# block 1

Figure 1. Signal wires on met3 (block 1).
Drawn at 1.5 px/µm. Cells faint in the background.
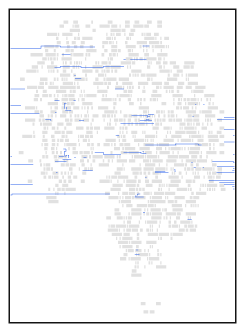
Figure 2. M2 wires (block 1).
Drawn at 1.5 px/µm.
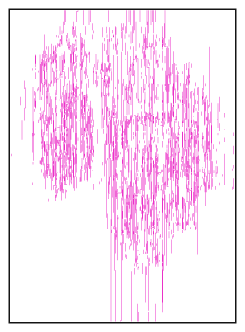
## src/rtl/vec_magnitude_iter_if.sv

```systemverilog
// Handshake bundle for vec_magnitude_iter: input sampler side (x, y, round)
// and result consumer side (mag, sumsq, exact).
interface vec_magnitude_iter_if #(
    parameter int WIDTH = 8
);
    logic               in_valid;
    logic               in_ready;
    logic [WIDTH-1:0]   x;
    logic [WIDTH-1:0]   y;
    logic               round;
    logic               out_valid;
    logic               out_ready;
    logic [WIDTH:0]     mag;
    logic [2*WIDTH:0]   sumsq;
    logic               exact;

    modport master (
        output in_valid, x, y, round, out_ready,
        input  in_ready, out_valid, mag, sumsq, exact
    );

    modport slave (
        input  in_valid, x, y, round, out_ready,
        output in_ready, out_valid, mag, sumsq, exact
    );
endinterface

```

## src/rtl/vec_magnitude_iter.sv

```systemverilog
// Exact integer magnitude floor(sqrt(x^2+y^2)) with optional rounding,
// computed by a restoring square root producing one root bit per cycle.
module vec_magnitude_iter #(
    parameter int WIDTH = 8
) (
    input  logic                 clk,
    input  logic                 rst,
    input  logic                 ena,
    vec_magnitude_iter_if.slave  bus,
    output logic                 busy
);
    localparam int N  = WIDTH + 1;
    localparam int SW = 2 * WIDTH + 1;
    localparam int DW = 2 * WIDTH + 2;
    localparam int RW = WIDTH + 4;
    localparam int CW = $clog2(WIDTH + 2);

    typedef enum logic [1:0] {
        IDLE = 2'd0,
        SUM  = 2'd1,
        ROOT = 2'd2,
        DONE = 2'd3
    } state_t;

    state_t state, state_nx;

    logic [WIDTH-1:0] x_q, y_q;
    logic             round_q;
    logic [DW-1:0]    rad;
    logic [RW-1:0]    rem;
    logic [N-1:0]     root;
    logic [CW-1:0]    cnt;
    logic [N-1:0]     mag_q;
    logic [SW-1:0]    sumsq_q;
    logic             exact_q;

    logic [SW-1:0]    sq;
    logic [RW-1:0]    rem_sh, trial, rem_nx;
    logic [N-1:0]     root_nx;
    logic             last;

    assign bus.in_ready  = ena && (state == IDLE);
    assign bus.out_valid = (state == DONE);
    assign bus.mag       = mag_q;
    assign bus.sumsq     = sumsq_q;
    assign bus.exact     = exact_q;
    assign busy          = (state != IDLE);

    always_ff @(posedge clk) begin
        if (rst) begin
            state <= IDLE;
        end else if (ena) begin
            state <= state_nx;
        end
    end

    always_comb begin
        state_nx = state;
        last     = (cnt == CW'(1));
        unique case (state)
            IDLE: if (bus.in_valid) state_nx = SUM;
            SUM:  state_nx = ROOT;
            ROOT: if (last) state_nx = DONE;
            DONE: if (bus.out_ready) state_nx = IDLE;
            default: state_nx = IDLE;
        endcase
    end

    // One restoring step: bring down two radicand bits, try subtracting 4r+1.
    always_comb begin
        sq      = SW'(x_q) * SW'(x_q) + SW'(y_q) * SW'(y_q);
        rem_sh  = (rem << 2) | RW'(rad[DW-1:DW-2]);
        trial   = RW'({root, 2'b01});
        rem_nx  = rem_sh;
        root_nx = root << 1;
        if (rem_sh >= trial) begin
            rem_nx  = rem_sh - trial;
            root_nx = (root << 1) | N'(1);
        end
    end

    always_ff @(posedge clk) begin
        if (rst) begin
            x_q     <= '0;
            y_q     <= '0;
            round_q <= 1'b0;
            rad     <= '0;
            rem     <= '0;
            root    <= '0;
            cnt     <= '0;
            mag_q   <= '0;
            sumsq_q <= '0;
            exact_q <= 1'b0;
        end else if (ena) begin
            unique case (state)
                IDLE: begin
                    if (bus.in_valid) begin
                        x_q     <= bus.x;
                        y_q     <= bus.y;
                        round_q <= bus.round;
                    end
                end
                SUM: begin
                    sumsq_q <= sq;
                    rad     <= {1'b0, sq};
                    rem     <= '0;
                    root    <= '0;
                    cnt     <= CW'(N);
                end
                ROOT: begin
                    rad  <= rad << 2;
                    rem  <= rem_nx;
                    root <= root_nx;
                    cnt  <= cnt - CW'(1);
                    if (last) begin
                        exact_q <= (rem_nx == '0);
                        // Remainder exceeding r means sqrt lies above r + 0.5.
                        mag_q   <= (round_q && (rem_nx > RW'(root_nx)))
                                   ? root_nx + N'(1) : root_nx;
                    end
                end
                default: ;
            endcase
        end
    end
endmodule

```

## src/flat_wrapper.sv

```systemverilog
// flat-port wrapper written by rule: the top's interface ports become plain ports
module vec_magnitude_iter_flat 
#(
    parameter int WIDTH = 8
)
  (clk, rst, ena, busy, bus_in_valid, bus_x, bus_y, bus_round, bus_out_ready, bus_in_ready, bus_out_valid, bus_mag, bus_sumsq, bus_exact);
  vec_magnitude_iter_if #(.WIDTH(WIDTH)) bus_i ();
  input  logic clk;
  input  logic rst;
  input  logic ena;
  output logic busy;
  input wire logic [$bits(bus_i.in_valid)-1:0] bus_in_valid;
  input wire logic [$bits(bus_i.x)-1:0] bus_x;
  input wire logic [$bits(bus_i.y)-1:0] bus_y;
  input wire logic [$bits(bus_i.round)-1:0] bus_round;
  input wire logic [$bits(bus_i.out_ready)-1:0] bus_out_ready;
  output wire logic [$bits(bus_i.in_ready)-1:0] bus_in_ready;
  output wire logic [$bits(bus_i.out_valid)-1:0] bus_out_valid;
  output wire logic [$bits(bus_i.mag)-1:0] bus_mag;
  output wire logic [$bits(bus_i.sumsq)-1:0] bus_sumsq;
  output wire logic [$bits(bus_i.exact)-1:0] bus_exact;
  assign bus_i.in_valid = bus_in_valid;
  assign bus_i.x = bus_x;
  assign bus_i.y = bus_y;
  assign bus_i.round = bus_round;
  assign bus_i.out_ready = bus_out_ready;
  assign bus_in_ready = bus_i.in_ready;
  assign bus_out_valid = bus_i.out_valid;
  assign bus_mag = bus_i.mag;
  assign bus_sumsq = bus_i.sumsq;
  assign bus_exact = bus_i.exact;
  vec_magnitude_iter #(.WIDTH(WIDTH)) u_core (.clk(clk), .rst(rst), .ena(ena), .bus(bus_i), .busy(busy));
endmodule
```

## config.mk

```make
export PLATFORM = sky130hd
export DESIGN_NAME = vec_magnitude_iter_flat
export DESIGN_NICKNAME = d
export VERILOG_FILES = /design/src/rtl/vec_magnitude_iter_if.sv /design/src/rtl/vec_magnitude_iter.sv /design/src/flat_wrapper.sv
export SDC_FILE = /design/constraint.sdc
export NUM_CORES = 1
export LEC_CHECK = 0
export CORE_AREA = 5 5 145 203
export CTS_BUF_LIST = sky130_fd_sc_hd__clkbuf_4 sky130_fd_sc_hd__clkbuf_8
export CTS_CLUSTER_SIZE = 16
export DETAILED_ROUTE_END_ITERATION = 6
export DIE_AREA = 0 0 150 208
export GPL_ROUTABILITY_DRIVEN = 0
export SYNTH_ARGS = -nofsm -noshare
export SYNTH_HDL_FRONTEND = slang
export SYNTH_SLANG_ARGS = --single-unit
```

## constraint.sdc

```tcl
create_clock -name clk -period 7.2 [get_ports clk]
set_input_delay 1.44 -clock clk [delete_from_list [all_inputs] [get_ports clk]]
set_output_delay 1.44 -clock clk [all_outputs]
set_load 0.1 [all_outputs]
```

==> results.rst <==
Implementation results
======================

.. list-table::
   :header-rows: 1

   * - Metric
     - Value
   * - Pwr/cell area
     - 146 nW/µm²
   * - Post-route fraction of the period consumed by the critical path
     - 0.823
   * - Sink of the worst hold path
     - u_core.root[8]$_SDFFE_PP0P_
   * - Yosys top cell by area
     - sky130_fd_sc_hd__dfxtp_1
   * - Root Buffer Master
     - sky130_fd_sc_hd__clkbuf_8
   * - Number of max-cap violations
     - 0
   * - CTS sink cnt
     - 87
   * - Total grt overflow
     - 0
   * - Slowest cell on the critical path
     - sky130_fd_sc_hd__dfxtp_1
   * - ANT nets after route
     - 0
   * - Largest net degree at the start of global routing
     - 90
   * - Cells after DPL
     - around 1300
   * - Wirelength per Cell
     - 15.5 µm
   * - Summed instance area of the synthesized netlist
     - 8090 µm²
   * - Total net switching power
     - 0.480 mW
   * - Non-filler cells, final
     - 1358
   * - P_clk
     - around 0.41 mW
   * - Core region area
     - 27400 µm²
   * - Fraction of power spent switching nets
     - 0.361
   * - Final hold viol count
     - 0
   * - OpenROAD warning count
     - 35
   * - Maximum fanout along the worst path
     - 11
   * - Count of buffering cells on the critical path with inverters included
     - 2
   * - Outcome
     - finished clean
   * - Wire length on met3
     - 596 µm
   * - Leakage Power
     - 3.92 nW
   * - Clock-pin slew of the registers on the worst-case setup and hold paths
     - 110 ps
About Figure 1:
The longest straight run is 65.1 µm. The wires run mostly horizontal. The layer carries 596 µm of wire. The layer holds 2.8% of the routed length. 59 nets have wire on it.
Detailed Route WL: 21.1 mm
via count: 6616

About Figure 2:
The layer carries 11500 µm of wire. The layer holds 55% of the routed length. The wires run mostly vertical. The longest straight run is 72.1 µm.

==> cell usage in the layout, fill, tap and decap left out, types with 8 or more instances in the layout <==
cell	count
sky130_fd_sc_hd__a21oi_1	74
sky130_fd_sc_hd__ha_1	81
sky130_fd_sc_hd__a22oi_1	10
sky130_fd_sc_hd__a211oi_1	18
sky130_fd_sc_hd__nand3_1	23
sky130_fd_sc_hd__nor3_1	16
sky130_fd_sc_hd__inv_1	127
sky130_fd_sc_hd__clkbuf_8	9
sky130_fd_sc_hd__and3_1	13
sky130_fd_sc_hd__o21ai_0	19
sky130_fd_sc_hd__nor2_1	57
sky130_fd_sc_hd__mux2i_1	12
sky130_fd_sc_hd__fa_1	76
sky130_fd_sc_hd__nor2b_1	10
sky130_fd_sc_hd__dfxtp_1	87
sky130_fd_sc_hd__and2_1	38
sky130_fd_sc_hd__clkdlybuf4s50_1	50
sky130_fd_sc_hd__xnor2_1	15
sky130_fd_sc_hd__xor2_1	8
sky130_fd_sc_hd__nand2_1	124
==> final cells by class <==
class	count	area (µm²)
inverters	128	480
clock buffers	9	124
multi-input cells	701	5670
clock inverters	7	101
repair buffers	56	543
flip-flops and latches	87	1740
well taps	370	463
fillers	2946	18300

# block 2

`src/rtl/rbm_pkg.sv`:
```
// Shared definitions for the RBM sequencer slice.
// Holds the default network dimensions, the sequencer state encoding and
// a helper that turns an entry count into an address width of at least 1 bit.
package rbm_pkg;

  localparam int N_VIS_DEF = 784;
  localparam int N_HID_DEF = 441;
  localparam int N_CLS_DEF = 10;
  localparam int W_DEF     = 12;
  localparam int ITER_DEF  = 100;

  typedef enum logic [1:0] {
    ST_IDLE = 2'd0,
    ST_HID  = 2'd1,
    ST_CLS  = 2'd2,
    ST_DONE = 2'd3
  } rbm_state_e;

  // Address width for a memory of n entries; never narrower than one bit.
  function automatic int addr_w(input int n);
    return (n > 1) ? $clog2(n) : 1;
  endfunction

  localparam int VIS_AW_DEF = addr_w(N_VIS_DEF);
  localparam int HID_AW_DEF = addr_w(N_HID_DEF + 1);
  localparam int CLS_AW_DEF = addr_w(N_CLS_DEF);

endpackage

```
`src/rtl/rbm_spike_counter_bank.sv`:
```
// Per-class spike counters.
// Ports: clock/reset (sync, active-high); clear_i zeroes every counter;
// inc_i adds one to counter idx_i; count_o is the combinational value of
// counter sel_i.
module rbm_spike_counter_bank
  import rbm_pkg::*;
#(
  parameter int N_CLS = N_CLS_DEF,
  parameter int CNT_W = 7,
  localparam int CAW  = addr_w(N_CLS)
) (
  input  logic             clock,
  input  logic             reset,
  input  logic             clear_i,
  input  logic             inc_i,
  input  logic [CAW-1:0]   idx_i,
  input  logic [CAW-1:0]   sel_i,
  output logic [CNT_W-1:0] count_o
);

  logic [N_CLS-1:0][CNT_W-1:0] cnt_q;
  logic [N_CLS-1:0][CNT_W-1:0] cnt_d;

  // Next counter values: clear wins over increment.
  always_comb begin
    cnt_d = cnt_q;
    if (clear_i) begin
      cnt_d = '0;
    end else if (inc_i) begin
      for (int i = 0; i < N_CLS; i++) begin
        if (idx_i == CAW'(i)) begin
          cnt_d[i] = cnt_q[i] + CNT_W'(1);
        end else begin
          cnt_d[i] = cnt_q[i];
        end
      end
    end else begin
      cnt_d = cnt_q;
    end
  end

  // Counter registers.
  always_ff @(posedge clock) begin
    if (reset) begin
      cnt_q <= '0;
    end else begin
      cnt_q <= cnt_d;
    end
  end

  // Readback mux.
  always_comb begin
    count_o = '0;
    for (int i = 0; i < N_CLS; i++) begin
      count_o = count_o | (cnt_q[i] & {CNT_W{sel_i == CAW'(i)}});
    end
  end

endmodule

```
`src/rtl/rbm_sequencer.sv`:
```
// Sequencer that drives the RBM Main engine.
// Streams image pixels and hidden weights/biases neuron by neuron (HID),
// latches each hidden result into hbuf, then streams hbuf and classifier
// weights/biases class by class (CLS), counting spikes per class, for ITER
// iterations. Ports: clock/reset (sync, active-high), start/busy/done
// handshake, combinational memory read ports (img_*, hw_*, hsw_data, cw_*),
// engine beat outputs eng_*, engine results eng_hidden/eng_spike, and
// count_sel/count_out spike-count readback.
module rbm_sequencer
  import rbm_pkg::*;
#(
  parameter int N_VIS = N_VIS_DEF,
  parameter int N_HID = N_HID_DEF,
  parameter int N_CLS = N_CLS_DEF,
  parameter int W     = W_DEF,
  parameter int ITER  = ITER_DEF,
  parameter int CNT_W = $clog2(ITER + 1),
  localparam int VAW  = addr_w(N_VIS),
  localparam int HAW  = addr_w(N_HID + 1),
  localparam int CAW  = addr_w(N_CLS)
) (
  input  logic             clock,
  input  logic             reset,
  input  logic             start,
  output logic             busy,
  output logic             done,
  output logic [VAW-1:0]   img_addr,
  input  logic             img_data,
  output logic [VAW-1:0]   hw_addr_v,
  output logic [HAW-1:0]   hw_addr_h,
  input  logic [W-1:0]     hw_data,
  input  logic             hsw_data,
  output logic [HAW-1:0]   cw_addr_h,
  output logic [CAW-1:0]   cw_addr_c,
  input  logic [W-1:0]     cw_data,
  output logic [W-1:0]     eng_hvalue,
  output logic [9:0]       eng_pixel_id,
  output logic             eng_pixel,
  output logic             eng_switch,
  output logic             eng_en_hid,
  output logic             eng_en_cls,
  output logic [W-1:0]     eng_cvalue,
  output logic [8:0]       eng_hidden_id,
  output logic             eng_hidden_pixel,
  input  logic             eng_hidden,
  input  logic             eng_spike,
  input  logic [CAW-1:0]   count_sel,
  output logic [CNT_W-1:0] count_out
);

  localparam int VIW = $clog2(N_VIS + 1);  // beat index includes the bias beat
  localparam int CIW = $clog2(N_CLS + 1);  // class index N_CLS marks the gap cycle
  localparam int IW  = addr_w(ITER);

  rbm_state_e       st_q, st_d;
  logic [VIW-1:0]   v_q, v_d;
  logic [HAW-1:0]   h_q, h_d;
  logic [HAW-1:0]   k_q, k_d;
  logic [CIW-1:0]   c_q, c_d;
  logic [IW-1:0]    iter_q, iter_d;
  logic             hsamp_q, hsamp_d;
  logic [HAW-1:0]   hidx_q, hidx_d;
  logic             csamp_q, csamp_d;
  logic [CAW-1:0]   cidx_q, cidx_d;
  logic [N_HID-1:0] hbuf_q, hbuf_d;
  logic             clr_s;
  logic             hbuf_rd_s;

  // Next-state logic. A sample flag marks the cycle after a bias beat; that
  // cycle already carries beat 0 of the following neuron or class.
  always_comb begin
    st_d    = st_q;
    v_d     = v_q;
    h_d     = h_q;
    k_d     = k_q;
    c_d     = c_q;
    iter_d  = iter_q;
    hidx_d  = hidx_q;
    cidx_d  = cidx_q;
    hsamp_d = 1'b0;
    csamp_d = 1'b0;
    clr_s   = 1'b0;
    case (st_q)
      ST_IDLE: begin
        if (start) begin
          st_d   = ST_HID;
          v_d    = '0;
          h_d    = '0;
          k_d    = '0;
          c_d    = '0;
          iter_d = '0;
          clr_s  = 1'b1;
        end else begin
          st_d = ST_IDLE;
        end
      end
      ST_HID: begin
        if (v_q == VIW'(N_VIS)) begin
          hsamp_d = 1'b1;
          hidx_d  = h_q;
          v_d     = '0;
          if (h_q == HAW'(N_HID - 1)) begin
            st_d = ST_CLS;
            h_d  = '0;
            k_d  = '0;
            c_d  = '0;
          end else begin
            h_d = h_q + HAW'(1);
          end
        end else begin
          v_d = v_q + VIW'(1);
        end
      end
      ST_CLS: begin
        if (c_q == CIW'(N_CLS)) begin
          // Gap cycle between iterations: only the last class sample happens.
          st_d   = ST_HID;
          v_d    = '0;
          h_d    = '0;
          c_d    = '0;
          iter_d = iter_q + IW'(1);
        end else if (k_q == HAW'(N_HID)) begin
          csamp_d = 1'b1;
          cidx_d  = c_q[CAW-1:0];
          k_d     = '0;
          if (c_q == CIW'(N_CLS - 1)) begin
            if (iter_q == IW'(ITER - 1)) begin
              st_d = ST_DONE;
            end else begin
              c_d = CIW'(N_CLS);
            end
          end else begin
            c_d = c_q + CIW'(1);
          end
        end else begin
          k_d = k_q + HAW'(1);
        end
      end
      ST_DONE: begin
        st_d = ST_IDLE;
      end
      default: begin
        st_d = ST_IDLE;
      end
    endcase
  end

  // Hidden buffer update: cleared on start, one bit written per sample cycle.
  always_comb begin
    hbuf_d = hbuf_q;
    if (clr_s) begin
      hbuf_d = '0;
    end else begin
      for (int i = 0; i < N_HID; i++) begin
        if (hsamp_q && (hidx_q == HAW'(i))) begin
          hbuf_d[i] = eng_hidden;
        end else begin
          hbuf_d[i] = hbuf_q[i];
        end
      end
    end
  end

  // Sequencer registers.
  always_ff @(posedge clock) begin
    if (reset) begin
      st_q    <= ST_IDLE;
      v_q     <= '0;
      h_q     <= '0;
      k_q     <= '0;
      c_q     <= '0;
      iter_q  <= '0;
      hsamp_q <= 1'b0;
      hidx_q  <= '0;
      csamp_q <= 1'b0;
      cidx_q  <= '0;
      hbuf_q  <= '0;
    end else begin
      st_q    <= st_d;
      v_q     <= v_d;
      h_q     <= h_d;
      k_q     <= k_d;
      c_q     <= c_d;
      iter_q  <= iter_d;
      hsamp_q <= hsamp_d;
      hidx_q  <= hidx_d;
      csamp_q <= csamp_d;
      cidx_q  <= cidx_d;
      hbuf_q  <= hbuf_d;
    end
  end

  // hbuf read for CLS beat k; forwards a bit still being written this cycle
  // (only reachable with a single hidden neuron).
  always_comb begin
    hbuf_rd_s = 1'b0;
    for (int i = 0; i < N_HID; i++) begin
      hbuf_rd_s = hbuf_rd_s | (hbuf_q[i] & (k_q == HAW'(i)));
    end
    if (hsamp_q && (hidx_q == k_q)) begin
      hbuf_rd_s = eng_hidden;
    end else begin
      hbuf_rd_s = hbuf_rd_s;
    end
  end

  // Engine beat and memory address outputs; everything idles at 0.
  always_comb begin
    img_addr         = '0;
    hw_addr_v        = '0;
    hw_addr_h        = '0;
    cw_addr_h        = '0;
    cw_addr_c        = '0;
    eng_hvalue       = '0;
    eng_pixel_id     = '0;
    eng_pixel        = 1'b0;
    eng_switch       = 1'b0;
    eng_en_hid       = 1'b0;
    eng_en_cls       = 1'b0;
    eng_cvalue       = '0;
    eng_hidden_id    = '0;
    eng_hidden_pixel = 1'b0;
    case (st_q)
      ST_HID: begin
        eng_en_hid   = 1'b1;
        hw_addr_h    = h_q;
        eng_hvalue   = hw_data;
        eng_switch   = hsw_data;
        eng_pixel_id = 10'(v_q);
        if (v_q == VIW'(N_VIS)) begin
          eng_pixel = 1'b1;
        end else begin
          img_addr  = v_q[VAW-1:0];
          hw_addr_v = v_q[VAW-1:0];
          eng_pixel = img_data;
        end
      end
      ST_CLS: begin
        if (c_q != CIW'(N_CLS)) begin
          eng_en_cls    = 1'b1;
          cw_addr_h     = k_q;
          cw_addr_c     = c_q[CAW-1:0];
          eng_cvalue    = cw_data;
          eng_hidden_id = 9'(k_q);
          eng_hidden_pixel = (k_q == HAW'(N_HID)) ? 1'b1 : hbuf_rd_s;
        end else begin
          eng_en_cls = 1'b0;
        end
      end
      default: begin
        eng_en_hid = 1'b0;
      end
    endcase
  end

  assign busy = (st_q != ST_IDLE);
  assign done = (st_q == ST_DONE);

  rbm_spike_counter_bank #(
    .N_CLS (N_CLS),
    .CNT_W (CNT_W)
  ) u_counts (
    .clock   (clock),
    .reset   (reset),
    .clear_i (clr_s),
    .inc_i   (csamp_q & eng_spike),
    .idx_i   (cidx_q),
    .sel_i   (count_sel),
    .count_o (count_out)
  );

endmodule

```
`config.mk`:
```
export PLATFORM = sky130hd
export DESIGN_NAME = rbm_sequencer
export DESIGN_NICKNAME = d
export VERILOG_FILES = /design/src/rtl/rbm_pkg.sv /design/src/rtl/rbm_spike_counter_bank.sv /design/src/rtl/rbm_sequencer.sv
export SDC_FILE = /design/constraint.sdc
export NUM_CORES = 2
export LEC_CHECK = 0
export CORE_AREA = 2 2 239 241
export CTS_CLUSTER_DIAMETER = 120
export DETAILED_ROUTE_END_ITERATION = 8
export DIE_AREA = 0 0 241 243
export HOLD_SLACK_MARGIN = 0.15
export PLACE_DENSITY = 0.66
export SYNTH_ARGS = -nofsm -noshare
export SYNTH_HDL_FRONTEND = slang
export SYNTH_SLANG_ARGS = --single-unit
```
`constraint.sdc`:
```
create_clock -name clock -period 5.26 [get_ports clock]
set_input_delay 1.052 -clock clock [delete_from_list [all_inputs] [get_ports clock]]
set_output_delay 1.052 -clock clock [all_outputs]
set_load 0.02 [all_outputs]
```
==> results.rst <==
Implementation results
======================

.. list-table::
   :header-rows: 1

   * - Metric
     - Value
   * - Post-synthesis share of cell area spent on full adders, half adders and majority gates
     - 0.00902
   * - Outcome
     - complete, but fails checks
   * - Largest cell class
     - combinational gates
   * - Most common library cell in the layout ignoring fill and taps
     - sky130_fd_sc_hd__dfxtp_1
   * - Violations in the final reports
     - negative setup slack
   * - Beginning of the worst register-to-register path
     - hidx_q[0]$_SDFFE_PP0P_
   * - Mapped Cells
     - 3593
   * - Via density per instance
     - between 7 and 8
   * - Summed instance area of the synthesized netlist
     - 27700 µm²
   * - I/O pin total
     - 134
   * - Clock distribution area overhead in the final layout
     - 0.0662
   * - Sink of the worst hold path
     - hbuf_q[153]$_SDFFE_PP0P_
   * - Largest net degree at the start of global routing
     - 105
   * - Number of max-cap violations
     - 0
   * - Endpoints failing setup
     - 1
   * - Final worst setup slack
     - -28.2 ps
   * - Routed wl met2
     - about 59 mm
   * - ANT nets after route
     - 0
   * - Number of cells in the yosys synthesis report
     - 3593
   * - Number of buffers added by the clock tree synthesis step
     - roughly 60
   * - Global Route met1 Usage
     - 0.579
   * - Wire length on met1
     - ~51 mm
   * - Antenna diode instance count
     - 3
   * - CP top delay family
     - AND-OR/OR-AND gates
## power breakdown
group          leakage (nW)  total (mW)  switching, mW  internal, mW
Clock                  1.04        4.64           1.92          2.72
Sequential             4.57        4.31         0.0110          4.30
Combinational          4.20       0.391          0.280         0.112
Total                  9.81        9.34           2.21          7.13
## how the worst max path moves through the flow
stage / slack, ps / endpoint / startpoint / cells after the start
floorplan: 1590 / eng_hidden_pixel / k_q[1]$_SDFFE_PP0P_ / 12
global placement: 280 / eng_hidden_pixel / k_q[1]$_SDFFE_PP0P_ / 13
detailed placement: 270 / eng_hidden_pixel / k_q[1]$_SDFFE_PP0P_ / 13
CTS: 10 / eng_hidden_pixel / k_q[0]$_SDFFE_PP0P_ / 12
global route: -5 / eng_hidden_pixel / k_q[0]$_SDFFE_PP0P_ / 14
finish: -30 / eng_hidden_pixel / k_q[2]$_SDFFE_PP0P_ / 10
## repair_timing
item,4_1_cts,5_1_grt
hold buffers,0,0
setup endpoints to repair,1,1
pin swaps,1,3
setup buffers,0,0
resized,15,17
Figure 3. PDN straps and rails (block 2).
Drawn at 1.5 px/µm. Pins as bars on the die edge. Tap cells in gray.
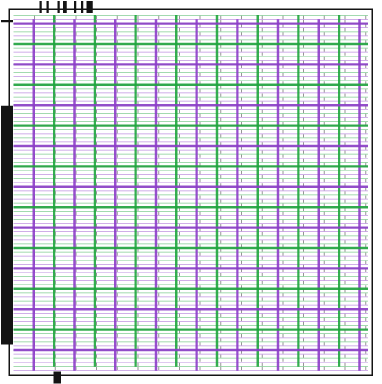
Key: VDD = green; VSS = purple
756 tap cells. 88 met1 rails follow the rows. 134 signal pins sit on the boundary. 17 straps on met5. The core has 87 rows.
core region area: 56000 µm²
die boundary height: 243 µm
IR drop worst, VDD: 0.000278 V
Die Wd: 241 µm

Figure 4. Signal wires on met3 (block 2).
Drawn at 1 px/µm. Cells faint in the background.
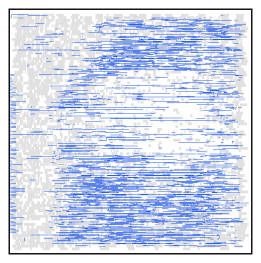
The longest straight run is 117 µm. The wires run mostly horizontal. 639 nets have wire on it. The layer holds 14% of the routed length. The layer carries 19400 µm of wire.
met3 layer usage reported by global route: 0.152
Detailed Route WL: 142 mm
via count: 31000

Figure 5. Wiring by layer (block 2).
Drawn at 1.5 px/µm.
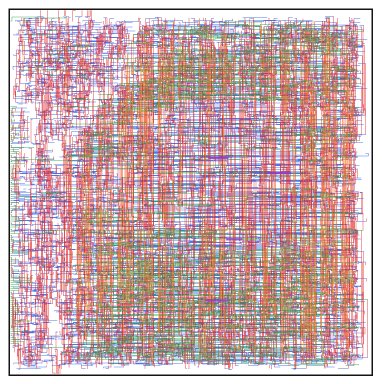
Key: metal 1 = blue [wire length 51.0 mm]; metal 4 = orange [wire length 12200 µm]; metal 5 = purple [wire length 48.8 µm]; metal 3 = green [wire length 19400 µm]; metal 2 = red [wire length 59.4 mm]
global-route total usage across every layer: 0.470
Wirelength per Cell: 32.5 µm


# block 3

## config.mk

```make
export PLATFORM = sky130hd
export DESIGN_NAME = antic_dlist_fetcher
export DESIGN_NICKNAME = d
export VERILOG_FILES = /design/src/rtl/antic_dlist_fetcher.sv
export SDC_FILE = /design/constraint.sdc
export NUM_CORES = 1
export LEC_CHECK = 0
export ABC_AREA = 1
export CAP_MARGIN = 5
export CORE_MARGIN = 1
export CORE_UTILIZATION = 40
export DETAILED_ROUTE_END_ITERATION = 8
export SLEW_MARGIN = 20
export SYNTH_ARGS = -nofsm -noshare
export SYNTH_HDL_FRONTEND = slang
export SYNTH_SLANG_ARGS = --single-unit
```

## constraint.sdc

```tcl
create_clock -name clk -period 5.5 [get_ports clk]
set_clock_uncertainty 0.1 [all_clocks]
set_input_delay 1.1 -clock clk [delete_from_list [all_inputs] [get_ports clk]]
set_output_delay 1.1 -clock clk [all_outputs]
set_load 0.005 [all_outputs]
```

## src/rtl/antic_dlist_fetcher.sv

```systemverilog
// ANTIC display-list DMA engine: boots the list pointer from the RAM shadow,
// fetches 1/3-byte instructions over a req/ack port and queues them in a FIFO.
module antic_dlist_fetcher #(
  parameter int unsigned       ADDR_W      = 16,
  parameter int unsigned       DATA_W      = 8,
  parameter int unsigned       FIFO_DEPTH  = 4,
  parameter int unsigned       CNT_BITS    = 10,
  parameter logic [ADDR_W-1:0] SHADOW_ADDR = 16'h0230
) (
  input  logic              clk,
  input  logic              RST,
  input  logic              dma_en,
  input  logic              vblank,
  output logic              mem_req,
  output logic [ADDR_W-1:0] mem_addr,
  input  logic              mem_ack,
  input  logic [DATA_W-1:0] mem_data,
  input  logic              dl_wr_lo,
  input  logic              dl_wr_hi,
  input  logic [DATA_W-1:0] dl_wdata,
  output logic              out_valid,
  input  logic              out_ready,
  output logic [DATA_W-1:0] out_ir,
  output logic [ADDR_W-1:0] out_operand,
  output logic [ADDR_W-1:0] dlist_ptr,
  output logic [2:0]        state_dbg
);

  localparam int unsigned PW   = $clog2(FIFO_DEPTH);
  localparam int unsigned CW   = PW + 1;
  localparam int unsigned HI_W = ADDR_W - DATA_W;
  localparam logic [CW-1:0] DEPTH_C = CW'(FIFO_DEPTH);

  typedef enum logic [2:0] {
    BOOT_LO, BOOT_HI, FETCH_IR, FETCH_LO, FETCH_HI, PUSH, WAIT_VB
  } state_t;

  state_t              state, state_nx;
  logic                req_nx;
  logic [ADDR_W-1:0]   addr_nx, ptr_nx, ptr_inc;
  logic [DATA_W-1:0]   ir_q, ir_nx;
  logic [ADDR_W-1:0]   op_q, op_nx;
  logic [ADDR_W-1:0]   shadow_q, shadow_nx;
  logic                pend_q, pend_nx, have_pend;
  logic [CNT_BITS-1:0] cnt_inc;

  logic [DATA_W-1:0]   fifo_ir [FIFO_DEPTH];
  logic [ADDR_W-1:0]   fifo_op [FIFO_DEPTH];
  logic [PW-1:0]       wr_idx, rd_idx;
  logic [CW-1:0]       count;
  logic                push, pop, has_room;

  function automatic logic needs_operand(input logic [DATA_W-1:0] ir);
    return (ir[3:0] == 4'd1) || (ir[6] && (ir[3:0] >= 4'd2));
  endfunction

  // Only the low CNT_BITS count; the upper bits stay put (1 KB wrap).
  assign cnt_inc = dlist_ptr[CNT_BITS-1:0] + CNT_BITS'(1);
  assign ptr_inc = {dlist_ptr[ADDR_W-1:CNT_BITS], cnt_inc};

  assign has_room    = count < DEPTH_C;
  assign push        = (state == PUSH) && has_room;
  assign out_valid   = count != '0;
  assign pop         = out_valid && out_ready;
  assign out_ir      = fifo_ir[rd_idx];
  assign out_operand = fifo_op[rd_idx];
  assign state_dbg   = state;

  always_comb begin
    state_nx = state;
    req_nx   = mem_req;
    addr_nx  = mem_addr;
    ptr_nx   = dlist_ptr;
    ir_nx    = ir_q;
    op_nx    = op_q;
    // Unwritten byte of a CPU write comes from the live pointer unless a write is already pending.
    shadow_nx = pend_q ? shadow_q : dlist_ptr;
    if (dl_wr_lo) shadow_nx[DATA_W-1:0]      = dl_wdata;
    if (dl_wr_hi) shadow_nx[ADDR_W-1:DATA_W] = HI_W'(dl_wdata);
    have_pend = pend_q | dl_wr_lo | dl_wr_hi;
    pend_nx   = have_pend;

    if (mem_req && mem_ack) req_nx = 1'b0;

    case (state)
      BOOT_LO: begin
        if (!mem_req) begin
          req_nx  = 1'b1;
          addr_nx = SHADOW_ADDR;
        end else if (mem_ack) begin
          ptr_nx[DATA_W-1:0] = mem_data;
          state_nx = BOOT_HI;
        end
      end
      BOOT_HI: begin
        if (!mem_req) begin
          req_nx  = 1'b1;
          addr_nx = SHADOW_ADDR + ADDR_W'(1);
        end else if (mem_ack) begin
          ptr_nx[ADDR_W-1:DATA_W] = HI_W'(mem_data);
          state_nx = FETCH_IR;
        end
      end
      FETCH_IR: begin
        if (mem_req) begin
          if (mem_ack) begin
            ir_nx    = mem_data;
            op_nx    = '0;
            ptr_nx   = ptr_inc;
            state_nx = needs_operand(mem_data) ? FETCH_LO : PUSH;
          end
        end else if (have_pend) begin
          ptr_nx  = shadow_nx;
          pend_nx = 1'b0;
        end else if (dma_en && has_room) begin
          req_nx  = 1'b1;
          addr_nx = dlist_ptr;
        end
      end
      FETCH_LO: begin
        if (!mem_req) begin
          req_nx  = 1'b1;
          addr_nx = dlist_ptr;
        end else if (mem_ack) begin
          op_nx[DATA_W-1:0] = mem_data;
          ptr_nx   = ptr_inc;
          state_nx = FETCH_HI;
        end
      end
      FETCH_HI: begin
        if (!mem_req) begin
          req_nx  = 1'b1;
          addr_nx = dlist_ptr;
        end else if (mem_ack) begin
          op_nx[ADDR_W-1:DATA_W] = HI_W'(mem_data);
          ptr_nx   = ptr_inc;
          state_nx = PUSH;
        end
      end
      PUSH: begin
        if (push) begin
          state_nx = FETCH_IR;
          if (ir_q[3:0] == 4'd1) begin
            ptr_nx = op_q;
            if (ir_q[6]) state_nx = WAIT_VB;
          end
          // A pending CPU write wins over the computed pointer, JMP target included.
          if (have_pend) begin
            ptr_nx  = shadow_nx;
            pend_nx = 1'b0;
          end
        end
      end
      WAIT_VB: begin
        if (have_pend) begin
          ptr_nx   = shadow_nx;
          pend_nx  = 1'b0;
          state_nx = FETCH_IR;
        end else if (vblank) begin
          state_nx = FETCH_IR;
        end
      end
      default: state_nx = BOOT_LO;
    endcase
  end

  always_ff @(posedge clk) begin
    if (RST) begin
      state     <= BOOT_LO;
      mem_req   <= 1'b0;
      mem_addr  <= '0;
      dlist_ptr <= '0;
      ir_q      <= '0;
      op_q      <= '0;
      shadow_q  <= '0;
      pend_q    <= 1'b0;
    end else begin
      state     <= state_nx;
      mem_req   <= req_nx;
      mem_addr  <= addr_nx;
      dlist_ptr <= ptr_nx;
      ir_q      <= ir_nx;
      op_q      <= op_nx;
      shadow_q  <= shadow_nx;
      pend_q    <= pend_nx;
    end
  end

  always_ff @(posedge clk) begin
    if (RST) begin
      wr_idx <= '0;
      rd_idx <= '0;
      count  <= '0;
    end else begin
      if (push) begin
        fifo_ir[wr_idx] <= ir_q;
        fifo_op[wr_idx] <= op_q;
        wr_idx <= wr_idx + 1'b1;
      end
      if (pop) rd_idx <= rd_idx + 1'b1;
      case ({push, pop})
        2'b10:   count <= count + 1'b1;
        2'b01:   count <= count - 1'b1;
        default: count <= count;
      endcase
    end
  end

endmodule

```

Figure 6. PDN straps and rails (block 3).
Drawn at 2 px/µm. Pins as bars on the die edge. Tap cells in gray.
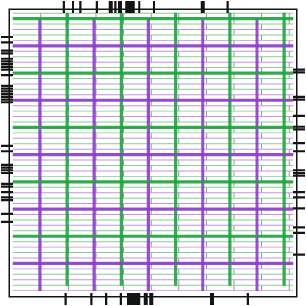
Key: VSS = purple; VDD = green
52 met1 rails follow the rows. The core has 51 rows. 10 straps on met4.
IR drop worst, VDD: 0.000233 V
core region area: 19500 µm²

==> results.rst <==
Implementation results
======================

.. list-table::
   :header-rows: 1

   * - Metric
     - Value
   * - Outcome
     - finished clean
   * - Antenna violations before repair
     - 0
   * - Clock distribution area overhead in the final layout
     - 0.0631
   * - Number of flip-flops and latches
     - 182
   * - Number of buffers added by the clock tree synthesis step
     - 17
   * - Sink of the worst hold path
     - mem_addr[12]$_SDFFE_PP0P_
   * - Largest net degree at the start of global routing
     - 52
   * - Reg area
     - around 4600 µm²
   * - Count of buffering cells on the critical path with inverters included
     - 3
   * - Chip Area, Yosys
     - 7960 µm²
   * - Buffer count excluding the clock tree in the final layout
     - 94
   * - Post-synth ARST share
     - 0
   * - CP Cell Sequence
     - buf_4, inv_1, o21ai_0, o22ai_1, clkdlybuf4s50_1
   * - Mapped Nets
     - 934
   * - Post-route fraction of the period consumed by the critical path
     - 0.681
[through the flow]
step | instance area (µm²) | total power, mW
final | 9600 | 4.19
after global routing | 9600 | 4.42
after CTS | 9600 | 4.20
after detailed placement | 8990 | 2.95
after global placement | 8990 | 2.94
after floorplan | 7960 | 2.46
[metal layers]
layer  vias up  wire length (µm)  part of all wire  GRT usage
met5         -                 0                 0          0
met4         0               452             0.021     0.0707
met3        32              1260             0.059     0.0439
met2       215              9930              0.47      0.354
met1      3075              9530              0.45      0.283
li1       3211                 -                 -          -
[power breakdown]
group          internal (mW)  switching, mW  total (mW)
Clock                  0.692          0.569        1.26
Combinational          0.485          0.703        1.19
Sequential              1.54          0.199        1.74
[cell families (layout without fill, tap and decap cells)]
logic type,count (synthesis),after routing,synth area share
compound gates,198,198,0.133
xor+xnor,2,2,0.00220
fa+ha+maj,7,7,0.0120
buf+inv,99,179,0.0519
flops,182,182,0.579
simple gates,415,415,0.222
[state kept, by name, summed over array words and instances (netlist names), named ones only]
name and flops:
fifo_op 64, fifo_ir 32, dlist_ptr 16, mem_addr 16, op_q 16, shadow_q 16
ir_q 8, count 3, state_dbg 3, rd_idx 2, wr_idx 2, mem_req 1
pend_q 1

# block 4

Figure 7. M2 wires (block 4).
Drawn at 1 px/µm.
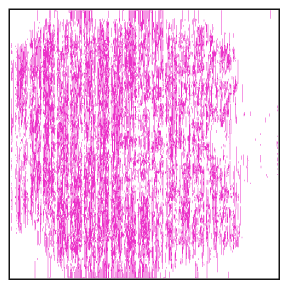
Figure 8. PDN straps and rails (block 4).
Drawn at 1.5 px/µm. Pins as bars on the die edge. Tap cells in gray.
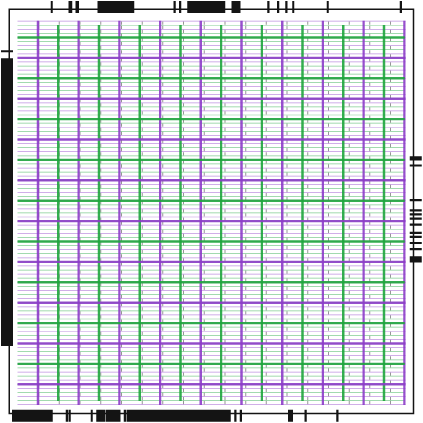
===== src/rtl/apb4_gpio_v2_pkg.sv =====
// Shared constants for the APB4 GPIO v2 block: register offsets, DBCTRL
// field layout and the interrupt-type encoding.
package gpio_v2_pkg;

   localparam logic [3:0] OFF_PADDIR   = 4'd0;
   localparam logic [3:0] OFF_PADIN    = 4'd1;
   localparam logic [3:0] OFF_PADOUT   = 4'd2;
   localparam logic [3:0] OFF_PADSET   = 4'd3;
   localparam logic [3:0] OFF_PADCLR   = 4'd4;
   localparam logic [3:0] OFF_INTEN    = 4'd5;
   localparam logic [3:0] OFF_INTTYPE0 = 4'd6;
   localparam logic [3:0] OFF_INTTYPE1 = 4'd7;
   localparam logic [3:0] OFF_INTANY   = 4'd8;
   localparam logic [3:0] OFF_INTSTAT  = 4'd9;
   localparam logic [3:0] OFF_IOFCFG   = 4'd10;
   localparam logic [3:0] OFF_PINMUX   = 4'd11;
   localparam logic [3:0] OFF_DBEN     = 4'd12;
   localparam logic [3:0] OFF_DBCTRL   = 4'd13;

   localparam int DB_PRESC_LSB  = 0;
   localparam int DB_PRESC_W    = 16;
   localparam int DB_THRESH_LSB = 16;

   // {INTTYPE1, INTTYPE0} per pin, used when INTANY is clear
   typedef enum logic [1:0] {
      INT_LVL_HIGH = 2'b00,
      INT_LVL_LOW  = 2'b01,
      INT_RISE     = 2'b10,
      INT_FALL     = 2'b11
   } int_type_e;

endpackage


===== src/rtl/apb4_gpio_v2_if.sv =====
// APB4 completer-side bus bundle for the GPIO block.
// Handshake: a transfer completes in the cycle psel & penable are high;
// pready is always 1, so there are no wait states and pslverr is never set.
interface apb4_gpio_v2_if;
   logic [31:0] paddr;
   logic        psel;
   logic        penable;
   logic        pwrite;
   logic [31:0] pwdata;
   logic [31:0] prdata;
   logic        pready;
   logic        pslverr;

   modport master (
      output paddr, psel, penable, pwrite, pwdata,
      input  prdata, pready, pslverr
   );

   modport slave (
      input  paddr, psel, penable, pwrite, pwdata,
      output prdata, pready, pslverr
   );
endinterface


===== src/rtl/apb4_gpio_v2_debounce.sv =====
// Per-pin debounce filter: a shared prescaler ticks the per-pin stability
// counters; a pin's filtered value follows its input after THRESH stable ticks.
module gpio_debounce #(
   parameter int PIN_NUM  = 32,
   parameter int DB_CNT_W = 4
) (
   input  logic                pclk,
   input  logic                preset,
   input  logic                i_clr,
   input  logic [PIN_NUM-1:0]  i_en,
   input  logic [PIN_NUM-1:0]  i_sync,
   input  logic [15:0]         i_presc,
   input  logic [DB_CNT_W-1:0] i_thresh,
   output logic [PIN_NUM-1:0]  o_filt
);

   logic [15:0]                      r_presc;
   logic [PIN_NUM-1:0][DB_CNT_W-1:0] r_cnt;
   logic [PIN_NUM-1:0]               r_filt;
   logic                             w_tick;
   logic [DB_CNT_W-1:0]              w_thr;
   logic [PIN_NUM-1:0][DB_CNT_W-1:0] w_cnt_inc;

   assign w_tick = (r_presc == i_presc);
   assign w_thr  = (i_thresh == '0) ? DB_CNT_W'(1) : i_thresh;
   assign o_filt = r_filt;

   always_comb begin
      w_cnt_inc = '0;
      for (int i = 0; i < PIN_NUM; i++) begin
         w_cnt_inc[i] = (&r_cnt[i]) ? r_cnt[i] : r_cnt[i] + DB_CNT_W'(1);
      end
   end

   always_ff @(posedge pclk or posedge preset) begin
      if (preset) begin
         r_presc <= '0;
         r_cnt   <= '0;
         r_filt  <= '0;
      end else begin
         if (i_clr || w_tick) r_presc <= '0;
         else                 r_presc <= r_presc + 16'd1;
         for (int i = 0; i < PIN_NUM; i++) begin
            // Disabled pins track the input so enabling later starts from a settled value
            if (!i_en[i]) begin
               r_cnt[i]  <= '0;
               r_filt[i] <= i_sync[i];
            end else if (i_clr) begin
               r_cnt[i] <= '0;
            end else if (w_tick) begin
               if (i_sync[i] == r_filt[i]) begin
                  r_cnt[i] <= '0;
               end else if (w_cnt_inc[i] == w_thr) begin
                  r_filt[i] <= i_sync[i];
                  r_cnt[i]  <= '0;
               end else begin
                  r_cnt[i] <= w_cnt_inc[i];
               end
            end
         end
      end
   end

endmodule


===== src/rtl/apb4_gpio_v2.sv =====
// APB4 GPIO controller: synchronised/debounced inputs, atomic set/clear outputs,
// sticky W1C interrupts with level/edge/any-edge modes, and alternate-function muxing.
module apb4_gpio_v2
   import gpio_v2_pkg::*;
#(
   parameter int PIN_NUM    = 32,
   parameter int SYNC_STAGE = 2,
   parameter int DB_CNT_W   = 4
) (
   input  logic               pclk,
   input  logic               preset,
   apb4_gpio_v2_if.slave      apb,
   input  logic [PIN_NUM-1:0] gpio_in_i,
   output logic [PIN_NUM-1:0] gpio_out_o,
   output logic [PIN_NUM-1:0] gpio_dir_o,
   output logic [PIN_NUM-1:0] gpio_alt_in_o,
   input  logic [PIN_NUM-1:0] gpio_alt_0_out_i,
   input  logic [PIN_NUM-1:0] gpio_alt_1_out_i,
   input  logic [PIN_NUM-1:0] gpio_alt_0_dir_i,
   input  logic [PIN_NUM-1:0] gpio_alt_1_dir_i,
   output logic               irq_o
);

   logic [PIN_NUM-1:0] r_paddir, r_padout, r_inten, r_inttype0, r_inttype1;
   logic [PIN_NUM-1:0] r_intany, r_intstat, r_iofcfg, r_pinmux, r_dben;
   logic [15:0]         r_presc;
   logic [DB_CNT_W-1:0] r_thresh;
   logic [SYNC_STAGE-1:0][PIN_NUM-1:0] r_sync;
   logic [PIN_NUM-1:0] r_prev;

   logic               w_wr, w_rd, w_db_clr, w_unused_bits;
   logic [3:0]         w_off;
   logic [PIN_NUM-1:0] w_wdata, w_s_sync, w_db_filt, w_filt;
   logic [PIN_NUM-1:0] w_rise, w_fall, w_trg, w_w1c, w_alt_out, w_alt_dir;
   logic [31:0]        w_rdata;

   assign w_wr     = apb.psel & apb.penable & apb.pwrite;
   assign w_rd     = apb.psel & apb.penable & ~apb.pwrite;
   assign w_off    = apb.paddr[5:2];
   assign w_wdata  = apb.pwdata[PIN_NUM-1:0];
   assign w_db_clr = w_wr && (w_off == OFF_DBCTRL);
   assign w_w1c    = (w_wr && (w_off == OFF_INTSTAT)) ? w_wdata : '0;
   assign w_unused_bits = ^{apb.paddr[31:6], apb.paddr[1:0], apb.pwdata};

   assign apb.pready  = 1'b1;
   assign apb.pslverr = 1'b0;
   assign apb.prdata  = w_rd ? w_rdata : 32'd0;

   assign w_s_sync = r_sync[SYNC_STAGE-1];

   gpio_debounce #(
      .PIN_NUM  (PIN_NUM),
      .DB_CNT_W (DB_CNT_W)
   ) u_debounce (
      .pclk     (pclk),
      .preset   (preset),
      .i_clr    (w_db_clr),
      .i_en     (r_dben),
      .i_sync   (w_s_sync),
      .i_presc  (r_presc),
      .i_thresh (r_thresh),
      .o_filt   (w_db_filt)
   );

   assign w_filt        = (r_dben & w_db_filt) | (~r_dben & w_s_sync);
   assign gpio_alt_in_o = w_filt;
   assign w_rise        = w_filt & ~r_prev;
   assign w_fall        = ~w_filt & r_prev;

   always_comb begin
      w_trg = '0;
      for (int i = 0; i < PIN_NUM; i++) begin
         if (r_intany[i]) begin
            w_trg[i] = w_rise[i] | w_fall[i];
         end else begin
            case (int_type_e'({r_inttype1[i], r_inttype0[i]}))
               INT_LVL_HIGH: w_trg[i] = w_filt[i];
               INT_LVL_LOW:  w_trg[i] = ~w_filt[i];
               INT_RISE:     w_trg[i] = w_rise[i];
               default:      w_trg[i] = w_fall[i];
            endcase
         end
      end
   end

   always_comb begin
      w_rdata = '0;
      case (w_off)
         OFF_PADDIR:   w_rdata = 32'(r_paddir);
         OFF_PADIN:    w_rdata = 32'(w_filt);
         OFF_PADOUT:   w_rdata = 32'(r_padout);
         OFF_INTEN:    w_rdata = 32'(r_inten);
         OFF_INTTYPE0: w_rdata = 32'(r_inttype0);
         OFF_INTTYPE1: w_rdata = 32'(r_inttype1);
         OFF_INTANY:   w_rdata = 32'(r_intany);
         OFF_INTSTAT:  w_rdata = 32'(r_intstat);
         OFF_IOFCFG:   w_rdata = 32'(r_iofcfg);
         OFF_PINMUX:   w_rdata = 32'(r_pinmux);
         OFF_DBEN:     w_rdata = 32'(r_dben);
         OFF_DBCTRL: begin
            w_rdata[DB_PRESC_LSB +: DB_PRESC_W] = r_presc;
            w_rdata[DB_THRESH_LSB +: DB_CNT_W]  = r_thresh;
         end
         default:      w_rdata = '0;
      endcase
   end

   always_ff @(posedge pclk or posedge preset) begin
      if (preset) begin
         r_paddir   <= '0;
         r_padout   <= '0;
         r_inten    <= '0;
         r_inttype0 <= '0;
         r_inttype1 <= '0;
         r_intany   <= '0;
         r_intstat  <= '0;
         r_iofcfg   <= '0;
         r_pinmux   <= '0;
         r_dben     <= '0;
         r_presc    <= '0;
         r_thresh   <= '0;
         r_sync     <= '0;
         r_prev     <= '0;
      end else begin
         if (w_wr) begin
            case (w_off)
               OFF_PADDIR:   r_paddir   <= w_wdata;
               OFF_PADOUT:   r_padout   <= w_wdata;
               OFF_PADSET:   r_padout   <= r_padout | w_wdata;
               OFF_PADCLR:   r_padout   <= r_padout & ~w_wdata;
               OFF_INTEN:    r_inten    <= w_wdata;
               OFF_INTTYPE0: r_inttype0 <= w_wdata;
               OFF_INTTYPE1: r_inttype1 <= w_wdata;
               OFF_INTANY:   r_intany   <= w_wdata;
               OFF_IOFCFG:   r_iofcfg   <= w_wdata;
               OFF_PINMUX:   r_pinmux   <= w_wdata;
               OFF_DBEN:     r_dben     <= w_wdata;
               OFF_DBCTRL: begin
                  r_presc  <= apb.pwdata[DB_PRESC_LSB +: DB_PRESC_W];
                  r_thresh <= apb.pwdata[DB_THRESH_LSB +: DB_CNT_W];
               end
               default: ;
            endcase
         end
         // A new trigger in the same cycle as a W1C keeps the bit set
         r_intstat <= (r_intstat & ~w_w1c) | (r_inten & w_trg);
         r_sync[0] <= gpio_in_i;
         for (int k = 1; k < SYNC_STAGE; k++) r_sync[k] <= r_sync[k-1];
         r_prev <= w_filt;
      end
   end

   assign irq_o = |r_intstat;

   assign w_alt_out  = (r_pinmux & gpio_alt_1_out_i) | (~r_pinmux & gpio_alt_0_out_i);
   assign w_alt_dir  = (r_pinmux & gpio_alt_1_dir_i) | (~r_pinmux & gpio_alt_0_dir_i);
   assign gpio_out_o = (r_iofcfg & w_alt_out) | (~r_iofcfg & r_padout);
   assign gpio_dir_o = (r_iofcfg & w_alt_dir) | (~r_iofcfg & r_paddir);

endmodule


===== src/flat_wrapper.sv =====
// flat-port wrapper written by rule: the top's interface ports become plain ports
module apb4_gpio_v2_flat import gpio_v2_pkg::*;
#(
   parameter int PIN_NUM    = 32,
   parameter int SYNC_STAGE = 2,
   parameter int DB_CNT_W   = 4
)
  (pclk, preset, gpio_in_i, gpio_out_o, gpio_dir_o, gpio_alt_in_o, gpio_alt_0_out_i, gpio_alt_1_out_i, gpio_alt_0_dir_i, gpio_alt_1_dir_i, irq_o, apb_paddr, apb_psel, apb_penable, apb_pwrite, apb_pwdata, apb_prdata, apb_pready, apb_pslverr);
  apb4_gpio_v2_if apb_i ();
  input  logic pclk;
  input  logic preset;
  input  logic [PIN_NUM-1:0] gpio_in_i;
  output logic [PIN_NUM-1:0] gpio_out_o;
  output logic [PIN_NUM-1:0] gpio_dir_o;
  output logic [PIN_NUM-1:0] gpio_alt_in_o;
  input  logic [PIN_NUM-1:0] gpio_alt_0_out_i;
  input  logic [PIN_NUM-1:0] gpio_alt_1_out_i;
  input  logic [PIN_NUM-1:0] gpio_alt_0_dir_i;
  input  logic [PIN_NUM-1:0] gpio_alt_1_dir_i;
  output logic irq_o;
  input wire logic [$bits(apb_i.paddr)-1:0] apb_paddr;
  input wire logic [$bits(apb_i.psel)-1:0] apb_psel;
  input wire logic [$bits(apb_i.penable)-1:0] apb_penable;
  input wire logic [$bits(apb_i.pwrite)-1:0] apb_pwrite;
  input wire logic [$bits(apb_i.pwdata)-1:0] apb_pwdata;
  output wire logic [$bits(apb_i.prdata)-1:0] apb_prdata;
  output wire logic [$bits(apb_i.pready)-1:0] apb_pready;
  output wire logic [$bits(apb_i.pslverr)-1:0] apb_pslverr;
  assign apb_i.paddr = apb_paddr;
  assign apb_i.psel = apb_psel;
  assign apb_i.penable = apb_penable;
  assign apb_i.pwrite = apb_pwrite;
  assign apb_i.pwdata = apb_pwdata;
  assign apb_prdata = apb_i.prdata;
  assign apb_pready = apb_i.pready;
  assign apb_pslverr = apb_i.pslverr;
  apb4_gpio_v2 #(.PIN_NUM(PIN_NUM), .SYNC_STAGE(SYNC_STAGE), .DB_CNT_W(DB_CNT_W)) u_core (.pclk(pclk), .preset(preset), .apb(apb_i), .gpio_in_i(gpio_in_i), .gpio_out_o(gpio_out_o), .gpio_dir_o(gpio_dir_o), .gpio_alt_in_o(gpio_alt_in_o), .gpio_alt_0_out_i(gpio_alt_0_out_i), .gpio_alt_1_out_i(gpio_alt_1_out_i), .gpio_alt_0_dir_i(gpio_alt_0_dir_i), .gpio_alt_1_dir_i(gpio_alt_1_dir_i), .irq_o(irq_o));
endmodule

===== config.mk =====
export PLATFORM = sky130hd
export DESIGN_NAME = apb4_gpio_v2_flat
export DESIGN_NICKNAME = d
export VERILOG_FILES = /design/src/rtl/apb4_gpio_v2_pkg.sv /design/src/rtl/apb4_gpio_v2_if.sv /design/src/rtl/apb4_gpio_v2_debounce.sv /design/src/rtl/apb4_gpio_v2.sv /design/src/flat_wrapper.sv
export SDC_FILE = /design/constraint.sdc
export NUM_CORES = 2
export LEC_CHECK = 0
export CORE_MARGIN = 5
export CORE_UTILIZATION = 52
export DETAILED_ROUTE_END_ITERATION = 8
export PLACE_DENSITY = 0.77
export SKIP_CTS_REPAIR_TIMING = 1
export SYNTH_ARGS = -nofsm -noshare
export SYNTH_HDL_FRONTEND = slang
export SYNTH_SLANG_ARGS = --single-unit

===== constraint.sdc =====
create_clock -name pclk -period 70.1 [get_ports pclk]
set_clock_uncertainty 0.1 [all_clocks]
set_input_delay 21.03 -clock pclk [delete_from_list [all_inputs] [get_ports pclk]]
set_output_delay 21.03 -clock pclk [all_outputs]
set_load 0.1 [all_outputs]

==> results.rst <==
Implementation results
======================

.. list-table::
   :header-rows: 1

   * - Metric
     - Value
   * - H-tree depth
     - 3
   * - Number of buffers added by the clock tree synthesis step
     - 67
   * - Final Wtd Congestion
     - 0.897
   * - Register-to-register setup slack
     - 66410 ps
   * - Post-route standard cell area excluding fillers
     - 40900 µm²
   * - Via density per instance
     - 6.33
   * - Critical Path Sink Type
     - primary output
   * - Die boundary height
     - 269 µm
   * - Routed wl met2
     - between 40 and 50 mm
   * - Pre-CTS setup slack
     - 23480 ps
   * - I/O pin total
     - 360
   * - Starting density of the core
     - 0.527
   * - Slowest cell on the critical path
     - sky130_fd_sc_hd__clkdlybuf4s50_1
   * - Wire length on met3
     - 10.4 mm
   * - Count of nets after finishing
     - 3996
   * - Hold slack final
     - between 200 and 250 ps
   * - Final cell utilization of the core
     - 0.620
   * - Fraction of synthesized cell area taken by the top area cell type
     - 0.441
   * - Outcome
     - finished clean
   * - Post-detail-place hpwl
     - approximately 70 mm
   * - Clock latency reported for the late side of the worst-skew pair
     - 620 ps
   * - Count of buffering cells on the critical path with inverters included
     - 3
   * - Post-route fraction of the period consumed by the critical path
     - 0.669
   * - Worst Hold Class
     - flip-flop to flip-flop
   * - Top metal layer carrying routed signals
     - met4
About Figure 7:
The wires run mostly vertical. The layer holds 46% of the routed length.

About Figure 8:
Key: VDD = green; VSS = purple
18 straps on met5. 864 tap cells. 19 straps on met4.

[power breakdown]
part	internal [mW]	switching [mW]
Clock	0.199	0.150
Combinational	0.110	0.200
Sequential	0.396	0.0586
[cells by family (layout without fill, tap and decap cells)]
logic type                 Yosys count  count (layout)  synth area share
xor gates and xnor gates           231             231            0.0582
muxes                              473             473             0.147
buffers and inverters              332             627            0.0389
other                                2               3          0.000216
DFF                                612             612             0.441
AOI/OAI and AO/OA                  877             877             0.165
and+or+nand+nor                    803             803             0.116
adders and majority gates           97              97            0.0349
[cell usage in the layout (no fill, tap or decap), drive strengths merged, types with 43 or more instances in the layout]
cell type,count
ha,97
a221oi,75
a31oi,44
inv,133
nor2,201
a21oi,252
o21ai,236
nand2,217
buf,46
xor2,90
xnor2,141
a22o,117
mux2i,185
clkbuf,100
dfrtp,612
nand4,43
nand3,77
mux2,288
and3,67
clkdlybuf4s50,329
[layout make-up]
cell class | count | area (µm²)
Antenna cell | 1 | 2.50
Multi-Input combinational cell | 2483 | 18200
Clock buffer | 100 | 1960
Timing Repair Buffer | 375 | 3650
Sequential cell | 612 | 15300
Fill cell | 5264 | 25100
Tap cell | 864 | 1080
Inverter | 131 | 499
Clock inverter | 21 | 179

# block 5

Figure 9. Wiring by layer (block 5).
Drawn at 6 px/µm.
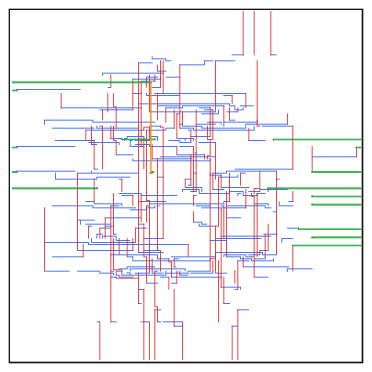
Figure 10. PDN straps and rails (block 5).
Drawn at 6 px/µm. Pins as bars on the die edge. Tap cells in gray.
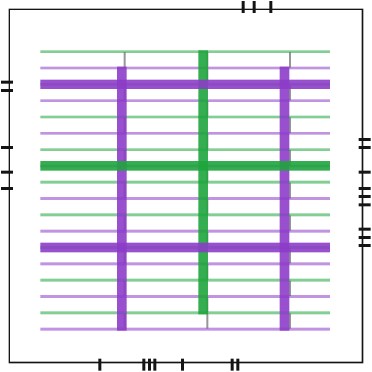
===== src/rtl/hcu_round_scheduler_if.sv =====
// Handshake and control bundle between the HCU round scheduler and its
// block source / result consumer / round datapath.
interface hcu_round_scheduler_if #(
    parameter int IDX_WIDTH = 7
);
    logic                 start_valid;
    logic                 start_ready;
    logic                 mode_in;
    logic                 first_block;
    logic                 abort;
    logic                 data_width_flag;
    logic                 busy;
    logic                 hash_init_en;
    logic                 state_init_en;
    logic                 round_en;
    logic [IDX_WIDTH-1:0] round_idx;
    logic                 w_sel_msg;
    logic                 w_shift_en;
    logic                 hash_update_en;
    logic                 done_valid;
    logic                 done_ready;

    // Block source, result consumer and datapath side.
    modport master (
        output start_valid, mode_in, first_block, abort, done_ready,
        input  start_ready, data_width_flag, busy, hash_init_en, state_init_en,
               round_en, round_idx, w_sel_msg, w_shift_en, hash_update_en,
               done_valid
    );

    // Scheduler side.
    modport slave (
        input  start_valid, mode_in, first_block, abort, done_ready,
        output start_ready, data_width_flag, busy, hash_init_en, state_init_en,
               round_en, round_idx, w_sel_msg, w_shift_en, hash_update_en,
               done_valid
    );
endinterface


===== src/rtl/hcu_round_scheduler.sv =====
// Round sequencer for one SHA-256/SHA-512 hash compression unit:
// IDLE -> INIT -> ROUND x N -> FINAL -> DONE, with abort and result handshake.
module hcu_round_scheduler #(
    parameter int ROUNDS_256 = 64,
    parameter int ROUNDS_512 = 80,
    parameter int MSG_WORDS  = 16,
    parameter int IDX_WIDTH  = 7
) (
    input  logic                  clk,
    input  logic                  rst,
    hcu_round_scheduler_if.slave  bus
);
    localparam logic [2:0] S_IDLE  = 3'd0;
    localparam logic [2:0] S_INIT  = 3'd1;
    localparam logic [2:0] S_ROUND = 3'd2;
    localparam logic [2:0] S_FINAL = 3'd3;
    localparam logic [2:0] S_DONE  = 3'd4;

    localparam logic [IDX_WIDTH-1:0] LAST_256 = IDX_WIDTH'(ROUNDS_256 - 1);
    localparam logic [IDX_WIDTH-1:0] LAST_512 = IDX_WIDTH'(ROUNDS_512 - 1);
    localparam logic [IDX_WIDTH-1:0] MSG_LIM  = IDX_WIDTH'(MSG_WORDS);

    logic [2:0]           state_q, state_d;
    logic [IDX_WIDTH-1:0] round_idx_q, round_idx_d;
    logic                 mode_q, mode_d;
    logic                 first_q, first_d;
    logic [IDX_WIDTH-1:0] last_idx;

    assign last_idx = mode_q ? LAST_512 : LAST_256;

    always_comb begin
        state_d     = state_q;
        round_idx_d = round_idx_q;
        mode_d      = mode_q;
        first_d     = first_q;
        case (state_q)
            S_IDLE: begin
                // abort is irrelevant here, so a coincident start still goes through
                if (bus.start_valid) begin
                    state_d     = S_INIT;
                    mode_d      = bus.mode_in;
                    first_d     = bus.first_block;
                    round_idx_d = '0;
                end
            end
            S_INIT: begin
                state_d = bus.abort ? S_IDLE : S_ROUND;
            end
            S_ROUND: begin
                if (bus.abort) begin
                    state_d = S_IDLE;
                end else if (round_idx_q == last_idx) begin
                    state_d = S_FINAL;
                end else begin
                    round_idx_d = round_idx_q + 1'b1;
                end
            end
            S_FINAL: begin
                // The update strobe of this cycle still commits even when aborted.
                state_d = bus.abort ? S_IDLE : S_DONE;
            end
            S_DONE: begin
                if (bus.done_ready) begin
                    state_d = S_IDLE;
                end
            end
            default: begin
                state_d = S_IDLE;
            end
        endcase
    end

    always_ff @(posedge clk) begin
        if (rst) begin
            state_q     <= S_IDLE;
            round_idx_q <= '0;
            mode_q      <= 1'b0;
            first_q     <= 1'b0;
        end else begin
            state_q     <= state_d;
            round_idx_q <= round_idx_d;
            mode_q      <= mode_d;
            first_q     <= first_d;
        end
    end

    assign bus.start_ready     = (state_q == S_IDLE);
    assign bus.busy            = (state_q != S_IDLE);
    assign bus.data_width_flag = mode_q;
    assign bus.state_init_en   = (state_q == S_INIT);
    assign bus.hash_init_en    = (state_q == S_INIT) && first_q;
    assign bus.round_en        = (state_q == S_ROUND);
    assign bus.w_shift_en      = (state_q == S_ROUND);
    assign bus.w_sel_msg       = (state_q == S_ROUND) && (round_idx_q < MSG_LIM);
    assign bus.round_idx       = round_idx_q;
    assign bus.hash_update_en  = (state_q == S_FINAL);
    assign bus.done_valid      = (state_q == S_DONE);
endmodule


===== src/flat_wrapper.sv =====
// flat-port wrapper written by rule: the top's interface ports become plain ports
module hcu_round_scheduler_flat 
#(
    parameter int ROUNDS_256 = 64,
    parameter int ROUNDS_512 = 80,
    parameter int MSG_WORDS  = 16,
    parameter int IDX_WIDTH  = 7
)
  (clk, rst, bus_start_valid, bus_mode_in, bus_first_block, bus_abort, bus_done_ready, bus_start_ready, bus_data_width_flag, bus_busy, bus_hash_init_en, bus_state_init_en, bus_round_en, bus_round_idx, bus_w_sel_msg, bus_w_shift_en, bus_hash_update_en, bus_done_valid);
  hcu_round_scheduler_if #(.IDX_WIDTH(IDX_WIDTH)) bus_i ();
  input  logic clk;
  input  logic rst;
  input wire logic [$bits(bus_i.start_valid)-1:0] bus_start_valid;
  input wire logic [$bits(bus_i.mode_in)-1:0] bus_mode_in;
  input wire logic [$bits(bus_i.first_block)-1:0] bus_first_block;
  input wire logic [$bits(bus_i.abort)-1:0] bus_abort;
  input wire logic [$bits(bus_i.done_ready)-1:0] bus_done_ready;
  output wire logic [$bits(bus_i.start_ready)-1:0] bus_start_ready;
  output wire logic [$bits(bus_i.data_width_flag)-1:0] bus_data_width_flag;
  output wire logic [$bits(bus_i.busy)-1:0] bus_busy;
  output wire logic [$bits(bus_i.hash_init_en)-1:0] bus_hash_init_en;
  output wire logic [$bits(bus_i.state_init_en)-1:0] bus_state_init_en;
  output wire logic [$bits(bus_i.round_en)-1:0] bus_round_en;
  output wire logic [$bits(bus_i.round_idx)-1:0] bus_round_idx;
  output wire logic [$bits(bus_i.w_sel_msg)-1:0] bus_w_sel_msg;
  output wire logic [$bits(bus_i.w_shift_en)-1:0] bus_w_shift_en;
  output wire logic [$bits(bus_i.hash_update_en)-1:0] bus_hash_update_en;
  output wire logic [$bits(bus_i.done_valid)-1:0] bus_done_valid;
  assign bus_i.start_valid = bus_start_valid;
  assign bus_i.mode_in = bus_mode_in;
  assign bus_i.first_block = bus_first_block;
  assign bus_i.abort = bus_abort;
  assign bus_i.done_ready = bus_done_ready;
  assign bus_start_ready = bus_i.start_ready;
  assign bus_data_width_flag = bus_i.data_width_flag;
  assign bus_busy = bus_i.busy;
  assign bus_hash_init_en = bus_i.hash_init_en;
  assign bus_state_init_en = bus_i.state_init_en;
  assign bus_round_en = bus_i.round_en;
  assign bus_round_idx = bus_i.round_idx;
  assign bus_w_sel_msg = bus_i.w_sel_msg;
  assign bus_w_shift_en = bus_i.w_shift_en;
  assign bus_hash_update_en = bus_i.hash_update_en;
  assign bus_done_valid = bus_i.done_valid;
  hcu_round_scheduler #(.ROUNDS_256(ROUNDS_256), .ROUNDS_512(ROUNDS_512), .MSG_WORDS(MSG_WORDS), .IDX_WIDTH(IDX_WIDTH)) u_core (.clk(clk), .rst(rst), .bus(bus_i));
endmodule

===== config.mk =====
export PLATFORM = sky130hd
export DESIGN_NAME = hcu_round_scheduler_flat
export DESIGN_NICKNAME = d
export VERILOG_FILES = /design/src/rtl/hcu_round_scheduler_if.sv /design/src/rtl/hcu_round_scheduler.sv /design/src/flat_wrapper.sv
export SDC_FILE = /design/constraint.sdc
export NUM_CORES = 1
export LEC_CHECK = 0
export ABC_AREA = 0
export CAP_MARGIN = 40
export CORE_MARGIN = 5
export CORE_UTILIZATION = 30
export CTS_CLUSTER_SIZE = 25
export DETAILED_ROUTE_END_ITERATION = 10
export PLACE_DENSITY_LB_ADDON = 0.08
export SKIP_CTS_REPAIR_TIMING = 1
export SLEW_MARGIN = 20
export SYNTH_ARGS = -nofsm -noshare
export SYNTH_HDL_FRONTEND = slang
export SYNTH_SLANG_ARGS = --single-unit

===== constraint.sdc =====
create_clock -name clk -period 2.56 [get_ports clk]
set_input_delay 0.768 -clock clk [delete_from_list [all_inputs] [get_ports clk]]
set_output_delay 0.768 -clock clk [all_outputs]
set_load 0.01 [all_outputs]

==> results.rst <==
Implementation results
======================

.. list-table::
   :header-rows: 1

   * - Metric
     - Value
   * - Non-filler cells, final
     - 137
   * - ANT nets after route
     - 0
   * - # Taps
     - 28
   * - Actual slew at the worst max-slew pin
     - ~350 ps
   * - AO/OA Area Share
     - 0.164
   * - Worst Hold Class
     - flip-flop to flip-flop
   * - Final worst setup slack
     - about 130 ps
   * - Seq share, synth
     - 0.339
   * - Final hold viol count
     - 0
   * - Total grt overflow
     - 0
   * - Root Buffer Master
     - sky130_fd_sc_hd__clkbuf_4
   * - Outcome
     - finished clean
   * - Clock tree from TritonCTS
     - yes
   * - Fraction of area in multi-input gates
     - 0.436
   * - CP top delay family
     - buffers and inverters
## Picture notes: Figure 9
Key: metal 2 = red [wire length 690 µm]; metal 3 = green [wire length 129 µm]; metal 1 = blue [wire length 836 µm]; metal 4 = orange [wire length 15.0 µm]

## Picture notes: Figure 10
Key: VDD = green; VSS = purple
3 straps on met4. 3 straps on met5. 24 signal pins sit on the boundary. 18 met1 rails follow the rows. The core has 17 rows.

power by group through the flow:
stage | registers (mW) | clock network, mW | logic, mW
global placement | 0.200 | 0 | 0.0599
global route | 0.197 | 0.165 | 0.0651
finish | 0.196 | 0.153 | 0.0592
floorplan | 0.198 | 0 | 0.0342
CTS | 0.196 | 0.160 | 0.0599
detailed placement | 0.200 | 0 | 0.0595
placed cells by master (no fill, tap or decap), types with 2 or more instances in the layout:
cell,count
sky130_fd_sc_hd__xor2_1,4
sky130_fd_sc_hd__and3_1,3
sky130_fd_sc_hd__nor3_1,4
sky130_fd_sc_hd__nand2_1,4
sky130_fd_sc_hd__nor2_1,11
sky130_fd_sc_hd__and2_1,2
sky130_fd_sc_hd__a21oi_1,4
sky130_fd_sc_hd__nor2b_1,2
sky130_fd_sc_hd__dfxtp_1,12
sky130_fd_sc_hd__clkdlybuf4s50_1,22
sky130_fd_sc_hd__clkbuf_4,3
sky130_fd_sc_hd__o21ai_0,5
sky130_fd_sc_hd__or3_1,2
sky130_fd_sc_hd__and4bb_1,2
sky130_fd_sc_hd__nand3_1,3
sky130_fd_sc_hd__inv_1,4
sky130_fd_sc_hd__nand2b_1,3

# block 6

Figure 11. M2 wires (block 6).
Drawn at 2 px/µm.
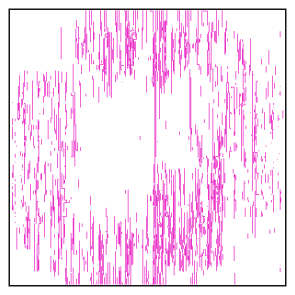
Figure 12. PDN straps and rails (block 6).
Drawn at 3 px/µm. Pins as bars on the die edge. Tap cells in gray.
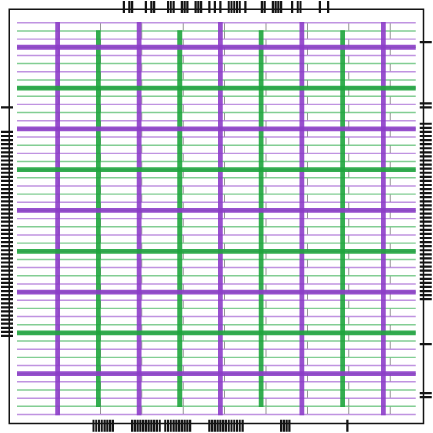
$ cat config.mk
export PLATFORM = sky130hd
export DESIGN_NAME = axil_cmd_master
export DESIGN_NICKNAME = d
export VERILOG_FILES = /design/src/rtl/axil_cmd_pkg.sv /design/src/rtl/axil_cmd_master.sv
export SDC_FILE = /design/constraint.sdc
export NUM_CORES = 1
export LEC_CHECK = 0
export CAP_MARGIN = 20
export CORE_MARGIN = 2
export CORE_UTILIZATION = 30
export CTS_BUF_LIST = sky130_fd_sc_hd__clkbuf_16
export CTS_CLUSTER_DIAMETER = 100
export DETAILED_ROUTE_END_ITERATION = 12
export PLACE_DENSITY = 0.7
export SETUP_SLACK_MARGIN = 0.3
export SYNTH_ARGS = -nofsm -noshare
export SYNTH_HDL_FRONTEND = slang
export SYNTH_SLANG_ARGS = --single-unit
$ cat constraint.sdc
create_clock -name clk -period 1.8 [get_ports clk]
set_input_delay 0.36 -clock clk [delete_from_list [all_inputs] [get_ports clk]]
set_output_delay 0.36 -clock clk [all_outputs]
set_load 0.01 [all_outputs]
$ cat src/rtl/axil_cmd_pkg.sv
// Shared state type, field positions and response codes for the stream-driven
// AXI-Lite command master.
`timescale 1ns/1ps
package axil_cmd_pkg;

    typedef enum logic [3:0] {
        StIdle,
        StWdata,
        StDrain,
        StAxiW,
        StBWait,
        StAr,
        StRWait,
        StRspStat,
        StRspData
    } state_e;

    // Command header fields
    localparam int unsigned RW_BIT = 31;

    // Status beat layout
    localparam int unsigned MALFORMED_BIT = 3;
    localparam int unsigned RESP_LSB      = 0;

    localparam logic [1:0] OKAY   = 2'b00;
    localparam logic [1:0] SLVERR = 2'b10;

    // A malformed command always reports SLVERR regardless of the captured resp.
    function automatic logic [31:0] pack_status(input logic       rw,
                                                input logic       malformed,
                                                input logic [1:0] resp);
        logic [31:0] word;
        word                = '0;
        word[RW_BIT]        = rw;
        word[MALFORMED_BIT] = malformed;
        word[RESP_LSB +: 2] = malformed ? SLVERR : resp;
        return word;
    endfunction

endpackage

$ cat src/rtl/axil_cmd_master.sv
// Turns command packets on an AXI-Stream input into single AXI-Lite reads/writes
// and returns a status beat (plus read data) on an AXI-Stream output.
`timescale 1ns/1ps
module axil_cmd_master
    import axil_cmd_pkg::*;
#(
    parameter int unsigned ADDR_WIDTH = 7,
    parameter int unsigned ID_WIDTH   = 1
) (
    input  logic                  clk,
    input  logic                  reset_n,

    input  logic [ID_WIDTH-1:0]   s_tid,
    input  logic [31:0]           s_tdata,
    input  logic                  s_tlast,
    input  logic [3:0]            s_tkeep,
    input  logic                  s_tvalid,
    output logic                  s_tready,

    output logic [ID_WIDTH-1:0]   m_tid,
    output logic [31:0]           m_tdata,
    output logic                  m_tlast,
    output logic [3:0]            m_tkeep,
    output logic                  m_tvalid,
    input  logic                  m_tready,

    output logic [ADDR_WIDTH-1:0] m_axil_awaddr,
    output logic [2:0]            m_axil_awprot,
    output logic                  m_axil_awvalid,
    input  logic                  m_axil_awready,

    output logic [31:0]           m_axil_wdata,
    output logic [3:0]            m_axil_wstrb,
    output logic                  m_axil_wvalid,
    input  logic                  m_axil_wready,

    input  logic [1:0]            m_axil_bresp,
    input  logic                  m_axil_bvalid,
    output logic                  m_axil_bready,

    output logic [ADDR_WIDTH-1:0] m_axil_araddr,
    output logic [2:0]            m_axil_arprot,
    output logic                  m_axil_arvalid,
    input  logic                  m_axil_arready,

    input  logic [31:0]           m_axil_rdata,
    input  logic [1:0]            m_axil_rresp,
    input  logic                  m_axil_rvalid,
    output logic                  m_axil_rready
);

    state_e                state_q, state_d;
    logic                  s_tready_q, s_tready_d;
    logic [ID_WIDTH-1:0]   tid_q, tid_d;
    logic                  rw_q, rw_d;
    logic [ADDR_WIDTH-1:0] addr_q, addr_d;
    logic [31:0]           wdata_q, wdata_d;
    logic [3:0]            wstrb_q, wstrb_d;
    logic [1:0]            resp_q, resp_d;
    logic [31:0]           rdata_q, rdata_d;
    logic                  malformed_q, malformed_d;
    logic                  aw_done_q, aw_done_d;
    logic                  w_done_q, w_done_d;
    logic                  awvalid_q, awvalid_d;
    logic                  wvalid_q, wvalid_d;
    logic                  arvalid_q, arvalid_d;
    logic                  m_tvalid_q, m_tvalid_d;
    logic [31:0]           m_tdata_q, m_tdata_d;
    logic                  m_tlast_q, m_tlast_d;
    logic [3:0]            m_tkeep_q, m_tkeep_d;
    logic [ID_WIDTH-1:0]   m_tid_q, m_tid_d;

    logic s_hs, aw_hs, w_hs, ar_hs, m_hs;
    logic rd_ok;

    assign s_hs  = s_tvalid && s_tready_q;
    assign aw_hs = awvalid_q && m_axil_awready;
    assign w_hs  = wvalid_q && m_axil_wready;
    assign ar_hs = arvalid_q && m_axil_arready;
    assign m_hs  = m_tvalid_q && m_tready;
    assign rd_ok = !rw_q && !malformed_q;

    always_comb begin
        state_d     = state_q;
        tid_d       = tid_q;
        rw_d        = rw_q;
        addr_d      = addr_q;
        wdata_d     = wdata_q;
        wstrb_d     = wstrb_q;
        resp_d      = resp_q;
        rdata_d     = rdata_q;
        malformed_d = malformed_q;
        aw_done_d   = aw_done_q;
        w_done_d    = w_done_q;
        awvalid_d   = 1'b0;
        wvalid_d    = 1'b0;
        arvalid_d   = 1'b0;
        m_tvalid_d  = m_tvalid_q;
        m_tdata_d   = m_tdata_q;
        m_tlast_d   = m_tlast_q;
        m_tkeep_d   = m_tkeep_q;
        m_tid_d     = m_tid_q;

        case (state_q)
            StIdle: begin
                if (s_hs) begin
                    tid_d       = s_tid;
                    rw_d        = s_tdata[RW_BIT];
                    addr_d      = s_tdata[ADDR_WIDTH-1:0];
                    resp_d      = OKAY;
                    malformed_d = 1'b0;
                    if (s_tdata[RW_BIT]) begin
                        if (s_tlast) begin
                            malformed_d = 1'b1;
                            state_d     = StRspStat;
                        end else begin
                            state_d = StWdata;
                        end
                    end else begin
                        if (s_tlast) begin
                            state_d = StAr;
                        end else begin
                            malformed_d = 1'b1;
                            state_d     = StDrain;
                        end
                    end
                end
            end

            StWdata: begin
                if (s_hs) begin
                    wdata_d = s_tdata;
                    wstrb_d = s_tkeep;
                    if (s_tlast) begin
                        aw_done_d = 1'b0;
                        w_done_d  = 1'b0;
                        state_d   = StAxiW;
                    end else begin
                        malformed_d = 1'b1;
                        state_d     = StDrain;
                    end
                end
            end

            StDrain: begin
                if (s_hs && s_tlast) begin
                    state_d = StRspStat;
                end
            end

            // Valids come up one cycle after entry and each drops on its own handshake.
            StAxiW: begin
                awvalid_d = !aw_done_q && !aw_hs;
                wvalid_d  = !w_done_q && !w_hs;
                if (aw_hs) begin
                    aw_done_d = 1'b1;
                end
                if (w_hs) begin
                    w_done_d = 1'b1;
                end
                if ((aw_done_q || aw_hs) && (w_done_q || w_hs)) begin
                    state_d = StBWait;
                end
            end

            StBWait: begin
                if (m_axil_bvalid) begin
                    resp_d  = m_axil_bresp;
                    state_d = StRspStat;
                end
            end

            StAr: begin
                arvalid_d = !ar_hs;
                if (ar_hs) begin
                    state_d = StRWait;
                end
            end

            StRWait: begin
                if (m_axil_rvalid) begin
                    rdata_d = m_axil_rdata;
                    resp_d  = m_axil_rresp;
                    state_d = StRspStat;
                end
            end

            StRspStat: begin
                if (!m_tvalid_q) begin
                    m_tvalid_d = 1'b1;
                    m_tdata_d  = pack_status(rw_q, malformed_q, resp_q);
                    m_tlast_d  = !rd_ok;
                    m_tkeep_d  = 4'hF;
                    m_tid_d    = tid_q;
                end else if (m_hs) begin
                    if (rd_ok) begin
                        m_tdata_d = rdata_q;
                        m_tlast_d = 1'b1;
                        state_d   = StRspData;
                    end else begin
                        m_tvalid_d = 1'b0;
                        state_d    = StIdle;
                    end
                end
            end

            StRspData: begin
                if (m_hs) begin
                    m_tvalid_d = 1'b0;
                    state_d    = StIdle;
                end
            end

            default: state_d = StIdle;
        endcase
    end

    // Registered so that it is low throughout reset and tracks the next state.
    assign s_tready_d = (state_d == StIdle) || (state_d == StWdata) || (state_d == StDrain);

    always_ff @(posedge clk or negedge reset_n) begin
        if (!reset_n) begin
            state_q     <= StIdle;
            s_tready_q  <= 1'b0;
            tid_q       <= '0;
            rw_q        <= 1'b0;
            addr_q      <= '0;
            wdata_q     <= '0;
            wstrb_q     <= '0;
            resp_q      <= OKAY;
            rdata_q     <= '0;
            malformed_q <= 1'b0;
            aw_done_q   <= 1'b0;
            w_done_q    <= 1'b0;
            awvalid_q   <= 1'b0;
            wvalid_q    <= 1'b0;
            arvalid_q   <= 1'b0;
            m_tvalid_q  <= 1'b0;
            m_tdata_q   <= '0;
            m_tlast_q   <= 1'b0;
            m_tkeep_q   <= '0;
            m_tid_q     <= '0;
        end else begin
            state_q     <= state_d;
            s_tready_q  <= s_tready_d;
            tid_q       <= tid_d;
            rw_q        <= rw_d;
            addr_q      <= addr_d;
            wdata_q     <= wdata_d;
            wstrb_q     <= wstrb_d;
            resp_q      <= resp_d;
            rdata_q     <= rdata_d;
            malformed_q <= malformed_d;
            aw_done_q   <= aw_done_d;
            w_done_q    <= w_done_d;
            awvalid_q   <= awvalid_d;
            wvalid_q    <= wvalid_d;
            arvalid_q   <= arvalid_d;
            m_tvalid_q  <= m_tvalid_d;
            m_tdata_q   <= m_tdata_d;
            m_tlast_q   <= m_tlast_d;
            m_tkeep_q   <= m_tkeep_d;
            m_tid_q     <= m_tid_d;
        end
    end

    assign s_tready       = s_tready_q;
    assign m_tid          = m_tid_q;
    assign m_tdata        = m_tdata_q;
    assign m_tlast        = m_tlast_q;
    assign m_tkeep        = m_tkeep_q;
    assign m_tvalid       = m_tvalid_q;

    assign m_axil_awaddr  = addr_q;
    assign m_axil_awprot  = 3'b000;
    assign m_axil_awvalid = awvalid_q;
    assign m_axil_wdata   = wdata_q;
    assign m_axil_wstrb   = wstrb_q;
    assign m_axil_wvalid  = wvalid_q;
    assign m_axil_bready  = (state_q == StBWait);
    assign m_axil_araddr  = addr_q;
    assign m_axil_arprot  = 3'b000;
    assign m_axil_arvalid = arvalid_q;
    assign m_axil_rready  = (state_q == StRWait);

endmodule

==> results.rst <==
Implementation results
======================

.. list-table::
   :header-rows: 1

   * - Metric
     - Value
   * - Outcome
     - complete, but fails checks
   * - Violations in the final reports
     - negative setup slack
   * - Final worst setup slack
     - -81.5 ps
   * - Clock-pin slew of the registers on the worst-case setup and hold paths
     - 60 ps
   * - Standard-cell row count
     - 48
   * - Antenna violations before repair
     - 0
   * - Element type at the critical path start
     - flip-flop
   * - Leakage Power
     - 4.13 nW
   * - Antenna diode instance count
     - 0
   * - Mux frac, synth
     - 0.191
   * - Most prevalent standard cell on the critical path
     - sky130_fd_sc_hd__buf_12
   * - Maximum count of clock buffers along a single path
     - 2
   * - # Taps
     - 225
   * - Cells after DPL
     - between 700 and 800
   * - Endpoints failing setup
     - 72
   * - AO/OA Area Share
     - 0.0933
About Figure 11:
The longest straight run is 81.6 µm. The layer holds 49% of the routed length. The wires run mostly vertical.

About Figure 12:
Key: VDD = green; VSS = purple
49 met1 rails follow the rows. 9 straps on met4. 184 signal pins sit on the boundary.
IR drop worst, VDD: 0.000784 V
die boundary height: 138 µm
Die Wd: 138 µm

[power breakdown]
group | internal (mW) | leakage [nW] | switching [mW]
combinational | 3.56 | 2.27 | 2.38
sequential | 4.05 | 1.57 | 0.795
clock | 2.31 | 0.289 | 1.29
total | 9.92 | 4.13 | 4.46
[flip-flops by register name, summed over array words and instances (netlist names), 2 cells and up]
name           flops
m_axil_wstrb       4
m_tdata           32
state_q            4
resp_q             2
rdata_q           32
m_axil_wdata      32
m_axil_araddr      7
[kinds of logic after synthesis]
| group | Yosys count |
|---|---|
| muxes | 81 |
| DFF | 126 |
| AOI/OAI and AO/OA | 65 |
| other | 1 |
| and+or+nand+nor | 56 |
| buffers and inverters | 40 |
| adders and majority gates | 1 |
[stage by stage]
stage / area, µm² / power (mW) / setup slack, ps / utilization / TNS (ps)
final: 8760 / 14.4 / -81.5 / 0.505 / -2790
after global routing: 8760 / 15.2 / -134 / 0.505 / -6860
after CTS: 8560 / 14.1 / -84.2 / 0.493 / -1510
after detailed placement: 7520 / 10.3 / -199 / 0.433 / -6900
after global placement: 7520 / 10.1 / -185 / 0.433 / -5470
after floorplan: 5420 / 7.59 / -58.1 / - / -1820


==> layout pictures side by side <==
The clock network.
shot_01.png
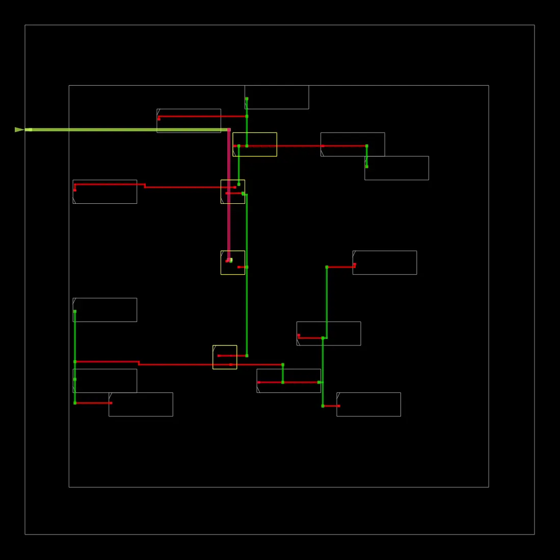
shot_02.png
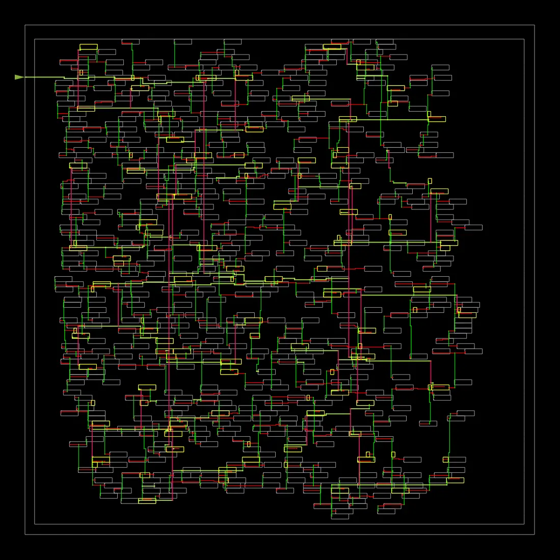
shot_03.png
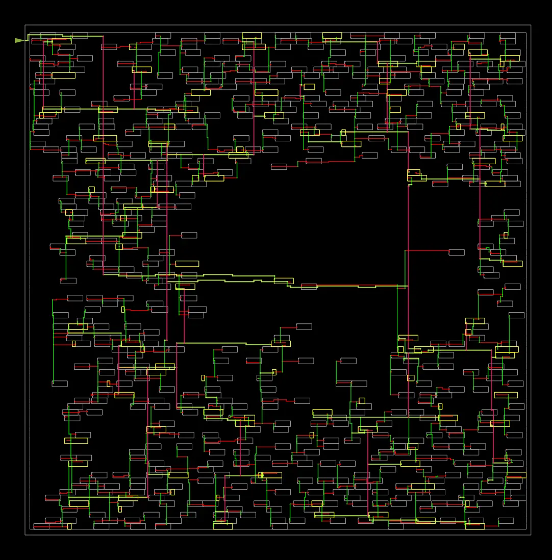
shot_04.png
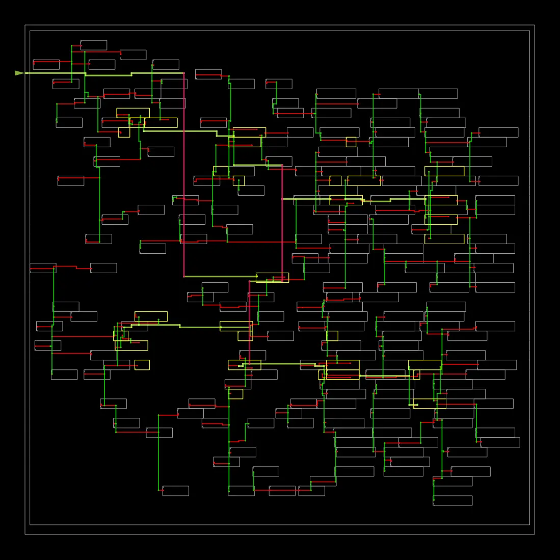
shot_05.png
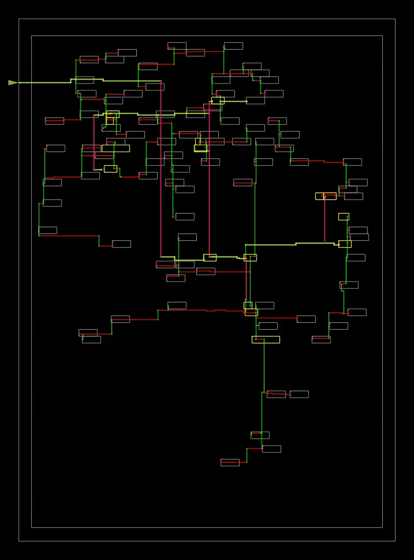
shot_06.png
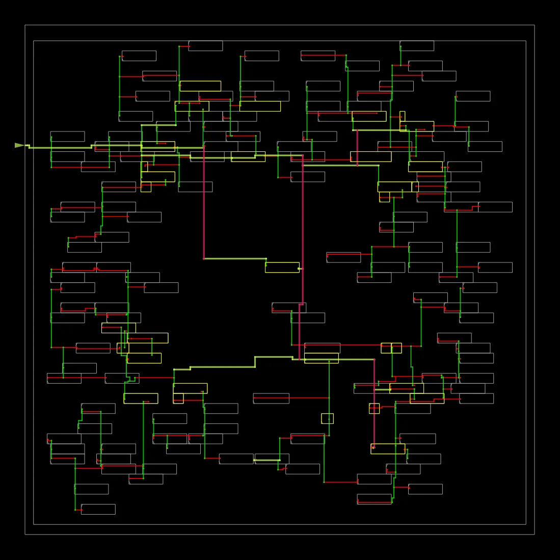
| picture | from |
|---|---|
| shot_05.png | block 1 |
| shot_02.png | block 4 |
| shot_03.png | block 2 |
| shot_04.png | block 3 |
| shot_06.png | block 6 |
| shot_01.png | block 5 |


==> screenshots <==
M2 wires.
panel A
Drawn at 1 px/µm.
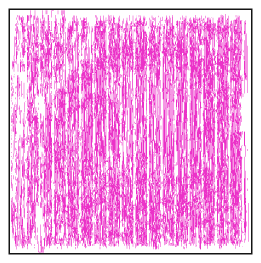
panel B
Drawn at 2 px/µm.
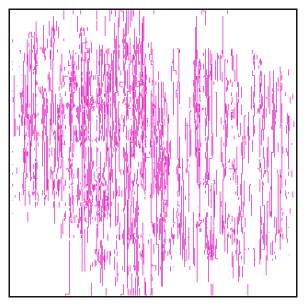
panel C
Drawn at 4 px/µm.
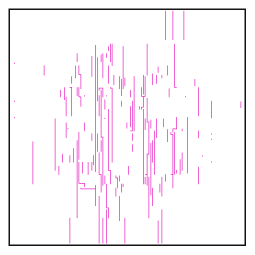
| picture | from |
|---|---|
| panel B | block 3 |
| panel C | block 5 |
| panel A | block 2 |
The one with the smallest die is panel C.

Power and IR drop assume default switching activity.
